# ---- design 1 ----
**Design 1: placed cells, one colour a class**

Scale bar: 50 um.
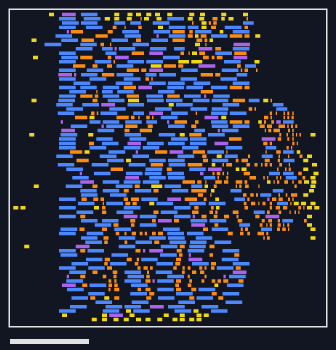

--- src/rtl/ext_vector_sequencer.sv ---
// ---------------------------------------------------------------------------
// ExtVectorSequencer (top module ext_vector_sequencer)
//
// Purpose:
//   Upstream stimulus/check stage for black-box ext-module DUTs. Holds a
//   loadable table of (stimulus, expected) vectors. Each vector is driven
//   onto dut_foo, the block waits LAT cycles, then compares dut_bar against
//   the expected value. Reports done / pass / saturating error count to the
//   top-level tester, which owns $finish/$fatal.
//
// Parameters:
//   WIDTH  data width of the DUT foo/bar ports
//   DEPTH  vector table entries (power of two, >= 2)
//   LAT    cycles between stimulus register update and the bar sample (0..15)
//   ERR_W  width of the saturating mismatch counter
//
// Ports:
//   clock      in   single clock, all state updates on posedge
//   reset      in   synchronous, active-high
//   ld_valid   in   write one table entry (accepted in IDLE/DONE only)
//   ld_addr    in   table index to write
//   ld_stim    in   stimulus value for that entry
//   ld_exp     in   expected DUT response for that entry
//   num_vec    in   vectors to run, sampled on start, clamped to DEPTH
//   start      in   begin a run (accepted in IDLE/DONE only)
//   dut_foo    out  registered stimulus to the DUT
//   dut_bar    in   DUT response
//   busy       out  high in DRIVE, WAIT, CHECK
//   done       out  high in DONE
//   pass       out  done and no mismatches
//   err_count  out  mismatches this run, saturating at all-ones
//   vec_idx    out  index of the current vector
//
// Configuration:
//   SEQ_PRINTF_EN  when defined (and SYNTHESIS undefined), each CHECK
//                  mismatch prints a failure message.
// ---------------------------------------------------------------------------
module ext_vector_sequencer #(
  parameter int WIDTH = 16,
  parameter int DEPTH = 8,
  parameter int LAT   = 0,
  parameter int ERR_W = 8
) (
  input  logic                       clock,
  input  logic                       reset,
  input  logic                       ld_valid,
  input  logic [$clog2(DEPTH)-1:0]   ld_addr,
  input  logic [WIDTH-1:0]           ld_stim,
  input  logic [WIDTH-1:0]           ld_exp,
  input  logic [$clog2(DEPTH+1)-1:0] num_vec,
  input  logic                       start,
  output logic [WIDTH-1:0]           dut_foo,
  input  logic [WIDTH-1:0]           dut_bar,
  output logic                       busy,
  output logic                       done,
  output logic                       pass,
  output logic [ERR_W-1:0]           err_count,
  output logic [$clog2(DEPTH)-1:0]   vec_idx
);

  localparam int IW = $clog2(DEPTH);
  localparam int NW = $clog2(DEPTH+1);
  localparam logic [NW-1:0] DEPTH_N = NW'(DEPTH);
  // WAIT counts down from LAT-1 to 0, giving exactly LAT cycles in WAIT.
  localparam logic [3:0] WAIT_LOAD = (LAT > 0) ? 4'(LAT - 1) : 4'd0;

  typedef enum logic [2:0] {
    S_IDLE,
    S_DRIVE,
    S_WAIT,
    S_CHECK,
    S_DONE
  } state_t;

  state_t r_state;
  state_t w_nextState;

  logic [WIDTH-1:0] r_stimMem [DEPTH];
  logic [WIDTH-1:0] r_expMem  [DEPTH];

  logic [WIDTH-1:0] r_dutFoo;
  logic [ERR_W-1:0] r_errCount;
  logic [IW-1:0]    r_vecIdx;
  logic [NW-1:0]    r_numVec;
  logic [3:0]       r_waitCnt;

  logic             w_canAccept;
  logic             w_startRun;
  logic             w_lastVec;
  logic             w_mismatch;
  logic [NW-1:0]    w_numClamped;

  // Table writes and new runs are only accepted while no run is in flight.
  assign w_canAccept  = (r_state == S_IDLE) || (r_state == S_DONE);
  assign w_startRun   = start && w_canAccept;
  assign w_numClamped = (num_vec > DEPTH_N) ? DEPTH_N : num_vec;
  assign w_lastVec    = (NW'(r_vecIdx) + NW'(1)) >= r_numVec;
  assign w_mismatch   = (dut_bar != r_expMem[r_vecIdx]);

  // Vector table; contents deliberately survive reset so a tester can
  // load once and rerun after an aborted run.
  always_ff @(posedge clock) begin
    if (ld_valid && w_canAccept) begin
      r_stimMem[ld_addr] <= ld_stim;
      r_expMem[ld_addr]  <= ld_exp;
    end
  end

  // State register.
  always_ff @(posedge clock) begin
    if (reset) begin
      r_state <= S_IDLE;
    end else begin
      r_state <= w_nextState;
    end
  end

  // Next-state logic. A zero-length run skips straight to DONE.
  always_comb begin
    w_nextState = r_state;
    case (r_state)
      S_IDLE, S_DONE: begin
        if (start) begin
          w_nextState = (w_numClamped == '0) ? S_DONE : S_DRIVE;
        end
      end
      S_DRIVE: w_nextState = (LAT == 0) ? S_CHECK : S_WAIT;
      S_WAIT: begin
        if (r_waitCnt == 4'd0) begin
          w_nextState = S_CHECK;
        end
      end
      S_CHECK: w_nextState = w_lastVec ? S_DONE : S_DRIVE;
      default: w_nextState = S_IDLE;
    endcase
  end

  // Datapath: run setup on start, stimulus drive, latency count and
  // result accumulation. dut_foo holds its last value outside DRIVE.
  always_ff @(posedge clock) begin
    if (reset) begin
      r_dutFoo   <= '0;
      r_errCount <= '0;
      r_vecIdx   <= '0;
      r_numVec   <= '0;
      r_waitCnt  <= '0;
    end else begin
      if (w_startRun) begin
        r_numVec   <= w_numClamped;
        r_vecIdx   <= '0;
        r_errCount <= '0;
      end
      case (r_state)
        S_DRIVE: begin
          r_dutFoo  <= r_stimMem[r_vecIdx];
          r_waitCnt <= WAIT_LOAD;
        end
        S_WAIT: begin
          r_waitCnt <= r_waitCnt - 4'd1;
        end
        S_CHECK: begin
          if (w_mismatch && (r_errCount != '1)) begin
            r_errCount <= r_errCount + ERR_W'(1);
          end
          if (!w_lastVec) begin
            r_vecIdx <= r_vecIdx + IW'(1);
          end
        end
        default: begin
        end
      endcase
    end
  end

  assign dut_foo   = r_dutFoo;
  assign err_count = r_errCount;
  assign vec_idx   = r_vecIdx;
  assign busy      = (r_state == S_DRIVE) || (r_state == S_WAIT) || (r_state == S_CHECK);
  assign done      = (r_state == S_DONE);
  assign pass      = (r_state == S_DONE) && (r_errCount == '0);

`ifdef SEQ_PRINTF_EN
`ifndef SYNTHESIS
  // Simulation-only mismatch report; the top level decides
  // whether and when to stop the simulation.
  always @(posedge clock) begin
    if (!reset && (r_state == S_CHECK) && w_mismatch) begin
      $display("Assertion failed\nTest Failed!\nvec_idx=%0d dut_bar=0x%h expected=0x%h",
               r_vecIdx, dut_bar, r_expMem[r_vecIdx]);
    end
  end
`endif
`else
  // Mismatch reporting disabled: no simulation system tasks in this build.
`endif

endmodule

--- config.mk ---
export PLATFORM = sky130hd
export DESIGN_NAME = ext_vector_sequencer
export DESIGN_NICKNAME = d
export VERILOG_FILES = /design/src/rtl/ext_vector_sequencer.sv
export SDC_FILE = /design/constraint.sdc
export NUM_CORES = 1
export LEC_CHECK = 0
export CAP_MARGIN = 5
export CELL_PAD_IN_SITES_DETAIL_PLACEMENT = 1
export CELL_PAD_IN_SITES_GLOBAL_PLACEMENT = 1
export CORE_UTILIZATION = 30
export CTS_BUF_LIST = sky130_fd_sc_hd__clkbuf_16
export DETAILED_ROUTE_END_ITERATION = 8
export PLACE_DENSITY = 0.59
export SYNTH_ARGS = -nofsm -noshare
export SYNTH_HDL_FRONTEND = slang
export SYNTH_SLANG_ARGS = --single-unit
export TNS_END_PERCENT = 20
--- constraint.sdc ---
create_clock -name clock -period 4.1 [get_ports clock]
set_clock_uncertainty 0.05 [all_clocks]
set_input_delay 0.615 -clock clock [delete_from_list [all_inputs] [get_ports clock]]
set_output_delay 0.615 -clock clock [all_outputs]
set_load 0.01 [all_outputs]
# ---- design 2 ----
File: src/rtl/spi_ctrl_pkg.sv
// Shared definitions for the SPI command controller: FSM state encoding,
// command byte layout and default sizing of the register bank.
package spi_ctrl_pkg;

   typedef enum logic [2:0] {
      IDLE,
      CMD,
      WR_DATA,
      RD_ISSUE,
      RD_CAPT,
      RD_WAIT
   } state_t;

   // Bit of the command byte that selects write (1) or read (0).
   localparam int unsigned CMD_RW_BIT   = 7;

   // Register address width; the command byte carries at most 7 address bits.
   localparam int unsigned DEF_ADDR_W   = 7;

   // Number of implemented registers; addresses at or above this are out of range.
   localparam int unsigned DEF_NUM_REGS = 32;

endpackage

File: src/rtl/spi_cmd_ctrl.sv
// Frame-level controller for the SPI byte deserializer. Gates the
// deserializer enable, realigns it between frames, and turns received bytes
// into register-bank writes and burst reads with an auto-incrementing address.
// Byte 0 of a frame is the command (bit7 = write, bits[ADDR_W-1:0] = start
// address); every later byte is write data or a read-burst dummy byte.
// ADDR_W must not exceed 7.
module spi_cmd_ctrl
   import spi_ctrl_pkg::*;
#(
   parameter int unsigned ADDR_W   = DEF_ADDR_W,
   parameter int unsigned NUM_REGS = DEF_NUM_REGS
) (
   input  logic              clk,
   input  logic              rst,
   input  logic              spi_en,
   input  logic              byte_flg,
   input  logic [7:0]        byte_in,
   output logic              pkt_en,
   output logic              pkt_clr,
   output logic              reg_wr_en,
   output logic              reg_rd_en,
   output logic [ADDR_W-1:0] reg_addr,
   output logic [7:0]        reg_wdata,
   input  logic [7:0]        reg_rdata,
   output logic [7:0]        tx_byte,
   output logic              tx_load,
   output logic              busy,
   output logic              frame_err,
   output logic              addr_err,
   input  logic              err_clr
);

   state_t            r_state;
   state_t            w_next_state;
   logic              r_spi_en_d;
   logic [2:0]        r_bit_cnt;
   logic [ADDR_W-1:0] r_addr;
   logic [ADDR_W-1:0] r_wr_addr;
   logic [7:0]        r_wdata;
   logic              r_wr_en;
   logic [7:0]        r_tx_byte;
   logic              r_tx_load;
   logic              r_frame_err;
   logic              r_addr_err;

   logic              w_addr_oor;
   logic              w_spi_rise;
   logic              w_frame_end;
   logic              w_frame_err_set;
   logic              w_addr_err_set;

   // The current burst address points outside the implemented bank.
   assign w_addr_oor = (32'(r_addr) >= NUM_REGS);

   // A frame starts only on a genuine low-to-high edge of spi_en.
   assign w_spi_rise = spi_en && !r_spi_en_d;

   // spi_en dropped while a frame was in progress.
   assign w_frame_end = (r_state != IDLE) && !spi_en;

   // A completed byte on the falling cycle is a clean end, not a partial byte.
   assign w_frame_err_set = w_frame_end && !byte_flg && (r_bit_cnt != 3'd0);

   assign w_addr_err_set = ((r_state == WR_DATA) && byte_flg && w_addr_oor) ||
                           ((r_state == RD_CAPT) && w_addr_oor);

   // State register.
   always_ff @(posedge clk) begin
      // NOTE: non-blocking assignments so every register samples pre-edge values.
      if (rst) begin
         r_state <= IDLE;
      end else begin
         r_state <= w_next_state;
      end
   end

   // Next-state decode and state-derived outputs.
   always_comb begin
      // NOTE: every output gets a default first so no path leaves a latch.
      w_next_state = r_state;
      pkt_en       = 1'b0;
      pkt_clr      = 1'b0;
      reg_rd_en    = 1'b0;
      reg_addr     = r_wr_addr;

      case (r_state)
         IDLE: begin
            pkt_clr = 1'b1;
            if (w_spi_rise) begin
               w_next_state = CMD;
            end
         end
         CMD: begin
            pkt_en = spi_en;
            if (byte_flg) begin
               w_next_state = byte_in[CMD_RW_BIT] ? WR_DATA : RD_ISSUE;
            end
         end
         WR_DATA: begin
            pkt_en = spi_en;
         end
         RD_ISSUE: begin
            pkt_en       = spi_en;
            reg_rd_en    = 1'b1;
            reg_addr     = r_addr;
            w_next_state = RD_CAPT;
         end
         RD_CAPT: begin
            pkt_en       = spi_en;
            w_next_state = RD_WAIT;
         end
         RD_WAIT: begin
            pkt_en = spi_en;
            if (byte_flg) begin
               w_next_state = RD_ISSUE;
            end
         end
         default: begin
            w_next_state = IDLE;
         end
      endcase

      // End of frame overrides every other transition.
      if (w_frame_end) begin
         w_next_state = IDLE;
      end
   end

   // Edge detector, bit counter, address counter and register-bank datapath.
   always_ff @(posedge clk) begin
      if (rst) begin
         // Held high so a frame already in progress at reset release is not
         // mistaken for a new one; spi_en must go low before a frame can start.
         r_spi_en_d <= 1'b1;
         r_bit_cnt  <= 3'd0;
         r_addr     <= '0;
         r_wr_addr  <= '0;
         r_wdata    <= 8'h00;
         r_wr_en    <= 1'b0;
         r_tx_byte  <= 8'h00;
         r_tx_load  <= 1'b0;
      end else begin
         r_spi_en_d <= spi_en;
         r_wr_en    <= 1'b0;
         r_tx_load  <= 1'b0;

         // Bit position within the current byte; realigned with the
         // deserializer whenever it is cleared or delivers a byte.
         if ((r_state == IDLE) || byte_flg) begin
            r_bit_cnt <= 3'd0;
         end else if (pkt_en) begin
            r_bit_cnt <= r_bit_cnt + 3'd1;
         end

         case (r_state)
            CMD: begin
               if (byte_flg) begin
                  r_addr <= byte_in[ADDR_W-1:0];
               end
            end
            WR_DATA: begin
               if (byte_flg) begin
                  r_wr_en   <= !w_addr_oor;
                  r_wr_addr <= r_addr;
                  r_wdata   <= byte_in;
                  r_addr    <= r_addr + ADDR_W'(1);
               end
            end
            RD_CAPT: begin
               r_tx_byte <= w_addr_oor ? 8'h00 : reg_rdata;
               r_tx_load <= 1'b1;
               r_addr    <= r_addr + ADDR_W'(1);
            end
            default: begin
            end
         endcase
      end
   end

   // Sticky error flags; a set event on the same cycle as err_clr wins.
   always_ff @(posedge clk) begin
      if (rst) begin
         r_frame_err <= 1'b0;
         r_addr_err  <= 1'b0;
      end else begin
         if (w_frame_err_set) begin
            r_frame_err <= 1'b1;
         end else if (err_clr) begin
            r_frame_err <= 1'b0;
         end

         if (w_addr_err_set) begin
            r_addr_err <= 1'b1;
         end else if (err_clr) begin
            r_addr_err <= 1'b0;
         end
      end
   end

   assign reg_wr_en = r_wr_en;
   assign reg_wdata = r_wdata;
   assign tx_byte   = r_tx_byte;
   assign tx_load   = r_tx_load;
   assign busy      = (r_state != IDLE);
   assign frame_err = r_frame_err;
   assign addr_err  = r_addr_err;

endmodule

File: config.mk
export PLATFORM = sky130hd
export DESIGN_NAME = spi_cmd_ctrl
export DESIGN_NICKNAME = d
export VERILOG_FILES = /design/src/rtl/spi_ctrl_pkg.sv /design/src/rtl/spi_cmd_ctrl.sv
export SDC_FILE = /design/constraint.sdc
export NUM_CORES = 1
export LEC_CHECK = 0
export CAP_MARGIN = 15
export CORE_AREA = 2 2 81 52
export CTS_CLUSTER_SIZE = 20
export DETAILED_ROUTE_END_ITERATION = 12
export DIE_AREA = 0 0 83 54
export HOLD_SLACK_MARGIN = 0.05
export PLACE_DENSITY = 0.9
export SLEW_MARGIN = 30
export SYNTH_ARGS = -nofsm -noshare
export SYNTH_HDL_FRONTEND = slang
export SYNTH_SLANG_ARGS = --single-unit
File: constraint.sdc
create_clock -name clk -period 2.7 [get_ports clk]
set_input_delay 0.405 -clock clk [delete_from_list [all_inputs] [get_ports clk]]
set_output_delay 0.405 -clock clk [all_outputs]
set_load 0.02 [all_outputs]
# ---- design 3 ----
--- config.mk ---
export PLATFORM = sky130hd
export DESIGN_NAME = counter_timer_arbiter
export DESIGN_NICKNAME = d
export VERILOG_FILES = /design/src/rtl/counter_timer_arbiter.sv
export SDC_FILE = /design/constraint.sdc
export NUM_CORES = 1
export LEC_CHECK = 0
export CAP_MARGIN = 10
export CORE_MARGIN = 1.5
export CORE_UTILIZATION = 48
export DETAILED_ROUTE_END_ITERATION = 12
export GPL_ROUTABILITY_DRIVEN = 0
export GPL_TIMING_DRIVEN = 0
export PLACE_DENSITY_LB_ADDON = 0.1
export SLEW_MARGIN = 20
export SYNTH_ARGS = -nofsm -noshare
export SYNTH_HDL_FRONTEND = slang
export SYNTH_SLANG_ARGS = --single-unit
--- constraint.sdc ---
create_clock -name clk -period 2.7 [get_ports clk]
set_input_delay 0.54 -clock clk [delete_from_list [all_inputs] [get_ports clk]]
set_output_delay 0.54 -clock clk [all_outputs]
set_load 0.05 [all_outputs]
--- src/rtl/counter_timer_arbiter.sv ---
// ---------------------------------------------------------------------------
// counter_timer_arbiter
//
// Shares one up-counting interval timer between two requesters. In IDLE the
// block picks a winner among the raised requests, latches that requester's
// terminal count and grants it. In RUN the counter advances on each tick until
// it reaches the terminal count. The following cycle is DONE, where a one-cycle
// done pulse goes to the owner. The block then returns to IDLE. The owner can
// cancel an interval in RUN with abort, which gives no done pulse.
//
// Optional feature (compile-time macro):
//   CTA_FAIR_RR_EN  defined   : a tie goes to the round-robin pointer rr, which
//                               is set to ~owner whenever an interval ends.
//   CTA_FAIR_RR_EN  undefined : fixed priority; requester 0 wins a tie.
//
// Ports:
//   clk    in   1      rising-edge clock
//   rst    in   1      asynchronous reset, active low
//   req    in   2      request levels, sampled only in IDLE
//   len0   in   CNT_W  requester 0 terminal count (interval = len0+1 ticks)
//   len1   in   CNT_W  requester 1 terminal count (interval = len1+1 ticks)
//   tick   in   1      count enable, honoured only in RUN
//   abort  in   1      cancel the current interval, honoured only in RUN
//   gnt    out  2      one-hot grant (registered)
//   cnt    out  CNT_W  current count (registered)
//   done   out  2      one-cycle completion pulse to the owner (registered)
//   busy   out  1      high in RUN and DONE
// ---------------------------------------------------------------------------
module counter_timer_arbiter #(
  parameter int CNT_W = 3
) (
  input  logic             clk,
  input  logic             rst,
  input  logic [1:0]       req,
  input  logic [CNT_W-1:0] len0,
  input  logic [CNT_W-1:0] len1,
  input  logic             tick,
  input  logic             abort,
  output logic [1:0]       gnt,
  output logic [CNT_W-1:0] cnt,
  output logic [1:0]       done,
  output logic             busy
);

  typedef enum logic [1:0] {
    S_IDLE = 2'd0,
    S_RUN  = 2'd1,
    S_DONE = 2'd2
  } state_e;

  state_e           state_q, state_d;
  logic [1:0]       gnt_q,   gnt_d;
  logic [CNT_W-1:0] cnt_q,   cnt_d;
  logic [CNT_W-1:0] tc_q,    tc_d;
  logic [1:0]       done_q,  done_d;
  logic             owner_q, owner_d;   // index of the granted requester
  logic             winner;             // arbitration result in IDLE

`ifdef CTA_FAIR_RR_EN
  logic             rr_q,    rr_d;      // requester favoured on a tie

  always_comb begin
    if (req[0] && req[1]) winner = rr_q;
    else                  winner = req[1];
  end
`else
  // Requester 0 wins whenever it asks, so the tie case needs no pointer.
  always_comb winner = ~req[0];
`endif

  // NOTE: every signal assigned in this block gets a default first, so no
  // path through the case statement leaves it unassigned and infers a latch.
  always_comb begin
    state_d = state_q;
    gnt_d   = gnt_q;
    cnt_d   = cnt_q;
    tc_d    = tc_q;
    owner_d = owner_q;
    done_d  = 2'b00;                    // done is a pulse unless set below
`ifdef CTA_FAIR_RR_EN
    rr_d    = rr_q;
`endif

    unique case (state_q)
      S_IDLE: begin
        if (|req) begin
          owner_d = winner;
          tc_d    = winner ? len1 : len0;
          cnt_d   = '0;
          gnt_d   = winner ? 2'b10 : 2'b01;
          state_d = S_RUN;
        end
      end

      S_RUN: begin
        if (abort) begin
          // Abort takes precedence over a simultaneous tick; no done pulse.
          state_d = S_IDLE;
          gnt_d   = 2'b00;
          cnt_d   = '0;
`ifdef CTA_FAIR_RR_EN
          rr_d    = ~owner_q;
`endif
        end else if (tick) begin
          if (cnt_q == tc_q) begin
            // Terminal tick: the count holds at tc rather than wrapping.
            state_d = S_DONE;
            done_d  = owner_q ? 2'b10 : 2'b01;
          end else begin
            cnt_d = cnt_q + CNT_W'(1);
          end
        end
      end

      S_DONE: begin
        state_d = S_IDLE;
        gnt_d   = 2'b00;
        cnt_d   = '0;
`ifdef CTA_FAIR_RR_EN
        rr_d    = ~owner_q;
`endif
      end

      default: begin
        state_d = S_IDLE;
        gnt_d   = 2'b00;
        cnt_d   = '0;
      end
    endcase
  end

  // NOTE: sequential state uses non-blocking assignments so every flop samples
  // the values from before the edge, independent of statement order.
  always_ff @(posedge clk or negedge rst) begin
    if (!rst) begin
      state_q <= S_IDLE;
      gnt_q   <= 2'b00;
      cnt_q   <= '0;
      tc_q    <= '0;
      done_q  <= 2'b00;
      owner_q <= 1'b0;
`ifdef CTA_FAIR_RR_EN
      rr_q    <= 1'b0;
`endif
    end else begin
      state_q <= state_d;
      gnt_q   <= gnt_d;
      cnt_q   <= cnt_d;
      tc_q    <= tc_d;
      done_q  <= done_d;
      owner_q <= owner_d;
`ifdef CTA_FAIR_RR_EN
      rr_q    <= rr_d;
`endif
    end
  end

  assign gnt  = gnt_q;
  assign cnt  = cnt_q;
  assign done = done_q;
  assign busy = (state_q != S_IDLE);

endmodule

# ---- design 4 ----
==> src/rtl/rtl_settings_pkg.sv <==
// Shared settings for the transmitter slice.
//   state_t    : command FSM encoding (IDLE_S, CREDIT_S, REQ_S)
//   ADDR_W     : default Avalon word address width
//   DATA_W     : default Avalon data width (multiple of 8)
//   TRANS_WR/TRANS_RD : values of the command type bit
package rtl_settings_pkg;

  localparam int ADDR_W = 16;
  localparam int DATA_W = 32;

  localparam logic TRANS_WR = 1'b0;
  localparam logic TRANS_RD = 1'b1;

  typedef enum logic [1:0] {
    IDLE_S   = 2'd0,
    CREDIT_S = 2'd1,
    REQ_S    = 2'd2
  } state_t;

endpackage

==> src/rtl/transmitter_block.sv <==
// Memory-side end of the control->transmitter command interface.
// Accepts one command per trans_valid_i && !trans_process_o and drives a single-word
// Avalon-MM master, tracks outstanding reads and forwards read data.
// Ports:
//   clk_i, rst_i (async, active-high)
//   test_start_i, data_pattern_i      : write pattern byte load
//   trans_valid_i/type_i/addr_i       : command in; trans_process_o = slot occupied
//   trans_busy_o                      : command in flight or reads outstanding
//   amm_*                             : Avalon-MM master
//   rd_valid_o, rd_data_o             : registered read return to the compare block
//   trans_timeout_o                   : read-timeout pulse
// Build option: define TRANS_RD_TIMEOUT_EN to enable the outstanding-read timeout;
// otherwise trans_timeout_o is tied 0 and no timer exists.
module transmitter_block #(
  parameter int ADDR_W      = rtl_settings_pkg::ADDR_W,
  parameter int DATA_W      = rtl_settings_pkg::DATA_W,
  parameter int MAX_PENDING = 8,
  parameter int TIMEOUT_CYC = 1024
) (
  input  logic                clk_i,
  input  logic                rst_i,
  input  logic                test_start_i,
  input  logic [7:0]          data_pattern_i,
  input  logic                trans_valid_i,
  input  logic                trans_type_i,
  input  logic [ADDR_W-1:0]   trans_addr_i,
  output logic                trans_process_o,
  output logic                trans_busy_o,
  output logic [ADDR_W-1:0]   amm_address_o,
  output logic                amm_read_o,
  output logic                amm_write_o,
  output logic [DATA_W-1:0]   amm_writedata_o,
  output logic [DATA_W/8-1:0] amm_byteenable_o,
  input  logic                amm_waitrequest_i,
  input  logic [DATA_W-1:0]   amm_readdata_i,
  input  logic                amm_readdatavalid_i,
  output logic                rd_valid_o,
  output logic [DATA_W-1:0]   rd_data_o,
  output logic                trans_timeout_o
);

  import rtl_settings_pkg::*;

  localparam int PEND_W = $clog2(MAX_PENDING + 1);
  localparam logic [PEND_W-1:0] PEND_MAX = PEND_W'(MAX_PENDING);

  state_t              state_q;
  logic [ADDR_W-1:0]   addr_q;
  logic                type_q;
  logic [7:0]          pattern_q;
  logic [PEND_W-1:0]   pending_q;
  logic [PEND_W-1:0]   pending_d;
  logic                rd_valid_q;
  logic [DATA_W-1:0]   rd_data_q;

  logic accept;
  logic bus_rd_done;
  logic pend_dec;
  logic timeout_hit;

  assign accept      = trans_valid_i && (state_q == IDLE_S);
  assign bus_rd_done = (state_q == REQ_S) && (type_q == TRANS_RD) && !amm_waitrequest_i;
  // Data arriving with nothing outstanding (late or stray) is never counted.
  assign pend_dec    = amm_readdatavalid_i && (pending_q != '0);

  // Command FSM: addr/type latched on the accepting edge and held through REQ_S,
  // which keeps the Avalon request stable while waitrequest is high.
  always_ff @(posedge clk_i or posedge rst_i) begin
    if (rst_i) begin
      state_q <= IDLE_S;
      addr_q  <= '0;
      type_q  <= TRANS_WR;
    end else begin
      case (state_q)
        IDLE_S: begin
          if (accept) begin
            addr_q <= trans_addr_i;
            type_q <= trans_type_i;
            if ((trans_type_i == TRANS_RD) && (pending_q == PEND_MAX)) begin
              state_q <= CREDIT_S;
            end else begin
              state_q <= REQ_S;
            end
          end
        end
        CREDIT_S: begin
          if (pending_q < PEND_MAX) begin
            state_q <= REQ_S;
          end
        end
        REQ_S: begin
          if (!amm_waitrequest_i) begin
            state_q <= IDLE_S;
          end
        end
        default: state_q <= IDLE_S;
      endcase
    end
  end

  // Pattern byte reloads on any test start, independent of the FSM.
  always_ff @(posedge clk_i or posedge rst_i) begin
    if (rst_i) begin
      pattern_q <= '0;
    end else if (test_start_i) begin
      pattern_q <= data_pattern_i;
    end
  end

  // Outstanding read count; simultaneous issue and return cancel out.
  always_comb begin
    pending_d = pending_q;
    case ({bus_rd_done, pend_dec})
      2'b10:   pending_d = pending_q + 1'b1;
      2'b01:   pending_d = pending_q - 1'b1;
      default: pending_d = pending_q;
    endcase
    if (timeout_hit) begin
      pending_d = '0;
    end
  end

  always_ff @(posedge clk_i or posedge rst_i) begin
    if (rst_i) begin
      pending_q <= '0;
    end else begin
      pending_q <= pending_d;
    end
  end

  // Read return is forwarded unconditionally, one cycle late.
  always_ff @(posedge clk_i or posedge rst_i) begin
    if (rst_i) begin
      rd_valid_q <= 1'b0;
      rd_data_q  <= '0;
    end else begin
      rd_valid_q <= amm_readdatavalid_i;
      rd_data_q  <= amm_readdata_i;
    end
  end

`ifdef TRANS_RD_TIMEOUT_EN
  localparam int TMR_W = $clog2(TIMEOUT_CYC + 1);
  localparam logic [TMR_W-1:0] TMR_LAST = TMR_W'(TIMEOUT_CYC - 1);

  logic [TMR_W-1:0] timer_q;
  logic             timeout_q;

  // Fires on the edge where the timer would reach TIMEOUT_CYC.
  assign timeout_hit = (pending_q != '0) && !amm_readdatavalid_i && (timer_q == TMR_LAST);

  always_ff @(posedge clk_i or posedge rst_i) begin
    if (rst_i) begin
      timer_q   <= '0;
      timeout_q <= 1'b0;
    end else begin
      timeout_q <= timeout_hit;
      if ((pending_q == '0) || amm_readdatavalid_i || timeout_hit) begin
        timer_q <= '0;
      end else begin
        timer_q <= timer_q + 1'b1;
      end
    end
  end

  assign trans_timeout_o = timeout_q;
`else
  assign timeout_hit     = 1'b0;
  assign trans_timeout_o = 1'b0;
`endif

  assign trans_process_o  = (state_q != IDLE_S);
  assign trans_busy_o     = (state_q != IDLE_S) || (pending_q != '0);
  assign amm_address_o    = addr_q;
  assign amm_read_o       = (state_q == REQ_S) && (type_q == TRANS_RD);
  assign amm_write_o      = (state_q == REQ_S) && (type_q == TRANS_WR);
  assign amm_writedata_o  = {(DATA_W/8){pattern_q}};
  assign amm_byteenable_o = '1;
  assign rd_valid_o       = rd_valid_q;
  assign rd_data_o        = rd_data_q;

endmodule

==> config.mk <==
export PLATFORM = sky130hd
export DESIGN_NAME = transmitter_block
export DESIGN_NICKNAME = d
export VERILOG_FILES = /design/src/rtl/rtl_settings_pkg.sv /design/src/rtl/transmitter_block.sv
export SDC_FILE = /design/constraint.sdc
export NUM_CORES = 1
export LEC_CHECK = 0
export CORE_UTILIZATION = 39
export CTS_CLUSTER_SIZE = 25
export DETAILED_ROUTE_END_ITERATION = 16
export GPL_TIMING_DRIVEN = 0
export PLACE_DENSITY = 0.88
export SLEW_MARGIN = 20
export SYNTH_ARGS = -nofsm -noshare
export SYNTH_HDL_FRONTEND = slang
export SYNTH_SLANG_ARGS = --single-unit
==> constraint.sdc <==
create_clock -name clk_i -period 4.5 [get_ports clk_i]
set_input_delay 0.9 -clock clk_i [delete_from_list [all_inputs] [get_ports clk_i]]
set_output_delay 0.9 -clock clk_i [all_outputs]
set_load 0.05 [all_outputs]
**Design 1: gate families picked out**

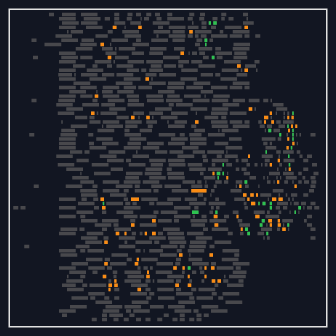
legend:
  orange:
    family: inverting AOI/OAI gates
    cells: 88
    most_used: a21oi_1
  green:
    family: NAND gates
    cells: 37
    most_used: nand2_1
logic share of the area: 0.2204
dominant logic cell type in the layout: edfxtp_1
non-filler cells in the finished layout: 1,337

**Design 1: placed standard cells**

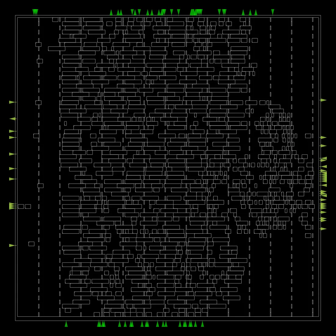
post-layout utilization of the core: 0.3705
total of fill cells in the finished design: 3,831
area of the core: 38,650 sq um
TAP cells: 518

## Picture notes: 'placed cells, one colour a class' of design 1
legend:
  blue:
    class: flip-flops
    cells: 294
    share_of_their_area: 62%
  yellow:
    class: other buffers and delay cells
    cells: 107
    share_of_their_area: 7.9%
  orange:
    class: all other logic
    cells: 363
    share_of_their_area: 23%
  purple:
    class: clock drivers and dummy loads
    cells: 53
    share_of_their_area: 6.7%

==> impl_results.rst, design 1 <==
Implementation results
======================

.. list-table::
   :header-rows: 1

   * - Metric
     - Value
   * - Die Y-Extent
     - 200.0 um
   * - Yosys Instances
     - 690
   * - RSZ-0062 raised after global routing
     - false
   * - Cells along the critical path
     - nor2_1, and2_1, nand4_1, nor4_1, clkdlybuf4s50_1
   * - Routed wire length on met2
     - 13,650 um
   * - Global-route met1 utilization
     - 0.1788
   * - Clock transition at path regs
     - 0.06 ns
   * - Remaining Overflow, GRT
     - 0
   * - Switching pwr
     - 1.729 mW
   * - Status
     - complete, no violations
   * - GR peak layer
     - met2
   * - Vias
     - 6,350
   * - P_clk
     - 2.57 mW
   * - Met2 layer usage reported by global route
     - 0.2409
   * - Number of clock buffers inserted by TritonCTS
     - 30
   * - Number of resized instances in the post-cts repair step
     - 0
   * - Flip-flop and latch share of the layout cell area
     - 0.5903
   * - Cell Area, Synth
     - 11,770 sq um
   * - Yosys-reported design area after synthesis
     - 11,770 sq um
   * - Main area contributors after synthesis
     - edfxtp_1, mux4_2, dfxtp_1, mux2i_1, a22oi_1
   * - ClkCell Share
     - 0.06439
   * - End point of the worst hold path
     - r_numVec[0]
   * - FFs & Latches
     - 294
   * - Cell Int Power
     - 5.355 mW
   * - Total instance count after detailed placement
     - 1,282
   * - DP Worst Slack
     - 1.182 ns
   * - Worst-case setup margin in the final layout
     - 1.143 ns
   * - Sequential power
     - 3.58 mW
   * - Part of the total power dissipated in combinational logic
     - 0.132
   * - Sum of routed wire length over all layers
     - 27,400 um
   * - Maximum number of pins on one net before global-route repair
     - 35
   * - Die outline width
     - 200.0 um
   * - Path type of the worst min-delay path
     - reg -> reg
   * - FF/Latch Area
     - 8453 sq um
   * - Type of element capturing the critical path
     - primary output
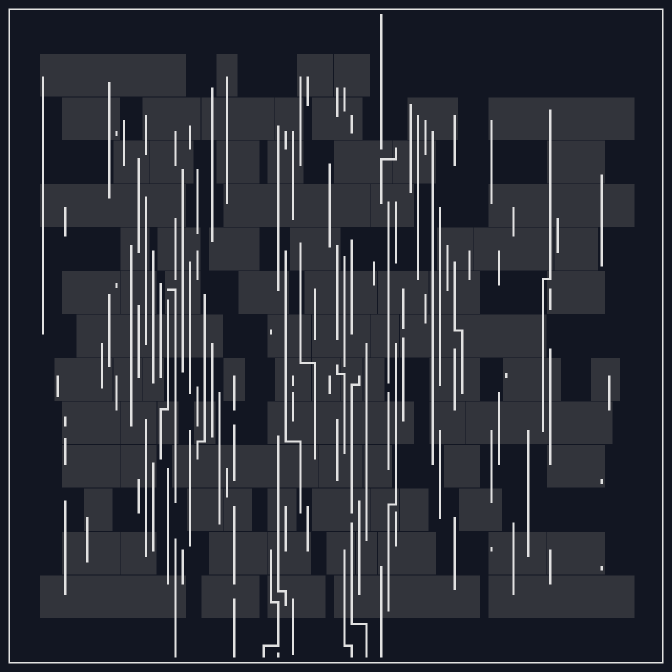
**Above:** design 3 (metal 2).
share of all routed wire: 46%
main direction: vertical
wire length on this layer: 641 um
longest straight run: 20.7 um

==> impl_results.rst, design 3 <==
Implementation results
======================

.. list-table::
   :header-rows: 1

   * - Metric
     - Value
   * - Status
     - complete, no violations
   * - Wl on met1
     - 646 um
   * - IR Drop Worst-Case VDD
     - 0.5362 mV
   * - Yosys Instances
     - 67
   * - FF/Latch Area
     - 325.3 sq um
   * - Sum of routed wire length over all layers
     - 1385 um
   * - Number of antenna violations at the first check in global routing
     - 0
   * - Slack of the worst reg-to-reg path
     - 1.38 ns
   * - Met3 routed WL
     - 87 um
   * - Async S/R FF share, synth
     - 1.000
   * - Average detailed-routed wire length per instance
     - 13.32 um
   * - Clock skew after layout
     - 0.005201 ns
   * - Global-route met1 utilization
     - 0.2785
   * - Largest fanout on the critical path
     - 10
   * - Critical register-to-register path endpoint
     - done[0]
   * - Share of cells above drive strength 1
     - 0.1236
   * - Shortest period the worst path allows
     - 2.409 ns
   * - Total instance count after detailed placement
     - 100
   * - Share of final layout cell area taken by non-clock buffers
     - 0.2170
   * - CTS tree
     - yes
   * - Total power divided by cell area
     - 924.5 nW/um^2
   * - Most instantiated logic cells after routing
     - clkdlybuf4s50_1, dfrtp_1, a21oi_1
   * - DP Worst Slack
     - 0.5934 ns
   * - Die Y-Extent
     - 40.80 um
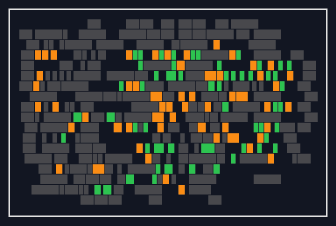
**Above:** design 2 (gate families picked out).
legend:
  green:
    family: NAND gates
    cells: 55
    most_used: nand2_1
  orange:
    family: inverting AOI/OAI gates
    cells: 55
    most_used: a21oi_1
logic share of the area: 0.3585
non-filler cells in the finished layout: 334
dominant logic cell type in the layout: clkdlybuf4s50_1

**Design 2: routed clock nets over the placement**

Scale bar: 20 um.
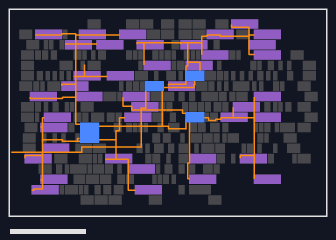
legend:
  purple:
    item: flip-flops
    count: 41
  blue:
    item: cells driving clock nets
    count: 5
  orange:
    item: clock wires
    length: 445 um
routed clock nets: 6

==> impl_results.rst, design 2 <==
Implementation results
======================

.. list-table::
   :header-rows: 1

   * - Metric
     - Value
   * - Late-Pin Clk Latency
     - 0.28 ns
   * - Buffering stage count on the worst path with inverters included
     - 2
   * - Cell Int Power
     - 837.1 uW
   * - Beginning of the worst register-to-register path
     - r_state[0]
   * - Aggregate negative setup slack
     - 0 ns
   * - Cell Area, Synth
     - 1819 sq um
   * - Final Hold Violating Endpoints
     - 0
   * - Cell count after synthesis
     - 233
   * - Synthesized flop and latch total
     - 41
   * - Async S/R FF share, synth
     - 0
   * - FFs & Latches
     - 41
   * - Yosys-reported design area after synthesis
     - 1819 sq um
   * - Global-route met1 utilization
     - 0.2600
   * - Top comb family, area
     - simple AND/OR/NAND/NOR gates
   * - Number of stages on the worst hold path
     - 2
   * - Number of resized instances in the post-cts repair step
     - 0
   * - Critical path data arrival time
     - 2.00 ns
   * - Tool warnings
     - 29
   * - Area of combinational cells with multiple inputs
     - 878.3 sq um
   * - FA/HA/MAJ Cells, Area Fraction
     - 0.02751
   * - Post-layout utilization of the core
     - 0.6361
   * - Status
     - complete, no violations
   * - Logic power comb
     - 86.2 uW
   * - End point of the worst hold path
     - r_wr_addr[2]
   * - Post-route fraction of the period consumed by the critical path
     - 0.8911
**Design 4: placed cells, one colour a class**

Scale bar: 20 um.
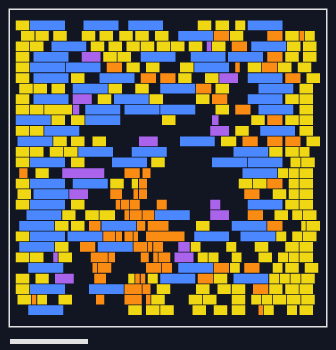
legend:
  yellow:
    class: other buffers and delay cells
    cells: 181
    share_of_their_area: 42%
  blue:
    class: flip-flops
    cells: 64
    share_of_their_area: 39%
  purple:
    class: clock drivers and dummy loads
    cells: 16
    share_of_their_area: 4.5%
  orange:
    class: all other logic
    cells: 71
    share_of_their_area: 15%

==> impl_results.rst, design 4 <==
Implementation results
======================

.. list-table::
   :header-rows: 1

   * - Metric
     - Value
   * - Status
     - complete, no violations
   * - Sequential power
     - 788 uW
   * - Number of buffers inserted by post-CTS setup repair
     - 0
   * - Number of multi-input logic gates
     - 67
   * - P_clk
     - 470 uW
   * - Average detailed-routed wire length per instance
     - 13.89 um
   * - Number of clock sinks seen by CTS
     - 64
   * - Post-detailed-route DRC marker count
     - 0
   * - Routed wire length on met2
     - 2842 um
   * - Yosys-reported design area after synthesis
     - 2462 sq um
   * - Init Core Util
     - 0.4110
   * - Net switching fraction of the power
     - 0.4141
   * - Post-synthesis share of cell area spent on and-or and or-and gates
     - 0.03913
   * - Part of the total power dissipated in combinational logic
     - 0.486
   * - Slew Limit Headroom
     - 0.6463
   * - Clock share of power
     - 0.192
   * - XOR/XNOR Fraction of Synth Area
     - 0.01067
   * - Top FF cell, synth
     - dfrtp_1
   * - Total power divided by cell area
     - 577.8 nW/um^2
   * - Number of clock buffers inserted by TritonCTS
     - 9
   * - Switching pwr
     - 1.014 mW
   * - Largest area contributor in the netlist
     - dfrtp_1
   * - Tally of buffers added on design ports
     - 146
   * - Worst-case reg-to-reg path depth
     - 7
   * - Met3 routed WL
     - 796 um
   * - RSZ-0062 raised after global routing
     - false
   * - CTS tree
     - yes
   * - Shortest period the worst path allows
     - 2.929 ns
   * - Number of flops mapped to enable cells by yosys
     - 0
   * - Seq share, synth
     - 0.6504
   * - FF/Latch Area
     - 1602 sq um
   * - Flip-flop count of the largest register after layout
     - 32
   * - Number of global-route vias before repair
     - 1,797
   * - Number of nets with antenna violations after routing
     - 0
   * - Max Fclk
     - 341.4 MHz
   * - Sum of routed wire length over all layers
     - 5654 um
   * - Most instantiated logic cells after routing
     - clkdlybuf4s50_1, dfrtp_1, buf_4
   * - Most frequent cell after synthesis
     - dfrtp_1
   * - DP Worst Slack
     - 1.500 ns
   * - Required time worst endpoint
     - 3.60 ns
   * - Path type of the worst min-delay path
     - reg -> reg
   * - FFs & Latches
     - 64
   * - Clock transition at path regs
     - 0.07 ns

# ---- design 5 ----
**Design 5: gate families picked out**

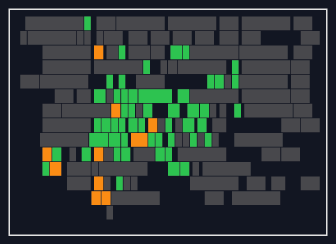

## src/rtl/calc_ctrl_seq_pkg.sv

```systemverilog
// Shared definitions for the calculator control sequencer: state encodings,
// opcode values and the legal-opcode check.
package calc_ctrl_seq_pkg;

    typedef enum logic [2:0] {
        ST_IDLE   = 3'd0,
        ST_WRITE1 = 3'd1,
        ST_WRITE2 = 3'd2,
        ST_READ   = 3'd3,
        ST_EXEC   = 3'd4,
        ST_WB     = 3'd5,
        ST_OUTPUT = 3'd6,
        ST_HOLD   = 3'd7
    } state_t;

    localparam int OP_XOR    = 0;
    localparam int OP_AND    = 1;
    localparam int OP_SUB    = 2;
    localparam int OP_ADD    = 3;
    localparam int OP_OR     = 4;
    localparam int OP_PASS_A = 5;

    // Wide enough for the largest supported ALU latency (15).
    localparam int CNT_W = 4;

    function automatic logic op_legal(input logic [31:0] code);
        return code <= 32'(OP_PASS_A);
    endfunction

endpackage

```

## src/rtl/calc_ctrl_seq_op_decode.sv

```systemverilog
// Combinational opcode decode: ALU control word plus legality flag.
module calc_op_decode
    import calc_ctrl_seq_pkg::*;
#(
    parameter int OP_W = 3
) (
    input  logic [OP_W-1:0] op,
    output logic [OP_W-1:0] c,
    output logic            legal
);

    assign c     = op;
    assign legal = op_legal(32'(op));

endmodule

```

## src/rtl/calc_ctrl_seq.sv

```systemverilog
// Sequencer for the MUX1 -> regfile -> ALU -> MUX2 calculator datapath with
// go/done handshake, chain mode, configurable ALU latency and illegal-op flag.
module calc_ctrl_seq
    import calc_ctrl_seq_pkg::*;
#(
    parameter int ADDR_W  = 2,
    parameter int OP_W    = 3,
    parameter int ALU_LAT = 1,
    parameter int SRC_A   = 1,
    parameter int SRC_B   = 2,
    parameter int RES     = 3
) (
    input  logic              clk,
    input  logic              rst,
    input  logic              go,
    input  logic              chain,
    input  logic [OP_W-1:0]   op,
    output logic [1:0]        s1,
    output logic [ADDR_W-1:0] WA,
    output logic              WE,
    output logic [ADDR_W-1:0] RAA,
    output logic [ADDR_W-1:0] RAB,
    output logic              REA,
    output logic              REB,
    output logic [OP_W-1:0]   C,
    output logic              S2,
    output logic [2:0]        cs,
    output logic              busy,
    output logic              done,
    output logic              err
);

    state_t            state, state_nxt;
    logic [OP_W-1:0]   op_q, op_nxt;
    logic              chain_q, chain_nxt;
    logic [CNT_W-1:0]  cnt, cnt_nxt;
    logic [OP_W-1:0]   c_nxt;
    logic              legal_nxt;

    logic [1:0]        s1_n;
    logic [ADDR_W-1:0] wa_n, raa_n, rab_n, raa_rd;
    logic              we_n, rea_n, reb_n, s2_n, done_n, err_n, busy_n;
    logic [OP_W-1:0]   c_n;

    calc_op_decode #(.OP_W(OP_W)) u_dec (
        .op    (op_nxt),
        .c     (c_nxt),
        .legal (legal_nxt)
    );

    always_comb begin
        state_nxt = state;
        op_nxt    = op_q;
        chain_nxt = chain_q;
        cnt_nxt   = cnt;
        case (state)
            ST_IDLE: begin
                if (go) begin
                    op_nxt    = op;
                    chain_nxt = chain;
                    state_nxt = chain ? ST_WRITE2 : ST_WRITE1;
                end
            end
            ST_WRITE1: state_nxt = ST_WRITE2;
            ST_WRITE2: state_nxt = ST_READ;
            ST_READ: begin
                state_nxt = ST_EXEC;
                cnt_nxt   = CNT_W'(ALU_LAT - 1);
            end
            ST_EXEC: begin
                if (cnt == '0) state_nxt = ST_WB;
                else           cnt_nxt   = cnt - 1'b1;
            end
            ST_WB:     state_nxt = ST_OUTPUT;
            ST_OUTPUT: state_nxt = go ? ST_HOLD : ST_IDLE;
            ST_HOLD:   if (!go) state_nxt = ST_IDLE;
            default:   state_nxt = ST_IDLE;
        endcase
    end

    // Outputs are decoded from the next state so the registered copies stay
    // aligned with cs while still resetting asynchronously to zero.
    always_comb begin
        s1_n   = '0;
        wa_n   = '0;
        we_n   = 1'b0;
        raa_n  = '0;
        rab_n  = '0;
        rea_n  = 1'b0;
        reb_n  = 1'b0;
        c_n    = '0;
        s2_n   = 1'b0;
        done_n = 1'b0;
        err_n  = 1'b0;
        busy_n = (state_nxt != ST_IDLE);
        raa_rd = chain_nxt ? ADDR_W'(RES) : ADDR_W'(SRC_A);
        case (state_nxt)
            ST_WRITE1: begin
                s1_n = 2'd3;
                wa_n = ADDR_W'(SRC_A);
                we_n = 1'b1;
            end
            ST_WRITE2: begin
                s1_n = 2'd2;
                wa_n = ADDR_W'(SRC_B);
                we_n = 1'b1;
            end
            ST_READ, ST_EXEC: begin
                raa_n = raa_rd;
                rab_n = ADDR_W'(SRC_B);
                rea_n = 1'b1;
                reb_n = 1'b1;
                c_n   = c_nxt;
            end
            ST_WB: begin
                wa_n  = ADDR_W'(RES);
                we_n  = legal_nxt;
                raa_n = raa_rd;
                rab_n = ADDR_W'(SRC_B);
                rea_n = 1'b1;
                reb_n = 1'b1;
                c_n   = c_nxt;
            end
            ST_OUTPUT, ST_HOLD: begin
                raa_n  = ADDR_W'(RES);
                rea_n  = 1'b1;
                s2_n   = 1'b1;
                done_n = 1'b1;
                err_n  = !legal_nxt;
            end
            default: ;
        endcase
    end

    always_ff @(posedge clk or negedge rst) begin
        if (!rst) begin
            state   <= ST_IDLE;
            op_q    <= '0;
            chain_q <= 1'b0;
            cnt     <= '0;
            s1      <= '0;
            WA      <= '0;
            WE      <= 1'b0;
            RAA     <= '0;
            RAB     <= '0;
            REA     <= 1'b0;
            REB     <= 1'b0;
            C       <= '0;
            S2      <= 1'b0;
            busy    <= 1'b0;
            done    <= 1'b0;
            err     <= 1'b0;
        end else begin
            state   <= state_nxt;
            op_q    <= op_nxt;
            chain_q <= chain_nxt;
            cnt     <= cnt_nxt;
            s1      <= s1_n;
            WA      <= wa_n;
            WE      <= we_n;
            RAA     <= raa_n;
            RAB     <= rab_n;
            REA     <= rea_n;
            REB     <= reb_n;
            C       <= c_n;
            S2      <= s2_n;
            busy    <= busy_n;
            done    <= done_n;
            err     <= err_n;
        end
    end

    assign cs = state;

endmodule

```

## config.mk

```make
export PLATFORM = sky130hd
export DESIGN_NAME = calc_ctrl_seq
export DESIGN_NICKNAME = d
export VERILOG_FILES = /design/src/rtl/calc_ctrl_seq_pkg.sv /design/src/rtl/calc_ctrl_seq_op_decode.sv /design/src/rtl/calc_ctrl_seq.sv
export SDC_FILE = /design/constraint.sdc
export NUM_CORES = 1
export LEC_CHECK = 0
export ABC_AREA = 1
export CAP_MARGIN = 20
export CORE_ASPECT_RATIO = 0.7
export CORE_MARGIN = 1
export CORE_UTILIZATION = 51
export DETAILED_ROUTE_END_ITERATION = 6
export GPL_ROUTABILITY_DRIVEN = 0
export PLACE_DENSITY = 0.88
export SYNTH_ARGS = -nofsm -noshare
export SYNTH_HDL_FRONTEND = slang
export SYNTH_SLANG_ARGS = --single-unit
```

## constraint.sdc

```tcl
create_clock -name clk -period 3 [get_ports clk]
set_clock_uncertainty 0.2 [all_clocks]
set_input_delay 0.9 -clock clk [delete_from_list [all_inputs] [get_ports clk]]
set_output_delay 0.9 -clock clk [all_outputs]
set_load 0.02 [all_outputs]
```

# ---- design 6 ----
===== src/rtl/first_pkg.sv =====
// Shared constants and helpers for the first_mod status decoder.
package first_pkg;

    localparam int FIRST_W_DEFAULT = 2;

    // Produces the all-ones pattern for a code of the given width (1..16)
    function automatic logic [31:0] all_ones(input int width);
        return (32'd1 << width) - 32'd1;
    endfunction

endpackage


===== src/rtl/first_wrap_det.sv =====
// Wrap detector: remembers the previous code and pulses when the code
// moves from all-ones straight to zero.
module first_wrap_det
    import first_pkg::*;
#(
    parameter int WIDTH = FIRST_W_DEFAULT
) (
    input  logic             clk,
    input  logic             rst_n,
    input  logic [WIDTH-1:0] sample,
    output logic             wrap_pulse
);

    localparam logic [WIDTH-1:0] ALL_ONES = WIDTH'(all_ones(WIDTH));

    logic [WIDTH-1:0] in_q;

    // Previous-sample history and the registered wrap pulse; clearing in_q on
    // reset means the first edge after release can never report a wrap
    always_ff @(posedge clk) begin
        if (!rst_n) begin
            in_q       <= '0;
            wrap_pulse <= 1'b0;
        end else begin
            in_q       <= sample;
            wrap_pulse <= (sample == '0) && (in_q == ALL_ONES);
        end
    end

endmodule


===== src/rtl/first_mod.sv =====
// Registered status decoder: flags a monitored code as all-ones, non-zero,
// and pulses once each time it wraps from all-ones back to zero.
module first_mod
    import first_pkg::*;
#(
    parameter int WIDTH = FIRST_W_DEFAULT
) (
    input  logic             clk,
    input  logic             rst_n,
    input  logic [WIDTH-1:0] first_in,
    output logic             first_out1,
    output logic             first_out2,
    output logic             first_out3
);

    localparam logic [WIDTH-1:0] ALL_ONES = WIDTH'(all_ones(WIDTH));

    // Level flags are registered so every output comes straight from a flop
    always_ff @(posedge clk) begin
        if (!rst_n) begin
            first_out1 <= 1'b0;
            first_out2 <= 1'b0;
        end else begin
            first_out1 <= (first_in == ALL_ONES);
            first_out2 <= (first_in != '0);
        end
    end

    first_wrap_det #(
        .WIDTH(WIDTH)
    ) u_wrap_det (
        .clk       (clk),
        .rst_n     (rst_n),
        .sample    (first_in),
        .wrap_pulse(first_out3)
    );

endmodule


===== config.mk =====
export PLATFORM = sky130hd
export DESIGN_NAME = first_mod
export DESIGN_NICKNAME = d
export VERILOG_FILES = /design/src/rtl/first_pkg.sv /design/src/rtl/first_wrap_det.sv /design/src/rtl/first_mod.sv
export SDC_FILE = /design/constraint.sdc
export NUM_CORES = 1
export LEC_CHECK = 0
export ABC_AREA = 1
export CAP_MARGIN = 20
export CORE_AREA = 10 10 47 49
export CTS_CLUSTER_DIAMETER = 80
export DETAILED_ROUTE_END_ITERATION = 16
export DIE_AREA = 0 0 57 59
export GPL_TIMING_DRIVEN = 0
export HOLD_SLACK_MARGIN = 0.12
export REMOVE_ABC_BUFFERS = 1
export SLEW_MARGIN = 30
export SYNTH_ARGS = -nofsm -noshare
export SYNTH_HDL_FRONTEND = slang
export SYNTH_SLANG_ARGS = --single-unit

===== constraint.sdc =====
create_clock -name clk -period 0.8 [get_ports clk]
set_input_delay 0.2 -clock clk [delete_from_list [all_inputs] [get_ports clk]]
set_output_delay 0.2 -clock clk [all_outputs]
set_load 0.05 [all_outputs]

# ---- design 7 ----
===== src/rtl/rb_beat_packer.sv =====
// rb_beat_packer: packs PACK narrow beats into one wide registered word, closed early by i_last.
module rb_beat_packer #(
  parameter int DW   = 8,
  parameter int PACK = 4,
  parameter int CW   = $clog2(PACK)
) (
  input  logic               clk,
  input  logic               rst_n,
  input  logic               i_valid,
  output logic               i_ready,
  input  logic [DW-1:0]      i_data,
  input  logic               i_last,
  output logic               o_valid,
  input  logic               o_ready,
  output logic [DW*PACK-1:0] o_data,
  output logic [PACK-1:0]    o_keep,
  output logic               o_last,
  output logic               busy
);
  if (PACK < 2) begin : g_bad_pack
    $error("rb_beat_packer: PACK must be >= 2");
  end
  logic [CW-1:0]      count;
  logic [DW*PACK-1:0] acc;
  logic [DW*PACK-1:0] merged;
  logic [PACK-1:0]    keep_n;
  logic               fire;
  logic               done;
  assign i_ready = !o_valid | o_ready;
  assign fire    = i_valid & i_ready;
  assign done    = fire & ((count == CW'(PACK - 1)) | i_last);
  assign busy    = count != '0;
  // lanes at and above count are always zero, so OR-ing the new beat in is enough
  assign merged  = acc | ((DW*PACK)'(i_data) << (DW * count));
  for (genvar k = 0; k < PACK; k++) begin : g_keep
    assign keep_n[k] = CW'(k) <= count;
  end
  always_ff @(posedge clk or negedge rst_n) begin
    if (!rst_n) begin
      count   <= '0;
      acc     <= '0;
      o_valid <= 1'b0;
      o_data  <= '0;
      o_keep  <= '0;
      o_last  <= 1'b0;
    end else begin
      if (o_valid & o_ready) o_valid <= 1'b0;
      if (done) begin
        o_valid <= 1'b1;
        o_data  <= merged;
        o_keep  <= keep_n;
        o_last  <= i_last;
        count   <= '0;
        acc     <= '0;
      end else if (fire) begin
        acc   <= merged;
        count <= count + 1'b1;
      end
    end
  end
endmodule


===== config.mk =====
export PLATFORM = sky130hd
export DESIGN_NAME = rb_beat_packer
export DESIGN_NICKNAME = d
export VERILOG_FILES = /design/src/rtl/rb_beat_packer.sv
export SDC_FILE = /design/constraint.sdc
export NUM_CORES = 1
export LEC_CHECK = 0
export CAP_MARGIN = 25
export CORE_UTILIZATION = 57
export DETAILED_ROUTE_END_ITERATION = 6
export HOLD_SLACK_MARGIN = 0.03
export PLACE_DENSITY = 0.94
export SLEW_MARGIN = 20
export SYNTH_ARGS = -nofsm -noshare
export SYNTH_HDL_FRONTEND = slang
export SYNTH_SLANG_ARGS = --single-unit
export TNS_END_PERCENT = 50

===== constraint.sdc =====
create_clock -name clk -period 4.1 [get_ports clk]
set_input_delay 1.025 -clock clk [delete_from_list [all_inputs] [get_ports clk]]
set_output_delay 1.025 -clock clk [all_outputs]
set_load 0.05 [all_outputs]

# ---- design 8 ----
## src/rtl/sync_fifo_param.sv

```systemverilog
// ----------------------------------------------------------------------------
// sync_fifo_param
//   Single-clock parametrised FIFO for same-domain buffering. Supports any
//   depth >= 2 (power of two not required), first-word-fall-through or
//   registered read, programmable almost-full / almost-empty thresholds, an
//   occupancy count, a synchronous flush and sticky overflow/underflow flags.
//
// Ports
//   clk           in   single clock, all state on rising edge
//   rst           in   asynchronous active-high reset
//   push          in   write request
//   FIFO_in       in   write data, captured on an accepted push
//   pop           in   read request
//   flush         in   synchronous clear of contents and error flags
//   FIFO_out      out  read data (combinational head if FWFT=1, registered if 0)
//   full          out  count == FIFO_DEPTH
//   empty         out  count == 0
//   almost_full   out  count >= AF_LEVEL
//   almost_empty  out  count <= AE_LEVEL
//   count         out  occupancy, 0..FIFO_DEPTH
//   overflow      out  sticky: push seen while full
//   underflow     out  sticky: pop seen while empty
// ----------------------------------------------------------------------------
module sync_fifo_param #(
    parameter int unsigned DATA_WIDTH = 32,
    parameter int unsigned FIFO_DEPTH = 4,
    parameter int unsigned FWFT       = 1,
    parameter int unsigned AF_LEVEL   = 3,
    parameter int unsigned AE_LEVEL   = 1,
    localparam int unsigned CNT_W     = $clog2(FIFO_DEPTH + 1)
) (
    input  logic                  clk,
    input  logic                  rst,
    input  logic                  push,
    input  logic [DATA_WIDTH-1:0] FIFO_in,
    input  logic                  pop,
    input  logic                  flush,
    output logic [DATA_WIDTH-1:0] FIFO_out,
    output logic                  full,
    output logic                  empty,
    output logic                  almost_full,
    output logic                  almost_empty,
    output logic [CNT_W-1:0]      count,
    output logic                  overflow,
    output logic                  underflow
);

    localparam int unsigned PTR_W = (FIFO_DEPTH > 1) ? $clog2(FIFO_DEPTH) : 1;
    localparam logic [PTR_W-1:0] LastPtr = PTR_W'(FIFO_DEPTH - 1);

    // Parameter legality checks at elaboration time
    if (DATA_WIDTH < 1) begin : g_err_dw
        $error("sync_fifo_param: DATA_WIDTH must be >= 1");
    end
    if (FIFO_DEPTH < 2) begin : g_err_depth
        $error("sync_fifo_param: FIFO_DEPTH must be >= 2");
    end
    if (FWFT > 1) begin : g_err_fwft
        $error("sync_fifo_param: FWFT must be 0 or 1");
    end
    if (AF_LEVEL < 1 || AF_LEVEL > FIFO_DEPTH) begin : g_err_af
        $error("sync_fifo_param: AF_LEVEL must be in 1..FIFO_DEPTH");
    end
    if (AE_LEVEL > FIFO_DEPTH - 1) begin : g_err_ae
        $error("sync_fifo_param: AE_LEVEL must be in 0..FIFO_DEPTH-1");
    end

    logic [DATA_WIDTH-1:0] mem [FIFO_DEPTH];
    logic [PTR_W-1:0]      wr_ptr_q;
    logic [PTR_W-1:0]      rd_ptr_q;
    logic [CNT_W-1:0]      count_q;
    logic                  overflow_q;
    logic                  underflow_q;
    logic                  push_ok;
    logic                  pop_ok;

    // Flags come from registered count only, so push/pop never reach them
    // combinationally.
    assign full         = (count_q == CNT_W'(FIFO_DEPTH));
    assign empty        = (count_q == '0);
    assign almost_full  = (count_q >= CNT_W'(AF_LEVEL));
    assign almost_empty = (count_q <= CNT_W'(AE_LEVEL));
    assign count        = count_q;
    assign overflow     = overflow_q;
    assign underflow    = underflow_q;

    // Acceptance uses the pre-edge full/empty: a full FIFO can still pop and
    // an empty FIFO can still push in the same cycle. Flush masks both.
    assign push_ok = push & ~full & ~flush;
    assign pop_ok  = pop & ~empty & ~flush;

    always_ff @(posedge clk or posedge rst) begin
        if (rst) begin
            wr_ptr_q    <= '0;
            rd_ptr_q    <= '0;
            count_q     <= '0;
            overflow_q  <= 1'b0;
            underflow_q <= 1'b0;
        end else if (flush) begin
            wr_ptr_q    <= '0;
            rd_ptr_q    <= '0;
            count_q     <= '0;
            overflow_q  <= 1'b0;
            underflow_q <= 1'b0;
        end else begin
            if (push_ok) begin
                wr_ptr_q <= (wr_ptr_q == LastPtr) ? '0 : wr_ptr_q + 1'b1;
            end
            if (pop_ok) begin
                rd_ptr_q <= (rd_ptr_q == LastPtr) ? '0 : rd_ptr_q + 1'b1;
            end
            case ({push_ok, pop_ok})
                2'b10:   count_q <= count_q + 1'b1;
                2'b01:   count_q <= count_q - 1'b1;
                default: count_q <= count_q;
            endcase
            if (push && full) begin
                overflow_q <= 1'b1;
            end
            if (pop && empty) begin
                underflow_q <= 1'b1;
            end
        end
    end

    // Storage is deliberately not reset.
    always_ff @(posedge clk) begin
        if (push_ok) begin
            mem[wr_ptr_q] <= FIFO_in;
        end
    end

    if (FWFT == 1) begin : g_fwft
        // Head is presented directly; zero while empty.
        assign FIFO_out = empty ? '0 : mem[rd_ptr_q];
    end else begin : g_reg_read
        logic [DATA_WIDTH-1:0] dout_q;

        // Loads only on an accepted pop; holds otherwise, even once empty.
        always_ff @(posedge clk or posedge rst) begin
            if (rst) begin
                dout_q <= '0;
            end else if (flush) begin
                dout_q <= '0;
            end else if (pop_ok) begin
                dout_q <= mem[rd_ptr_q];
            end
        end

        assign FIFO_out = dout_q;
    end

endmodule

```

## config.mk

```make
export PLATFORM = sky130hd
export DESIGN_NAME = sync_fifo_param
export DESIGN_NICKNAME = d
export VERILOG_FILES = /design/src/rtl/sync_fifo_param.sv
export SDC_FILE = /design/constraint.sdc
export NUM_CORES = 1
export LEC_CHECK = 0
export ABC_AREA = 1
export CAP_MARGIN = 20
export CORE_MARGIN = 2
export CORE_UTILIZATION = 35
export CTS_BUF_LIST = sky130_fd_sc_hd__clkbuf_16
export DETAILED_ROUTE_END_ITERATION = 12
export GPL_ROUTABILITY_DRIVEN = 0
export GPL_TIMING_DRIVEN = 0
export HOLD_SLACK_MARGIN = 0.06
export MAX_ROUTING_LAYER = met4
export PLACE_DENSITY = 0.55
export SKIP_CTS_REPAIR_TIMING = 1
export SYNTH_ARGS = -nofsm -noshare
export SYNTH_HDL_FRONTEND = slang
export SYNTH_SLANG_ARGS = --single-unit
```

## constraint.sdc

```tcl
create_clock -name clk -period 4.05 [get_ports clk]
set_input_delay 0.81 -clock clk [delete_from_list [all_inputs] [get_ports clk]]
set_output_delay 0.81 -clock clk [all_outputs]
set_load 0.005 [all_outputs]
```

# ---- design 9 ----
--- src/rtl/uart_hex_seg_display.sv ---
// ---------------------------------------------------------------------------
// uart_hex_seg_display
//
// Shows the most recent hex characters received from a UART receiver in a
// left-shifting window on a multiplexed 7-segment display, with a BCD count
// of accepted characters in the rightmost CNT_DIGITS digits.
//
// Byte handling (taken on the rising edge of rx_valid only):
//   hex char  ('0'-'9','A'-'F','a'-'f') : shift window left, insert, count+1
//   0x08 backspace                      : drop newest char, shift right
//   0x1B escape                         : clear window, count = 0
//   anything else                       : ignored
//
// Parameters:
//   NUM_DIGITS     total multiplexed digits (2..8)
//   CNT_DIGITS     digits used by the decimal counter (0..NUM_DIGITS-1)
//   SCAN_DIV       clk cycles each digit stays enabled (>=2)
//   SEG_ACTIVE_LOW 1: segment/enable lines active-low, 0: active-high
//
// Optional build macro:
//   SEG_COUNT_ZERO_BLANK_EN  blank leading zeros of the count field
//                            (rightmost count digit always shown)
//
// Ports:
//   clk       system clock
//   rst       asynchronous active-high reset
//   rx_data   received ASCII byte, valid while rx_valid is high
//   rx_valid  level flag from the UART receiver
//   seg_en    digit enables, bit 0 = rightmost digit, one-hot in active level
//   seg_out   registered segments {dp,g,f,e,d,c,b,a}
// ---------------------------------------------------------------------------
module uart_hex_seg_display #(
    parameter int NUM_DIGITS     = 8,
    parameter int CNT_DIGITS     = 2,
    parameter int SCAN_DIV       = 100000,
    parameter int SEG_ACTIVE_LOW = 1
) (
    input  logic                  clk,
    input  logic                  rst,
    input  logic [7:0]            rx_data,
    input  logic                  rx_valid,
    output logic [NUM_DIGITS-1:0] seg_en,
    output logic [7:0]            seg_out
);

    localparam int SLOTS = NUM_DIGITS - CNT_DIGITS;
    localparam int CNT_N = (CNT_DIGITS > 0) ? CNT_DIGITS : 1;
    localparam int IDX_W = $clog2(NUM_DIGITS);
    localparam int SCW   = $clog2(SCAN_DIV);

    // Glyphs are built active-low internally and inverted at the output
    // register when the board wants active-high lines.
    localparam logic [7:0] BLANK_AL = 8'hFF;
    localparam logic [NUM_DIGITS-1:0] EN_ONE = NUM_DIGITS'(1);

    function automatic logic [7:0] glyph_al(input logic [3:0] nib);
        logic [7:0] g;
        case (nib)
            4'h0: g = 8'hC0;  4'h1: g = 8'hF9;  4'h2: g = 8'hA4;  4'h3: g = 8'hB0;
            4'h4: g = 8'h99;  4'h5: g = 8'h92;  4'h6: g = 8'h82;  4'h7: g = 8'hF8;
            4'h8: g = 8'h80;  4'h9: g = 8'h90;  4'hA: g = 8'h88;  4'hB: g = 8'h83;
            4'hC: g = 8'hC6;  4'hD: g = 8'hA1;  4'hE: g = 8'h86;  default: g = 8'h8E;
        endcase
        return g;
    endfunction

    // ---------------------------------------------------------------- input
    logic       rx_prev;
    logic       rx_event;
    logic       is_hex;
    logic       is_bs;
    logic       is_esc;
    logic [3:0] hex_nib;

    assign rx_event = rx_valid & ~rx_prev;

    // NOTE: every output of a combinational block gets a default first so no
    // path leaves it unassigned, otherwise a latch is inferred.
    always_comb begin
        is_hex  = 1'b0;
        hex_nib = 4'h0;
        is_bs   = (rx_data == 8'h08);
        is_esc  = (rx_data == 8'h1B);
        if (rx_data >= 8'h30 && rx_data <= 8'h39) begin
            is_hex  = 1'b1;
            hex_nib = rx_data[3:0];
        end else if ((rx_data >= 8'h41 && rx_data <= 8'h46) ||
                     (rx_data >= 8'h61 && rx_data <= 8'h66)) begin
            is_hex  = 1'b1;
            hex_nib = rx_data[3:0] + 4'd9;   // 'A'/'a' low nibble 1 -> 10
        end
    end

    // NOTE: sequential state uses non-blocking assignments so every register
    // samples pre-edge values regardless of statement order.
    always_ff @(posedge clk or posedge rst) begin
        if (rst) rx_prev <= 1'b0;
        else     rx_prev <= rx_valid;
    end

    // ---------------------------------------------------------- char window
    // Slot 0 is the newest character (digit CNT_DIGITS); higher slots are
    // older and sit further left. Valid slots are always contiguous from 0.
    logic       slot_valid [SLOTS];
    logic [3:0] slot_nib   [SLOTS];

    // NOTE: the slot array is a handful of flops, not a RAM, so it is reset;
    // empty slots must read as blank straight out of reset.
    always_ff @(posedge clk or posedge rst) begin
        if (rst) begin
            for (int i = 0; i < SLOTS; i++) begin
                slot_valid[i] <= 1'b0;
                slot_nib[i]   <= 4'h0;
            end
        end else if (rx_event) begin
            if (is_hex) begin
                for (int i = SLOTS - 1; i >= 1; i--) begin
                    slot_valid[i] <= slot_valid[i-1];
                    slot_nib[i]   <= slot_nib[i-1];
                end
                slot_valid[0] <= 1'b1;
                slot_nib[0]   <= hex_nib;
            end else if (is_bs && slot_valid[0]) begin
                for (int i = 0; i < SLOTS - 1; i++) begin
                    slot_valid[i] <= slot_valid[i+1];
                    slot_nib[i]   <= slot_nib[i+1];
                end
                slot_valid[SLOTS-1] <= 1'b0;
                slot_nib[SLOTS-1]   <= 4'h0;
            end else if (is_esc) begin
                for (int i = 0; i < SLOTS; i++) begin
                    slot_valid[i] <= 1'b0;
                    slot_nib[i]   <= 4'h0;
                end
            end
        end
    end

    // ---------------------------------------------------------- BCD counter
    logic [3:0] cnt [CNT_N];

    generate
        if (CNT_DIGITS > 0) begin : g_cnt
            // carry[i] = every lower digit is 9, so digit i steps this time.
            logic [CNT_N:0] carry;

            always_comb begin
                carry[0] = 1'b1;
                for (int i = 0; i < CNT_N; i++)
                    carry[i+1] = carry[i] & (cnt[i] == 4'd9);
            end

            always_ff @(posedge clk or posedge rst) begin
                if (rst) begin
                    for (int i = 0; i < CNT_N; i++) cnt[i] <= 4'd0;
                end else if (rx_event) begin
                    if (is_hex) begin
                        for (int i = 0; i < CNT_N; i++)
                            if (carry[i])
                                cnt[i] <= (cnt[i] == 4'd9) ? 4'd0 : cnt[i] + 4'd1;
                    end else if (is_esc) begin
                        for (int i = 0; i < CNT_N; i++) cnt[i] <= 4'd0;
                    end
                end
            end
        end else begin : g_no_cnt
            always_comb begin
                for (int i = 0; i < CNT_N; i++) cnt[i] = 4'd0;
            end
        end
    endgenerate

    // ----------------------------------------------------------------- scan
    logic [SCW-1:0]   scan_cnt;
    logic [IDX_W-1:0] scan_idx;

    always_ff @(posedge clk or posedge rst) begin
        if (rst) begin
            scan_cnt <= '0;
            scan_idx <= '0;
        end else if (scan_cnt == SCW'(SCAN_DIV - 1)) begin
            scan_cnt <= '0;
            scan_idx <= (scan_idx == IDX_W'(NUM_DIGITS - 1)) ? '0 : scan_idx + 1'b1;
        end else begin
            scan_cnt <= scan_cnt + 1'b1;
        end
    end

    // Glyph for the digit currently selected by scan_idx.
    logic [7:0] cur_glyph;

    always_comb begin
        int idx;
        int s;
`ifdef SEG_COUNT_ZERO_BLANK_EN
        logic hi_nonzero;
        hi_nonzero = 1'b0;
`endif
        idx       = int'(scan_idx);
        s         = 0;
        cur_glyph = BLANK_AL;
        if (idx < CNT_DIGITS) begin
            cur_glyph = glyph_al(cnt[idx]);
`ifdef SEG_COUNT_ZERO_BLANK_EN
            // A count digit is a leading zero if it and all digits above it
            // are zero; the ones digit is never blanked.
            for (int j = 0; j < CNT_N; j++)
                if (j >= idx && cnt[j] != 4'd0) hi_nonzero = 1'b1;
            if (idx > 0 && !hi_nonzero) cur_glyph = BLANK_AL;
`endif
        end else begin
            s = idx - CNT_DIGITS;
            if (s < SLOTS && slot_valid[s]) cur_glyph = glyph_al(slot_nib[s]);
        end
    end

    // Enable and segments are registered together from the same index so
    // they always change on the same edge.
    always_ff @(posedge clk or posedge rst) begin
        if (rst) begin
            seg_en  <= (SEG_ACTIVE_LOW != 0) ? '1 : '0;
            seg_out <= (SEG_ACTIVE_LOW != 0) ? BLANK_AL : ~BLANK_AL;
        end else begin
            seg_en  <= (SEG_ACTIVE_LOW != 0) ? ~(EN_ONE << scan_idx) : (EN_ONE << scan_idx);
            seg_out <= (SEG_ACTIVE_LOW != 0) ? cur_glyph : ~cur_glyph;
        end
    end

endmodule

--- config.mk ---
export PLATFORM = sky130hd
export DESIGN_NAME = uart_hex_seg_display
export DESIGN_NICKNAME = d
export VERILOG_FILES = /design/src/rtl/uart_hex_seg_display.sv
export SDC_FILE = /design/constraint.sdc
export NUM_CORES = 1
export LEC_CHECK = 0
export CORE_MARGIN = 2
export CORE_UTILIZATION = 40
export CTS_CLUSTER_DIAMETER = 200
export CTS_CLUSTER_SIZE = 28
export DETAILED_ROUTE_END_ITERATION = 7
export GPL_ROUTABILITY_DRIVEN = 0
export SYNTH_ARGS = -nofsm -noshare
export SYNTH_HDL_FRONTEND = slang
export SYNTH_SLANG_ARGS = --single-unit
--- constraint.sdc ---
create_clock -name clk -period 7 [get_ports clk]
set_input_delay 0.7 -clock clk [delete_from_list [all_inputs] [get_ports clk]]
set_output_delay 0.7 -clock clk [all_outputs]
set_load 0.02 [all_outputs]
**Design 9: placed standard cells**

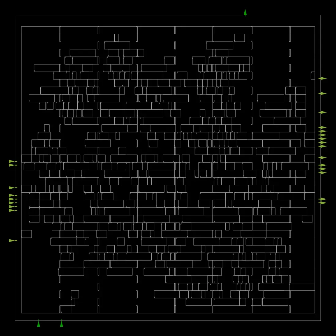
non-filler cells in the finished layout: 612
FFs & Latches: 74
total of fill cells in the finished design: 1,034
area of the core: 10,940 sq um

**Design 9: metal 2**

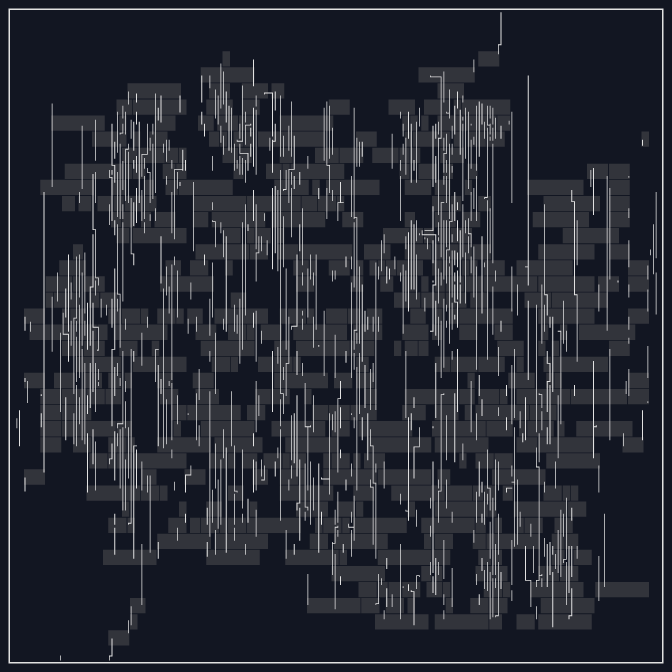
main direction: vertical
wire length on this layer: 4,110 um
longest straight run: 47.3 um
share of all routed wire: 46%

==> impl_results.rst, design 9 <==
Implementation results
======================

.. list-table::
   :header-rows: 1

   * - Metric
     - Value
   * - Number of clock sinks seen by CTS
     - 74
   * - Least-Margin Pin Slew
     - 1.226 ns
   * - # IOs
     - 27
   * - Path type of the worst min-delay path
     - reg -> reg
   * - GR peak layer
     - met2
   * - Starting DRT DRC Count
     - 184
   * - Vias
     - 3,345
   * - Clock share of power
     - 0.404
   * - Buffering stage count on the worst path with inverters included
     - 1
   * - IR Drop Worst-Case VDD
     - 0.1323 mV
   * - Status
     - complete, no violations
   * - Tally of buffers added on design ports
     - 25
   * - Top comb family, area
     - AND-OR/OR-AND gates
   * - Number of unique standard cell types used by synthesis
     - 62
   * - Number of nets with antenna violations after routing
     - 0
   * - Sum of routed wire length over all layers
     - 8982 um
   * - Most area-hungry cell class in the final design
     - multi-input combinational cells
   * - Commonest cells post-synth
     - nand2_1, dfrtp_1, ha_1, o21ai_2, a22oi_1
   * - Net switching fraction of the power
     - 0.2772
   * - Critical path data arrival time
     - 3.48 ns
   * - Max Fclk
     - 307.4 MHz
   * - Logic share of the area
     - 0.4723
   * - Shortest period the worst path allows
     - 3.253 ns
   * - Synthesized net count
     - 489
   * - Crit. Startpoint
     - rx_data[4]
   * - Register bank with the most flops
     - slot_nib
   * - Die outline width
     - 110.3 um
   * - Switching pwr
     - 319.3 uW
   * - Most frequent cell after synthesis
     - nand2_1
   * - Depth of the critical timing path with buffers and inverters included
     - 6
   * - CTS max path bufs
     - 2
   * - Dominant logic cell type in the layout
     - nand2_1
   * - Post-route fraction of the period consumed by the critical path
     - 0.4647
   * - Router iterations before antenna repair
     - 4
   * - Area of combinational cells with multiple inputs
     - 2421 sq um
   * - Global Route met3 Usage
     - 0.02881
   * - Largest fanout on the critical path
     - 36
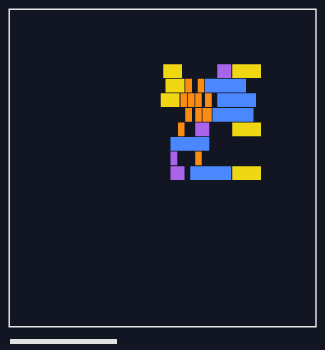
**Above:** design 6 (placed cells, one colour a class).
Scale bar: 20 um.
legend:
  orange:
    class: all other logic
    cells: 11
    share_of_their_area: 17%
  yellow:
    class: other buffers and delay cells
    cells: 6
    share_of_their_area: 30%
  blue:
    class: flip-flops
    cells: 5
    share_of_their_area: 42%
  purple:
    class: clock drivers and dummy loads
    cells: 4
    share_of_their_area: 11%

==> impl_results.rst, design 6 <==
Implementation results
======================

.. list-table::
   :header-rows: 1

   * - Metric
     - Value
   * - Status
     - finished, violations left
   * - Violations in the final reports
     - negative setup slack
   * - Final tally of setup violations
     - 3
   * - Total of plain and repair buffers excluding clock buffers
     - 6
   * - Cell Rows
     - 14
   * - Type of element capturing the critical path
     - primary output
   * - Sequential power
     - 269 uW
   * - Worst-case setup margin in the final layout
     - -0.09770 ns
   * - Global-route wire length before repair
     - 455 um
   * - Diodes inserted
     - 0
   * - Tally of buffers added on design ports
     - 6
   * - Critical register-to-register path endpoint
     - u_wrap_det.wrap_pulse
   * - Main area contributors after synthesis
     - dfxtp_1, inv_1, nand2_1, nor2_1, nand3_1
   * - Worst-case reg-to-reg path depth
     - 2
   * - Most area-hungry cell class in the final design
     - flip-flops and latches
   * - Hold-fix buffer count after cts
     - 0
   * - CTS H-tree depth
     - 1
   * - Half-perimeter wire length after placement
     - 232.1 um
   * - Logic share of the area
     - 0.1028
   * - Post-synthesis share of cell area spent on and, or, nand and nor gates
     - 0.1930
   * - Number of multi-input logic gates
     - 7
   * - Slack of the worst reg-to-reg path
     - 0.28 ns
   * - Final Hold Violating Endpoints
     - 0
   * - Max-slew violation count
     - 0
   * - Cell Area, Synth
     - 142.6 sq um
   * - Global-route met1 utilization
     - 0.01432
   * - Number of resized instances in the post-cts repair step
     - 27
   * - Sum of routed wire length over all layers
     - 281 um
   * - RSZ-0062 raised after global routing
     - true
   * - P_clk
     - 280 uW
   * - Least-Margin Pin Slew
     - 0.1046 ns
   * - Number of clock sinks seen by CTS
     - 5
   * - Number of flops mapped to enable cells by yosys
     - 0
   * - Post-route fraction of the period consumed by the critical path
     - 1.122
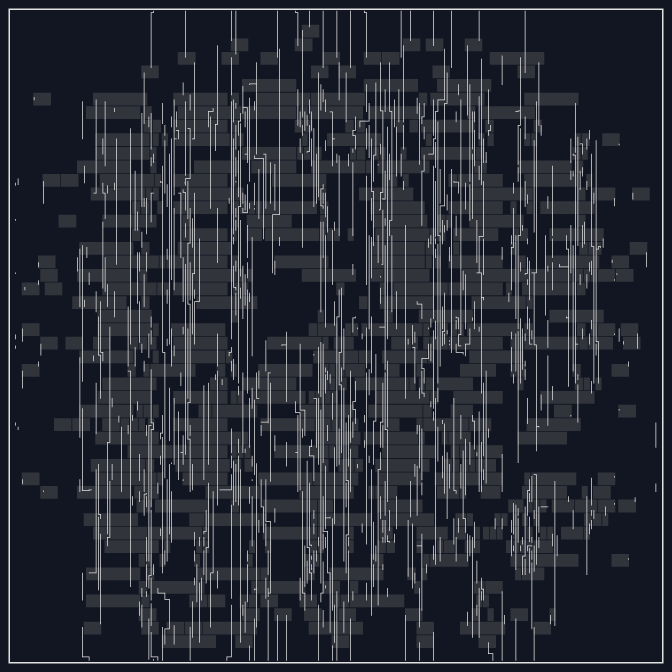
**Above:** design 8 (metal 2).
nets with wire on the layer: 474
share of all routed wire: 49%
longest straight run: 47.6 um
main direction: vertical

==> impl_results.rst, design 8 <==
Implementation results
======================

.. list-table::
   :header-rows: 1

   * - Metric
     - Value
   * - Sum of routed wire length over all layers
     - 12,690 um
   * - Total power divided by cell area
     - 657.6 nW/um^2
   * - Crit path max-delay cell type
     - clkbuf_1
   * - Router iterations before antenna repair
     - 4
   * - Most instantiated logic cells after routing
     - nor2_1, edfxtp_1, clkdlybuf4s50_1
   * - Number of multi-input logic gates
     - 282
   * - P_clk
     - 1.48 mW
   * - Share of final layout cell area taken by non-clock buffers
     - 0.1351
   * - Beginning of the worst register-to-register path
     - count[0]
   * - Total Nets Final
     - 611
   * - Clock share of power
     - 0.306
   * - Sequential power
     - 1.70 mW
   * - Met3 routed WL
     - 621 um
   * - Area growth from synthesis to final layout
     - 30.98%
   * - Status
     - complete, no violations
   * - Worst-case reg-to-reg path depth
     - 8
   * - Termination of the worst setup path
     - FIFO_out[0]
   * - Type of element capturing the critical path
     - primary output
   * - Average detailed-routed wire length per instance
     - 16.00 um
   * - Top Metal Used
     - met4
   * - Worst-case setup margin in the final layout
     - 0.6368 ns
   * - Biggest registers after layout
     - mem: 128 flops, count: 3 flops
   * - Number of unique standard cell types used by synthesis
     - 23
   * - Critical path type
     - reg -> out
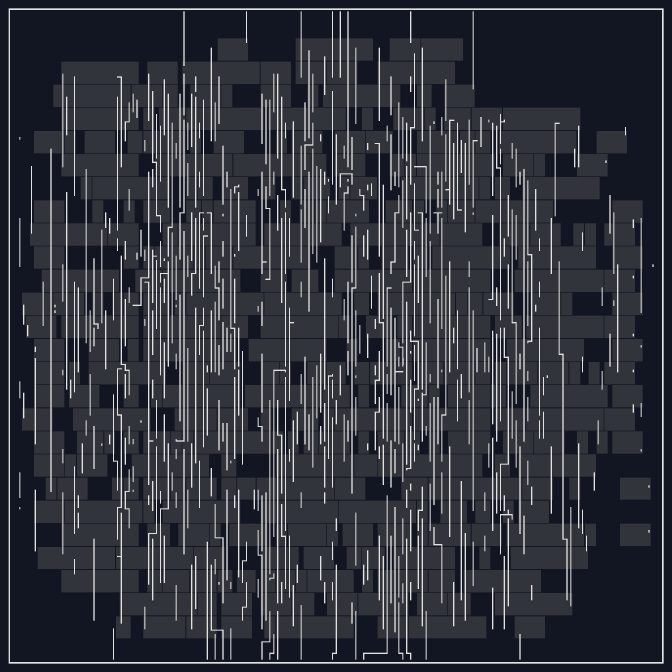
**Above:** design 7 (metal 2).
longest straight run: 40.3 um
wire length on this layer: 3,280 um

**Design 7: placed standard cells**

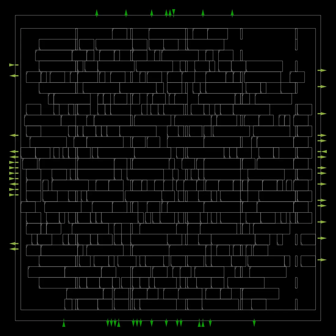
flip-flop and latch share of the layout cell area: 0.4654
area of the core: 5238 sq um
post-layout utilization of the core: 0.7391
TAP cells: 70

==> impl_results.rst, design 7 <==
Implementation results
======================

.. list-table::
   :header-rows: 1

   * - Metric
     - Value
   * - Half-perimeter wire length after placement
     - 4151 um
   * - Power group with the largest share
     - combinational logic
   * - Cell Area, Synth
     - 3184 sq um
   * - Number of unique standard cell types used by synthesis
     - 29
   * - Most area-hungry cell class in the final design
     - flip-flops and latches
   * - Met2 layer usage reported by global route
     - 0.3795
   * - Area leader share
     - 0.5658
   * - CTS max path bufs
     - 2
   * - Tool warnings
     - 28
   * - Switching pwr
     - 1.169 mW
   * - DP Worst Slack
     - 0.7130 ns
   * - GR peak layer
     - met2
   * - Synthesized net count
     - 309
   * - Status
     - complete, no violations
   * - Largest fanout on the critical path
     - 38
   * - Cell Int Power
     - 1.628 mW
   * - Cells along the critical path
     - clkdlybuf4s50_1, nor2b_2, inv_2, buf_4
   * - Average detailed-routed wire length per instance
     - 16.63 um
   * - XOR/XNOR Fraction of Synth Area
     - 0
   * - Area of combinational cells with multiple inputs
     - 1079 sq um
   * - ClkCell Share
     - 0.05139
   * - Die Y-Extent
     - 76.74 um
   * - Area growth from synthesis to final layout
     - 21.57%
   * - CTS H-tree depth
     - 3
   * - Synthesized flop and latch total
     - 72
   * - Root buf cell
     - clkbuf_8
   * - Crit. Startpoint
     - o_ready
   * - Late-Pin Clk Latency
     - 0.35 ns
   * - Critical path type
     - in -> out
   * - Final Hold Violating Endpoints
     - 0
   * - Die outline width
     - 76.74 um
**Design 5: placed standard cells**

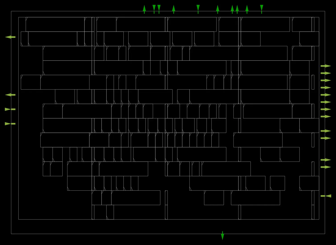
non-filler cells in the finished layout: 181
FFs & Latches: 26
Cell Rows: 14

Notes on 'gate families picked out' of design 5 above:
legend:
  orange:
    family: inverting AOI/OAI gates
    cells: 10
    most_used: a21oi_1
  green:
    family: NAND gates
    cells: 51
    most_used: nand2_1
dominant logic cell type in the layout: nand2_1
logic share of the area: 0.2693

==> impl_results.rst, design 5 <==
Implementation results
======================

.. list-table::
   :header-rows: 1

   * - Metric
     - Value
   * - Number of clock sinks seen by CTS
     - 26
   * - Area growth from synthesis to final layout
     - 27.13%
   * - Remaining Overflow, GRT
     - 0
   * - Most area-hungry cell class in the final design
     - flip-flops and latches
   * - Tally of buffers added on design ports
     - 26
   * - Number of global-route vias before repair
     - 828
   * - Total of fill cells in the finished design
     - 151
   * - IR Drop Worst-Case VDD
     - 0.6543 mV
   * - Register bank with the most flops
     - cnt
   * - Maximum number of pins on one net before global-route repair
     - 27
   * - Per-cell via count in the routed design
     - 5.017
   * - Largest fanout on the critical path
     - 11
   * - Buffering stage count on the worst path with inverters included
     - 1
   * - Summed area of non-filler cells in the final layout
     - 1478 sq um
   * - FA/HA/MAJ Cells, Area Fraction
     - 0.02153
   * - Yosys-reported design area after synthesis
     - 1162 sq um
   * - Total power divided by cell area
     - 1074 nW/um^2
   * - Clock share of power
     - 0.154
   * - Mean Syn Cell Area
     - 9.450 sq um
   * - P_clk
     - 244 uW
   * - Post-synthesis share of cell area spent on and-or and or-and gates
     - 0.06028
   * - Die Y-Extent
     - 41.94 um
   * - Status
     - complete, no violations
   * - Met3 routed WL
     - 166 um
   * - Max Fclk
     - 372.4 MHz
   * - Global-route met1 utilization
     - 0.2448
   * - Root buf cell
     - clkbuf_4
   * - Beginning of the worst register-to-register path
     - cs[2]
   * - Init Core Util
     - 0.5395
   * - Synthesized flop and latch total
     - 26
   * - Number of resized instances in the post-cts repair step
     - 0
   * - Total of plain and repair buffers excluding clock buffers
     - 27
   * - Flip-flop count of the largest register after layout
     - 4

# ---- design 10 ----
[src/rtl/mdc_pkg.sv]
// Shared definitions for the MDC input front end: frame geometry, code widths,
// FSM states and the saturating error-counter helper.
package mdc_pkg;

    localparam int N_WORDS     = 16;
    localparam int DW          = 11;
    localparam int CODE_W      = 15;
    localparam int MODE_CODE_W = 9;
    localparam int MODE_W      = 5;
    localparam int CNT_W       = 4;
    localparam int ERR_W       = 5;

    // 16 data words plus the mode word is the most corrections one frame can hold.
    localparam logic [ERR_W-1:0] ERR_MAX = 5'd17;

    typedef enum logic [1:0] {
        IDLE,
        RECV,
        OUT
    } state_t;

    function automatic logic [ERR_W-1:0] sat_inc(input logic [ERR_W-1:0] value,
                                                 input logic inc);
        if (inc && (value != ERR_MAX)) begin
            return value + 1'b1;
        end
        return value;
    endfunction

endpackage

[src/rtl/hamming_dec.sv]
// Combinational single-error-correcting Hamming decoder. code[N-1] is position 1,
// parity bits sit at power-of-two positions, and the lowest data position is the data MSB.
module hamming_dec #(
    parameter int N = 15,
    parameter int K = 11
) (
    input  logic [N-1:0] code,
    output logic [K-1:0] data,
    output logic         corrected,
    output logic         uncorrectable
);

    localparam int SW = $clog2(N + 1);

    logic [SW-1:0] syndrome;
    logic [N-1:0]  fixed;

    // Number of data positions that precede position p.
    function automatic int data_rank(input int p);
        int n;
        n = 0;
        for (int q = 1; q < p; q++) begin
            if ((q & (q - 1)) != 0) begin
                n++;
            end
        end
        return n;
    endfunction

    always_comb begin
        syndrome = '0;
        for (int p = 1; p <= N; p++) begin
            if (code[N-p]) begin
                syndrome = syndrome ^ SW'(p);
            end
        end
    end

    // A syndrome that points beyond the code word cannot be a single-bit error.
    always_comb begin
        fixed         = code;
        corrected     = 1'b0;
        uncorrectable = 1'b0;
        if (syndrome != '0) begin
            if (int'(syndrome) <= N) begin
                corrected = 1'b1;
                for (int p = 1; p <= N; p++) begin
                    if (int'(syndrome) == p) begin
                        fixed[N-p] = ~code[N-p];
                    end
                end
            end else begin
                uncorrectable = 1'b1;
            end
        end
    end

    always_comb begin
        data = '0;
        for (int p = 1; p <= N; p++) begin
            if ((p & (p - 1)) != 0) begin
                data[K-1-data_rank(p)] = fixed[N-p];
            end
        end
    end

endmodule

[src/rtl/mdc_input_frontend.sv]
// Collects a frame of Hamming(15,11) words plus one Hamming(9,5) mode word, corrects
// them on the way in and presents the decoded frame for exactly one cycle.
module mdc_input_frontend #(
    parameter int N_WORDS = mdc_pkg::N_WORDS,
    parameter int DW      = mdc_pkg::DW
) (
    input  logic                            clk,
    input  logic                            rst_n,
    input  logic                            in_valid,
    input  logic [mdc_pkg::CODE_W-1:0]      in_data,
    input  logic [mdc_pkg::MODE_CODE_W-1:0] in_mode,
    output logic                            out_valid,
    output logic [N_WORDS*DW-1:0]           out_matrix,
    output logic [mdc_pkg::MODE_W-1:0]      out_mode,
    output logic [mdc_pkg::ERR_W-1:0]       err_cnt,
    output logic                            mode_bad
);

    import mdc_pkg::*;

    localparam logic [CNT_W-1:0] LAST_WORD = CNT_W'(N_WORDS - 1);

    state_t                state;
    state_t                next_state;
    logic [CNT_W-1:0]      word_cnt;
    logic [N_WORDS*DW-1:0] buffer;
    logic [MODE_W-1:0]     mode_reg;
    logic [ERR_W-1:0]      err_reg;
    logic                  mode_bad_reg;

    logic [DW-1:0]         word_data;
    logic                  word_corr;
    logic                  word_unc;
    logic                  word_fix;
    logic [MODE_W-1:0]     mode_data;
    logic                  mode_corr;
    logic                  mode_unc;

    logic                  start_frame;
    logic                  store_word;
    logic                  abort_frame;

    hamming_dec #(.N(CODE_W), .K(DW)) u_data_dec (
        .code          (in_data),
        .data          (word_data),
        .corrected     (word_corr),
        .uncorrectable (word_unc)
    );

    hamming_dec #(.N(MODE_CODE_W), .K(MODE_W)) u_mode_dec (
        .code          (in_mode),
        .data          (mode_data),
        .corrected     (mode_corr),
        .uncorrectable (mode_unc)
    );

    assign word_fix = word_corr & ~word_unc;

    always_ff @(posedge clk or negedge rst_n) begin
        if (!rst_n) begin
            state <= IDLE;
        end else begin
            state <= next_state;
        end
    end

    // A frame may start from IDLE or straight out of the presentation cycle.
    always_comb begin
        next_state  = state;
        start_frame = 1'b0;
        store_word  = 1'b0;
        abort_frame = 1'b0;
        unique case (state)
            IDLE: begin
                if (in_valid) begin
                    start_frame = 1'b1;
                    next_state  = RECV;
                end
            end
            RECV: begin
                if (in_valid) begin
                    store_word = 1'b1;
                    if (word_cnt == LAST_WORD) begin
                        next_state = OUT;
                    end
                end else begin
                    abort_frame = 1'b1;
                    next_state  = IDLE;
                end
            end
            OUT: begin
                if (in_valid) begin
                    start_frame = 1'b1;
                    next_state  = RECV;
                end else begin
                    next_state = IDLE;
                end
            end
            default: next_state = IDLE;
        endcase
    end

    always_ff @(posedge clk or negedge rst_n) begin
        if (!rst_n) begin
            word_cnt     <= '0;
            buffer       <= '0;
            mode_reg     <= '0;
            err_reg      <= '0;
            mode_bad_reg <= 1'b0;
        end else if (start_frame) begin
            buffer[DW-1:0] <= word_data;
            word_cnt       <= CNT_W'(1);
            mode_reg       <= mode_data;
            mode_bad_reg   <= mode_unc;
            err_reg        <= ERR_W'(word_fix) + ERR_W'(mode_corr);
        end else if (store_word) begin
            buffer[int'(word_cnt)*DW +: DW] <= word_data;
            word_cnt                        <= word_cnt + 1'b1;
            err_reg                         <= sat_inc(err_reg, word_fix);
        end else if (abort_frame) begin
            buffer   <= '0;
            word_cnt <= '0;
        end
    end

    // Outputs are gated by the OUT state so reset and idle cycles read as zero.
    assign out_valid  = (state == OUT);
    assign out_matrix = out_valid ? buffer       : '0;
    assign out_mode   = out_valid ? mode_reg     : '0;
    assign err_cnt    = out_valid ? err_reg      : '0;
    assign mode_bad   = out_valid ? mode_bad_reg : 1'b0;

endmodule
[config.mk]
export PLATFORM = sky130hd
export DESIGN_NAME = mdc_input_frontend
export DESIGN_NICKNAME = d
export VERILOG_FILES = /design/src/rtl/mdc_pkg.sv /design/src/rtl/hamming_dec.sv /design/src/rtl/mdc_input_frontend.sv
export SDC_FILE = /design/constraint.sdc
export NUM_CORES = 1
export LEC_CHECK = 0
export ABC_AREA = 1
export CORE_ASPECT_RATIO = 0.9
export CORE_MARGIN = 2
export CORE_UTILIZATION = 45
export CTS_CLUSTER_SIZE = 12
export DETAILED_ROUTE_END_ITERATION = 12
export GPL_TIMING_DRIVEN = 0
export PLACE_DENSITY = 0.7
export SLEW_MARGIN = 20
export SYNTH_ARGS = -nofsm -noshare
export SYNTH_HDL_FRONTEND = slang
export SYNTH_HIERARCHICAL = 1
export SYNTH_SLANG_ARGS = --single-unit
[constraint.sdc]
create_clock -name clk -period 2.73 [get_ports clk]
set_input_delay 0.273 -clock clk [delete_from_list [all_inputs] [get_ports clk]]
set_output_delay 0.273 -clock clk [all_outputs]
set_load 0.05 [all_outputs]
# ---- design 11 ----
===== src/rtl/xadac_dispatch.sv =====
// Payload types shared by the xadac dispatcher and the units it feeds.
// Purely combinational type definitions; no timing of their own.
// Carried alongside valid/ready pairs on every channel.
package xadac_dispatch_pkg;

  localparam int IdWidth = 4;

  typedef struct packed {
    logic [IdWidth-1:0] id;
    logic [31:0]        instr;
  } dec_req_t;

  typedef struct packed {
    logic [IdWidth-1:0] id;
    logic               accept;
    logic [1:0]         rs_read;
    logic [2:0]         vs_read;
    logic               rd_clobber;
    logic               vd_clobber;
  } dec_rsp_t;

  typedef struct packed {
    logic [IdWidth-1:0] id;
    logic [31:0]        instr;
    logic [31:0]        rs1;
  } exe_req_t;

  typedef struct packed {
    logic [IdWidth-1:0] id;
    logic [31:0]        rd;
    logic               rd_write;
    logic [31:0]        vd;
    logic               vd_write;
  } exe_rsp_t;

endpackage

// Routes one xadac master to NumSlaves units by an instruction field, answering unmapped ones locally.
// Latency: decode and execute forwarding are 0 cycles; order-FIFO state moves on the next edge.
// Backpressure: requests stall while the order FIFO is full; responses leave strictly in dispatch order.
module xadac_dispatch
  import xadac_dispatch_pkg::*;
#(
  parameter int NumSlaves      = 4,
  parameter int SelLsb         = 12,
  parameter int SelWidth       = 3,
  parameter int MaxOutstanding = 4
) (
  input  logic                    clk,
  input  logic                    rst,

  input  logic                    mst_dec_req_valid,
  output logic                    mst_dec_req_ready,
  input  dec_req_t                mst_dec_req,
  output logic                    mst_dec_rsp_valid,
  input  logic                    mst_dec_rsp_ready,
  output dec_rsp_t                mst_dec_rsp,
  input  logic                    mst_exe_req_valid,
  output logic                    mst_exe_req_ready,
  input  exe_req_t                mst_exe_req,
  output logic                    mst_exe_rsp_valid,
  input  logic                    mst_exe_rsp_ready,
  output exe_rsp_t                mst_exe_rsp,

  output logic     [NumSlaves-1:0] slv_dec_req_valid,
  input  logic     [NumSlaves-1:0] slv_dec_req_ready,
  output dec_req_t [NumSlaves-1:0] slv_dec_req,
  input  logic     [NumSlaves-1:0] slv_dec_rsp_valid,
  output logic     [NumSlaves-1:0] slv_dec_rsp_ready,
  input  dec_rsp_t [NumSlaves-1:0] slv_dec_rsp,
  output logic     [NumSlaves-1:0] slv_exe_req_valid,
  input  logic     [NumSlaves-1:0] slv_exe_req_ready,
  output exe_req_t [NumSlaves-1:0] slv_exe_req,
  input  logic     [NumSlaves-1:0] slv_exe_rsp_valid,
  output logic     [NumSlaves-1:0] slv_exe_rsp_ready,
  input  exe_rsp_t [NumSlaves-1:0] slv_exe_rsp
);

  localparam int PtrW = (MaxOutstanding > 1) ? $clog2(MaxOutstanding) : 1;
  localparam int CntW = $clog2(MaxOutstanding + 1);
  localparam logic [CntW-1:0]   CntMax  = CntW'(MaxOutstanding);
  localparam logic [SelWidth:0] NumSlvW = (SelWidth + 1)'(NumSlaves);

  logic [SelWidth-1:0] dec_sel;
  logic [SelWidth-1:0] exe_sel;
  logic                dec_mapped;
  logic                exe_mapped;

  // Order FIFO: which unit (or the local responder) owes each outstanding response.
  logic [SelWidth-1:0] fifo_sel [MaxOutstanding];
  logic                fifo_loc [MaxOutstanding];
  logic [IdWidth-1:0]  fifo_id  [MaxOutstanding];
  logic [PtrW-1:0]     wptr;
  logic [PtrW-1:0]     rptr;
  logic [CntW-1:0]     occupancy;

  logic                full;
  logic                empty;
  logic                req_tgt_rdy;
  logic                push;
  logic                pop;
  logic                wr_en;
  logic                rd_en;

  logic                head_vld;
  logic                head_loc;
  logic [SelWidth-1:0] head_sel;
  logic [IdWidth-1:0]  head_id;

  assign dec_sel    = mst_dec_req.instr[SelLsb +: SelWidth];
  assign exe_sel    = mst_exe_req.instr[SelLsb +: SelWidth];
  assign dec_mapped = ({1'b0, dec_sel} < NumSlvW);
  assign exe_mapped = ({1'b0, exe_sel} < NumSlvW);

  // Request payloads are broadcast; only the selected unit sees valid.
  always_comb begin
    for (int i = 0; i < NumSlaves; i++) begin
      slv_dec_req[i] = mst_dec_req;
      slv_exe_req[i] = mst_exe_req;
    end
  end

  // Decode path: forward to the selected unit, or answer "not accepted" locally.
  always_comb begin
    mst_dec_req_ready = 1'b0;
    mst_dec_rsp_valid = 1'b0;
    mst_dec_rsp       = '0;
    slv_dec_req_valid = '0;
    slv_dec_rsp_ready = '0;
    if (!rst) begin
      if (dec_mapped) begin
        for (int i = 0; i < NumSlaves; i++) begin
          if (dec_sel == SelWidth'(i)) begin
            slv_dec_req_valid[i] = mst_dec_req_valid;
            slv_dec_rsp_ready[i] = mst_dec_rsp_ready;
            mst_dec_req_ready    = slv_dec_req_ready[i];
            mst_dec_rsp_valid    = slv_dec_rsp_valid[i];
            mst_dec_rsp          = slv_dec_rsp[i];
          end
        end
      end else begin
        mst_dec_rsp_valid = mst_dec_req_valid;
        mst_dec_rsp.id    = mst_dec_req.id;
        mst_dec_req_ready = mst_dec_req_valid && mst_dec_rsp_ready;
      end
    end
  end

  assign full  = (occupancy == CntMax);
  assign empty = (occupancy == '0);

  // Readiness of the execute target; the local responder never stalls.
  always_comb begin
    req_tgt_rdy = 1'b1;
    for (int i = 0; i < NumSlaves; i++) begin
      if (exe_mapped && exe_sel == SelWidth'(i)) begin
        req_tgt_rdy = slv_exe_req_ready[i];
      end
    end
  end

  assign mst_exe_req_ready = !rst && !full && req_tgt_rdy;
  assign push              = mst_exe_req_valid && mst_exe_req_ready;

  // Head selection: oldest FIFO entry, or the in-flight request when the FIFO is empty.
  always_comb begin
    if (empty) begin
      head_vld = mst_exe_req_valid;
      head_loc = !exe_mapped;
      head_sel = exe_sel;
      head_id  = mst_exe_req.id;
    end else begin
      head_vld = 1'b1;
      head_loc = fifo_loc[rptr];
      head_sel = fifo_sel[rptr];
      head_id  = fifo_id[rptr];
    end
  end

  // Execute routing: request to the selected unit, response only from the head.
  always_comb begin
    slv_exe_req_valid = '0;
    slv_exe_rsp_ready = '0;
    mst_exe_rsp_valid = 1'b0;
    mst_exe_rsp       = '0;
    if (!rst) begin
      for (int i = 0; i < NumSlaves; i++) begin
        if (exe_mapped && exe_sel == SelWidth'(i)) begin
          slv_exe_req_valid[i] = mst_exe_req_valid && !full;
        end
      end
      if (head_vld) begin
        if (head_loc) begin
          mst_exe_rsp_valid = 1'b1;
          mst_exe_rsp.id    = head_id;
        end else begin
          for (int i = 0; i < NumSlaves; i++) begin
            if (head_sel == SelWidth'(i)) begin
              mst_exe_rsp_valid    = slv_exe_rsp_valid[i];
              mst_exe_rsp          = slv_exe_rsp[i];
              slv_exe_rsp_ready[i] = mst_exe_rsp_ready;
            end
          end
        end
      end
    end
  end

  // A bypassed request answered in its accept cycle never enters the FIFO.
  assign pop   = mst_exe_rsp_valid && mst_exe_rsp_ready;
  assign wr_en = push && !(empty && pop);
  assign rd_en = pop && !empty;

  // Pointer and occupancy bookkeeping; reset discards every outstanding entry.
  always_ff @(posedge clk) begin
    if (rst) begin
      wptr      <= '0;
      rptr      <= '0;
      occupancy <= '0;
    end else begin
      if (wr_en) wptr <= wptr + PtrW'(1);
      if (rd_en) rptr <= rptr + PtrW'(1);
      occupancy <= occupancy + CntW'(wr_en) - CntW'(rd_en);
    end
  end

  // Entry storage; contents are meaningless until written, so no reset.
  always_ff @(posedge clk) begin
    if (wr_en) begin
      fifo_sel[wptr] <= exe_sel;
      fifo_loc[wptr] <= !exe_mapped;
      fifo_id[wptr]  <= mst_exe_req.id;
    end
  end

endmodule


===== config.mk =====
export PLATFORM = sky130hd
export DESIGN_NAME = xadac_dispatch
export DESIGN_NICKNAME = d
export VERILOG_FILES = /design/src/rtl/xadac_dispatch.sv
export SDC_FILE = /design/constraint.sdc
export NUM_CORES = 1
export LEC_CHECK = 0
export ABC_AREA = 1
export CORE_AREA = 2 2 380 382
export CTS_BUF_LIST = sky130_fd_sc_hd__clkbuf_16
export DETAILED_ROUTE_END_ITERATION = 7
export DIE_AREA = 0 0 382 384
export PLACE_DENSITY_LB_ADDON = 0.3
export SKIP_LAST_GASP = 1
export SLEW_MARGIN = 20
export SYNTH_ARGS = -nofsm -noshare
export SYNTH_HDL_FRONTEND = slang
export SYNTH_SLANG_ARGS = --single-unit

===== constraint.sdc =====
create_clock -name clk -period 3.7 [get_ports clk]
set_clock_uncertainty 0.1 [all_clocks]
set_input_delay 0.37 -clock clk [delete_from_list [all_inputs] [get_ports clk]]
set_output_delay 0.37 -clock clk [all_outputs]
set_load 0.01 [all_outputs]

# ---- design 12 ----
### src/rtl/gxl01_deserializer_if.sv
// Bus bundle for the GXL-01 serial-to-parallel receiver.
// Define GXL01_DESER_OVERRUN_EN to add the sticky OVERRUN flag.
interface gxl01_deserializer_if #(
  parameter int LANES = 4,
  parameter int WIDTH = 8
);
  logic [1:0]             MODE;
  logic                   BITSEL;
  logic                   SYNC;
  logic [LANES-1:0]       SER_IN;
  logic                   PAR_READY;
  logic [LANES*WIDTH-1:0] PAR_OUT;
  logic                   PAR_VALID;
  logic                   BUSY;
`ifdef GXL01_DESER_OVERRUN_EN
  logic                   OVERRUN;
`endif

  // Handshake: a word is accepted on any rising edge where PAR_VALID=1 and
  // PAR_READY=1; PAR_OUT is stable while PAR_VALID=1 unless a new word overruns it.
  modport master (
    output MODE, BITSEL, SYNC, SER_IN, PAR_READY,
`ifdef GXL01_DESER_OVERRUN_EN
    input  OVERRUN,
`endif
    input  PAR_OUT, PAR_VALID, BUSY
  );

  modport slave (
    input  MODE, BITSEL, SYNC, SER_IN, PAR_READY,
`ifdef GXL01_DESER_OVERRUN_EN
    output OVERRUN,
`endif
    output PAR_OUT, PAR_VALID, BUSY
  );
endinterface

### src/rtl/gxl01_deserializer.sv
// Multi-lane serial-in/parallel-out receiver with a valid/ready holding register.
// Optional macro GXL01_DESER_OVERRUN_EN adds a sticky OVERRUN flag.
module gxl01_deserializer #(
  parameter int LANES = 4,
  parameter int WIDTH = 8
) (
  input  logic                   CLK,
  input  logic                   RST_n,
  gxl01_deserializer_if.slave    bus
);
  localparam int CW = $clog2(WIDTH + 1);

  logic [LANES-1:0][WIDTH-1:0] r_shift;
  logic [CW-1:0]               r_cnt;
  logic                        r_order;
  logic [LANES-1:0][WIDTH-1:0] r_par_out;
  logic                        r_par_valid;

  logic [LANES-1:0][WIDTH-1:0] w_nxt_shift;
  logic [CW-1:0]               w_nxt_cnt;
  logic                        w_nxt_order;
  logic                        w_order_use;
  logic [CW-1:0]               w_cnt_base;
  logic [LANES-1:0][WIDTH-1:0] w_shifted;
  logic                        w_xfer;
  logic [LANES-1:0][WIDTH-1:0] w_xfer_word;

  function automatic logic [WIDTH-1:0] f_shift(input logic [WIDTH-1:0] word,
                                               input logic bit_in,
                                               input logic lsb_first);
    if (lsb_first) return (word >> 1) | (WIDTH'(bit_in) << (WIDTH - 1));
    else           return (word << 1) | WIDTH'(bit_in);
  endfunction

  always_comb begin
    w_nxt_shift = r_shift;
    w_nxt_cnt   = r_cnt;
    w_nxt_order = r_order;
    w_order_use = r_order;
    w_cnt_base  = r_cnt;
    w_shifted   = '0;
    w_xfer      = 1'b0;
    w_xfer_word = '0;
    case (bus.MODE)
      2'b10: begin
        w_nxt_shift = '0;
        w_nxt_cnt   = '0;
      end
      2'b11: begin
        if (r_cnt != '0) begin
          w_xfer      = 1'b1;
          w_xfer_word = r_shift;
          w_nxt_shift = '0;
          w_nxt_cnt   = '0;
        end
      end
      2'b01: begin
        // SYNC behaves as a shift into an empty shifter at count 0.
        w_cnt_base  = bus.SYNC ? '0 : r_cnt;
        w_order_use = (w_cnt_base == '0) ? bus.BITSEL : r_order;
        w_nxt_order = w_order_use;
        for (int n = 0; n < LANES; n++) begin
          w_shifted[n] = f_shift(bus.SYNC ? {WIDTH{1'b0}} : r_shift[n],
                                 bus.SER_IN[n], w_order_use);
        end
        if (w_cnt_base == CW'(WIDTH - 1)) begin
          w_xfer      = 1'b1;
          w_xfer_word = w_shifted;
          w_nxt_shift = '0;
          w_nxt_cnt   = '0;
        end else begin
          w_nxt_shift = w_shifted;
          w_nxt_cnt   = w_cnt_base + CW'(1);
        end
      end
      default: ;
    endcase
  end

  always_ff @(posedge CLK or negedge RST_n) begin
    if (!RST_n) begin
      r_shift <= '0;
      r_cnt   <= '0;
      r_order <= 1'b0;
    end else begin
      r_shift <= w_nxt_shift;
      r_cnt   <= w_nxt_cnt;
      r_order <= w_nxt_order;
    end
  end

  // A new word always wins over an accept on the same edge.
  always_ff @(posedge CLK or negedge RST_n) begin
    if (!RST_n) begin
      r_par_out   <= '0;
      r_par_valid <= 1'b0;
    end else if (w_xfer) begin
      r_par_out   <= w_xfer_word;
      r_par_valid <= 1'b1;
    end else if (r_par_valid && bus.PAR_READY) begin
      r_par_valid <= 1'b0;
    end
  end

`ifdef GXL01_DESER_OVERRUN_EN
  logic r_overrun;

  always_ff @(posedge CLK or negedge RST_n) begin
    if (!RST_n)                                           r_overrun <= 1'b0;
    else if (bus.MODE == 2'b10)                           r_overrun <= 1'b0;
    else if (w_xfer && r_par_valid && !bus.PAR_READY)     r_overrun <= 1'b1;
  end

  assign bus.OVERRUN = r_overrun;
`endif

  assign bus.PAR_OUT   = r_par_out;
  assign bus.PAR_VALID = r_par_valid;
  assign bus.BUSY      = (r_cnt != '0);
endmodule

### src/flat_wrapper.sv
// flat-port wrapper written by rule: the top's interface ports become plain ports
module gxl01_deserializer_flat 
#(
  parameter int LANES = 4,
  parameter int WIDTH = 8
)
  (CLK, RST_n, bus_MODE, bus_BITSEL, bus_SYNC, bus_SER_IN, bus_PAR_READY, bus_PAR_OUT, bus_PAR_VALID, bus_BUSY);
  gxl01_deserializer_if #(.LANES(LANES), .WIDTH(WIDTH)) bus_i ();
  input  logic CLK;
  input  logic RST_n;
  input wire logic [$bits(bus_i.MODE)-1:0] bus_MODE;
  input wire logic [$bits(bus_i.BITSEL)-1:0] bus_BITSEL;
  input wire logic [$bits(bus_i.SYNC)-1:0] bus_SYNC;
  input wire logic [$bits(bus_i.SER_IN)-1:0] bus_SER_IN;
  input wire logic [$bits(bus_i.PAR_READY)-1:0] bus_PAR_READY;
  output wire logic [$bits(bus_i.PAR_OUT)-1:0] bus_PAR_OUT;
  output wire logic [$bits(bus_i.PAR_VALID)-1:0] bus_PAR_VALID;
  output wire logic [$bits(bus_i.BUSY)-1:0] bus_BUSY;
  assign bus_i.MODE = bus_MODE;
  assign bus_i.BITSEL = bus_BITSEL;
  assign bus_i.SYNC = bus_SYNC;
  assign bus_i.SER_IN = bus_SER_IN;
  assign bus_i.PAR_READY = bus_PAR_READY;
  assign bus_PAR_OUT = bus_i.PAR_OUT;
  assign bus_PAR_VALID = bus_i.PAR_VALID;
  assign bus_BUSY = bus_i.BUSY;
  gxl01_deserializer #(.LANES(LANES), .WIDTH(WIDTH)) u_core (.CLK(CLK), .RST_n(RST_n), .bus(bus_i));
endmodule
### config.mk
export PLATFORM = sky130hd
export DESIGN_NAME = gxl01_deserializer_flat
export DESIGN_NICKNAME = d
export VERILOG_FILES = /design/src/rtl/gxl01_deserializer_if.sv /design/src/rtl/gxl01_deserializer.sv /design/src/flat_wrapper.sv
export SDC_FILE = /design/constraint.sdc
export NUM_CORES = 1
export LEC_CHECK = 0
export ABC_AREA = 1
export CORE_ASPECT_RATIO = 0.5
export CORE_MARGIN = 3
export CORE_UTILIZATION = 51
export DETAILED_ROUTE_END_ITERATION = 12
export PLACE_DENSITY = 0.76
export SLEW_MARGIN = 20
export SYNTH_ARGS = -nofsm -noshare
export SYNTH_HDL_FRONTEND = slang
export SYNTH_SLANG_ARGS = --single-unit
### constraint.sdc
create_clock -name CLK -period 1.7 [get_ports CLK]
set_input_delay 0.34 -clock CLK [delete_from_list [all_inputs] [get_ports CLK]]
set_output_delay 0.34 -clock CLK [all_outputs]
set_load 0.05 [all_outputs]
**Design 11: placed cells, one colour a class**

Scale bar: 100 um.
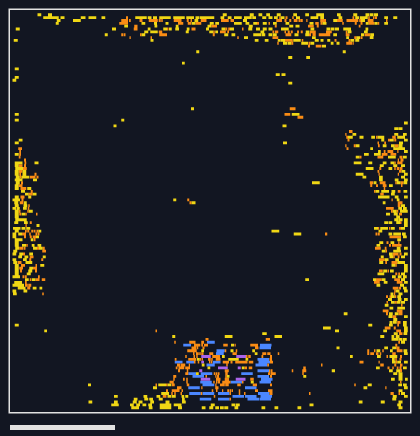
legend:
  blue:
    class: flip-flops
    cells: 37
    share_of_their_area: 9.8%
  orange:
    class: all other logic
    cells: 551
    share_of_their_area: 32%
  purple:
    class: clock drivers and dummy loads
    cells: 8
    share_of_their_area: 1.4%
  yellow:
    class: other buffers and delay cells
    cells: 598
    share_of_their_area: 57%
area of the core: 142,800 sq um
flip-flop and latch share of the layout cell area: 0.07973
post-layout utilization of the core: 0.08991
summed area of non-filler cells in the final layout: 12,840 sq um

==> impl_results.rst, design 11 <==
Implementation results
======================

.. list-table::
   :header-rows: 1

   * - Metric
     - Value
   * - Placement-stage cell area
     - 12,630 sq um
   * - Maximum number of pins on one net before global-route repair
     - 39
   * - GR peak layer
     - met2
   * - Register bank with the most flops
     - fifo_id
   * - Hold-fix buffer count after cts
     - 0
   * - Termination of the worst setup path
     - mst_exe_rsp[69]
   * - Shortest period the worst path allows
     - 3.596 ns
   * - Global-route met1 utilization
     - 0.08724
   * - Sum of routed wire length over all layers
     - 56,750 um
   * - Mean Syn Cell Area
     - 7.378 sq um
   * - Synthesized flop and latch total
     - 37
   * - Switching pwr
     - 3.088 mW
   * - Cells along the critical path
     - nor2_4, nand2_4, or2_1, nand2_4, nand2_4, buf_4, nor2_8, buf_16, nand2_1, nand4_1, nand3_2, inv_1, clkdlybuf4s50_1
   * - Logic power comb
     - 4.75 mW
   * - Non-clock inverter total of the final layout
     - 56
   * - Number of antenna violations at the first check in global routing
     - 19
   * - Share of final layout cell area taken by non-clock buffers
     - 0.4604
   * - Largest fanout on the critical path
     - 38
   * - XOR/XNOR Fraction of Synth Area
     - 0.002255
   * - Buffering stage count on the worst path with inverters included
     - 4
   * - IR Drop Worst-Case VDD
     - 0.2684 mV
   * - Biggest registers after layout
     - fifo_id: 16 flops, fifo_sel: 8 flops, fifo_loc: 4 flops
   * - Number of clock sinks seen by CTS
     - 37
   * - CTS tree
     - yes
   * - Area of the die
     - 146,700 sq um
   * - Cell Rows
     - 139
   * - Cell Int Power
     - 2.588 mW
   * - Global Route met3 Usage
     - 0.04777
   * - Dominant logic cell type in the layout
     - clkdlybuf4s50_1
   * - Mux share
     - 0
   * - Starting DRT DRC Count
     - 305
   * - Status
     - complete, no violations
   * - CP startpoint kind
     - register
   * - ClkCell Share
     - 0.01150
   * - Global-route wire length before repair
     - 71,930 um
   * - Crit. Startpoint
     - occupancy[1]
   * - Tally of buffers added on design ports
     - 521
   * - Number of unique standard cell types used by synthesis
     - 37
   * - P_clk
     - 423 uW
   * - Post-route fraction of the period consumed by the critical path
     - 0.9720
   * - Commonest cells post-synth
     - buf_4, a21oi_1, nand2_1, o221ai_2, inv_1
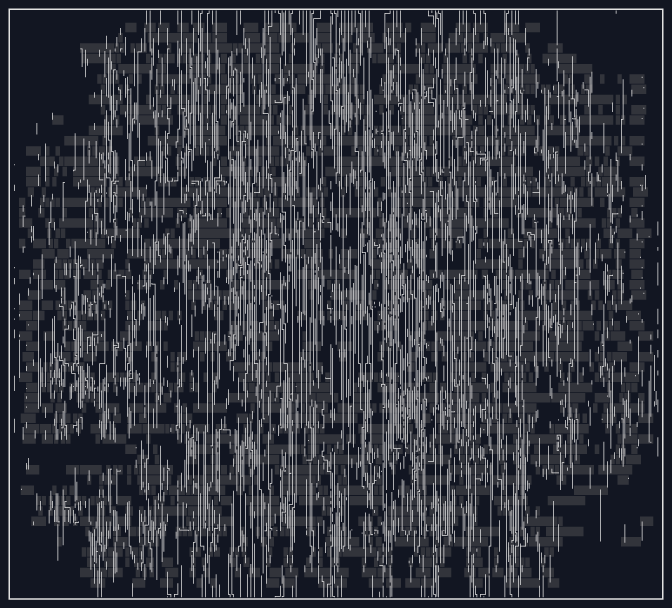
**Above:** design 10 (metal 2).
longest straight run: 67.3 um
wire length on this layer: 16,200 um

**Design 10: gate families picked out**

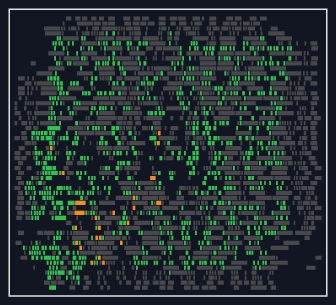
legend:
  orange:
    family: inverting AOI/OAI gates
    cells: 23
    most_used: o21ai_0
  green:
    family: NAND gates
    cells: 831
    most_used: nand2_1
    where: widely spread

==> impl_results.rst, design 10 <==
Implementation results
======================

.. list-table::
   :header-rows: 1

   * - Metric
     - Value
   * - CP max stage delay
     - 0.57 ns
   * - Largest area contributor in the netlist
     - dfrtp_1
   * - Cells along the critical path
     - clkdlybuf4s50_1, nor2_1, inv_1, nand2_1, nand2_1, nand2_1, inv_1, nand2_1, nand2_1, a21oi_4, nand3_1, nand2_1, nand3_1, nor2_1, nand2_1, nand2_1
   * - Met2 layer usage reported by global route
     - 0.4196
   * - Number of stages on the worst hold path
     - 5
   * - Largest fanout on the critical path
     - 6
   * - Dominant delay contributor by cell family on the critical path
     - simple AND/OR/NAND/NOR gates
   * - Number of clock sinks seen by CTS
     - 193
   * - Shortest period the worst path allows
     - 2.648 ns
   * - Average detailed-routed wire length per instance
     - 15.31 um
   * - Most area-hungry cell class in the final design
     - multi-input combinational cells
   * - Routability Congestion
     - 0.9645
   * - Post-synthesis share of cell area spent on and, or, nand and nor gates
     - 0.4239
   * - Cell Rows
     - 55
   * - Critical path data arrival time
     - 3.03 ns
   * - Status
     - complete, no violations
   * - Share of final layout cell area taken by non-clock buffers
     - 0.1685
   * - Clock share of power
     - 0.334
   * - Global-route wire length before repair
     - 56,060 um
   * - Tool warnings
     - 31
   * - Placement-stage cell area
     - 14,060 sq um
   * - Least-Margin Pin Slew
     - 0.6854 ns
   * - Critical path type
     - in -> reg
   * - Slew Limit Headroom
     - 0.5431
   * - IR Drop Worst-Case VDD
     - 0.4304 mV
   * - Beginning of the worst register-to-register path
     - word_cnt[0]
   * - Global Route met3 Usage
     - 0.04059
   * - Yosys Instances
     - 1,733
   * - Aggregate negative setup slack
     - 0 ns
   * - Final tally of setup violations
     - 0
   * - Number of clock buffers inserted by TritonCTS
     - 17
**Design 12: gate families picked out**

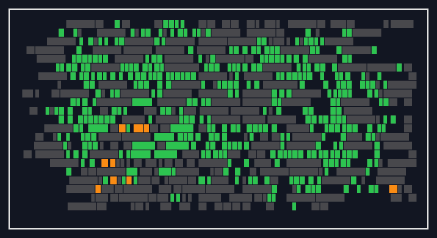
legend:
  green:
    family: NAND gates
    cells: 373
    most_used: nand3_1
  orange:
    family: inverting AOI/OAI gates
    cells: 9

**Design 12: metal 2**

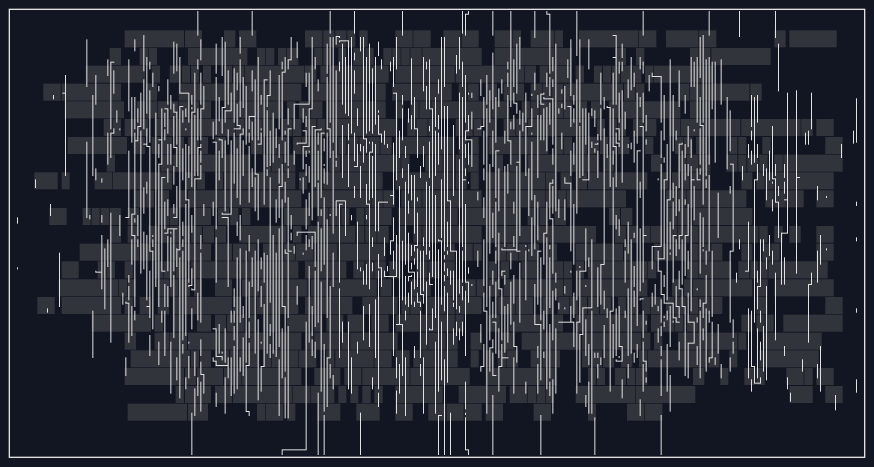
wire length on this layer: 5,320 um
nets with wire on the layer: 489

==> impl_results.rst, design 12 <==
Implementation results
======================

.. list-table::
   :header-rows: 1

   * - Metric
     - Value
   * - Maximum number of pins on one net before global-route repair
     - 71
   * - Type of element capturing the critical path
     - primary output
   * - Clock share of power
     - 0.354
   * - Critical path data arrival time
     - 1.29 ns
   * - Total Nets Final
     - 623
   * - TAP cells
     - 96
   * - GR peak layer
     - met2
   * - Met3 routed WL
     - 881 um
   * - Diodes inserted
     - 0
   * - Power group with the largest share
     - clock
   * - Number of clock buffers inserted by TritonCTS
     - 9
   * - Router iterations before antenna repair
     - 5
   * - Status
     - complete, no violations
   * - Async S/R FF share, synth
     - 1.000
   * - Main area contributors after synthesis
     - dfrtp_1, nand3_1, nand2_1, inv_1, buf_2
   * - Most instantiated logic cells after routing
     - nand3_1, nand2_1, dfrtp_1
   * - CTS max path bufs
     - 2
   * - Critical path type
     - reg -> out
   * - Sum of routed wire length over all layers
     - 11,310 um
   * - GRT Overall Usage
     - 0.2613
   * - Power after layout
     - 6.751 mW
   * - Aggregate negative setup slack
     - 0 ns
   * - Final Hold Violating Endpoints
     - 0
   * - Number of clock sinks seen by CTS
     - 70
   * - Clock skew after layout
     - 0.006486 ns
   * - Tightest hold margin
     - 0.01915 ns
   * - Commonest cells post-synth
     - nand3_1, nand2_1, dfrtp_1, inv_1, buf_2
   * - Average detailed-routed wire length per instance
     - 15.91 um
   * - Least-Margin Pin Slew
     - 0.3752 ns
   * - Init Core Util
     - 0.5328

==> gallery <==
Routed clock nets over the placement.
picture 1
Scale bar: 100 um.
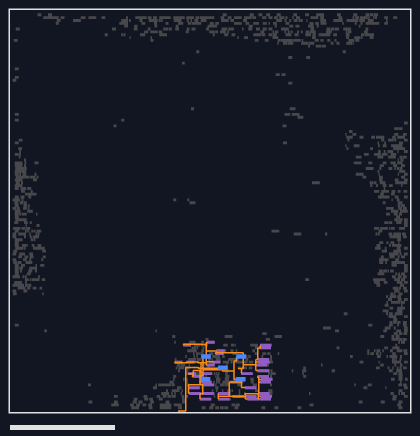
picture 2
Scale bar: 50 um.
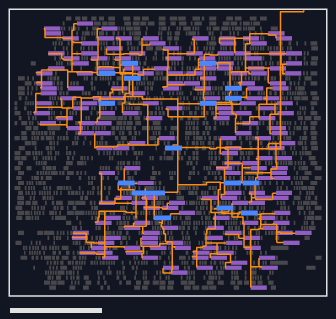
picture 3
Scale bar: 50 um.
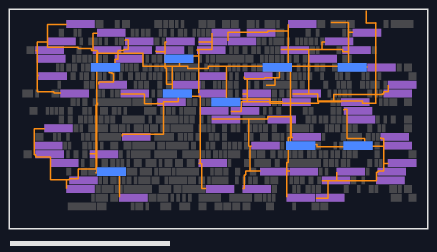
Picture 2 is design 10.
Picture 1 is design 11.
Picture 3 is design 12.
- largest die: picture 1

Key to picture 2:
legend:
  purple:
    item: flip-flops
    count: 193
  orange:
    item: clock wires
    length: 2,350 um
  blue:
    item: cells driving clock nets
    count: 17
routed clock nets: 18
flops lie: widely spread



## Gallery

Placed cells, one colour a class.
image #1
Scale bar: 20 um.
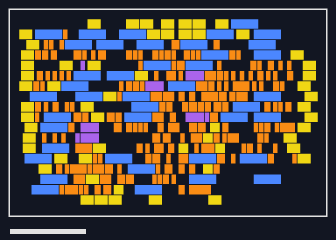
image #2
Scale bar: 20 um.
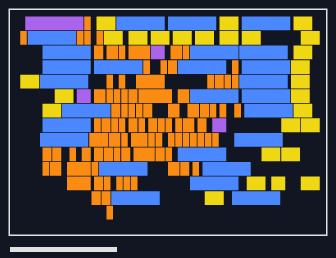
image #3
Scale bar: 10 um.
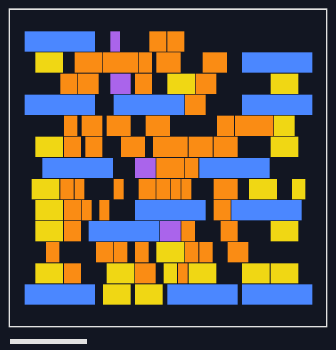
image #4
Scale bar: 50 um.
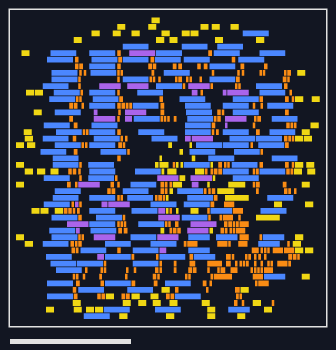
image #5
Scale bar: 50 um.
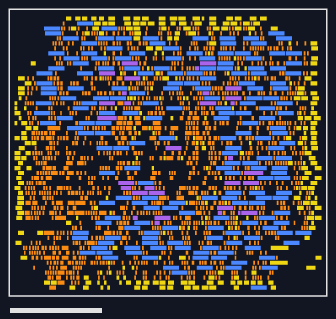
image #6
Scale bar: 20 um.
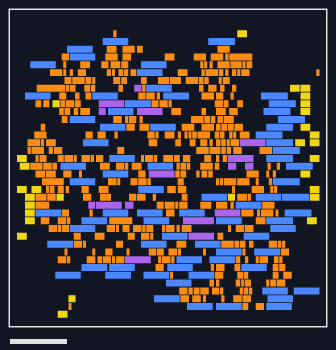
- smallest die: image #3
For design 3, see image #3.
For design 5, see image #2.
For design 10, see image #5.
For design 8, see image #4.
For design 2, see image #1.
For design 9, see image #6.

Key to image #6:
legend:
  orange:
    class: all other logic
    cells: 353
    share_of_their_area: 50%
  yellow:
    class: other buffers and delay cells
    cells: 29
    share_of_their_area: 5.7%
  purple:
    class: clock drivers and dummy loads
    cells: 16
    share_of_their_area: 6.1%
  blue:
    class: flip-flops
    cells: 74
    share_of_their_area: 38%


==> screenshots <==
Placed standard cells.
(a)
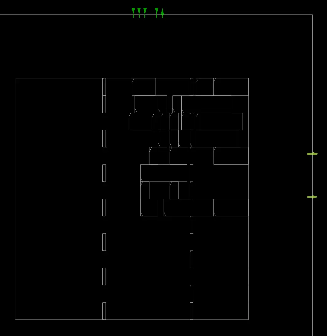
(b)
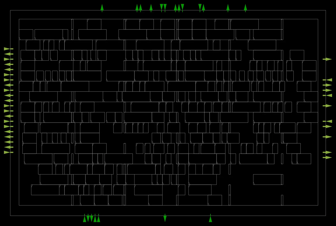
(c)
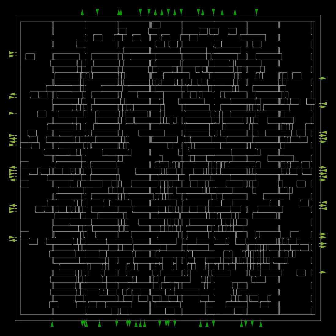
(d)
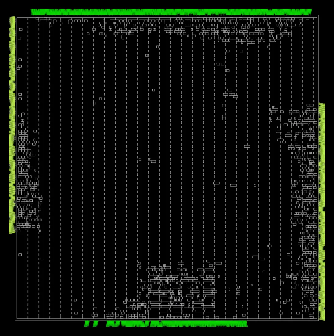
(e)
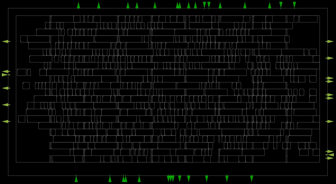
(f)
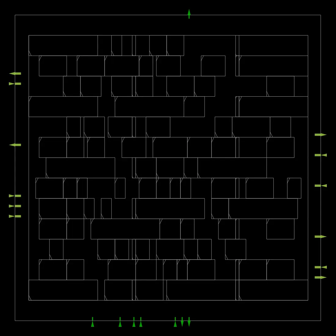
The one with the fewest cells is (a).
The one with the lowest utilization is (d).
- (a) = design 6
- (d) = design 11
- (f) = design 3
- (b) = design 2
- (e) = design 12
- (c) = design 8

Power is estimated from default activity; no workload was simulated.
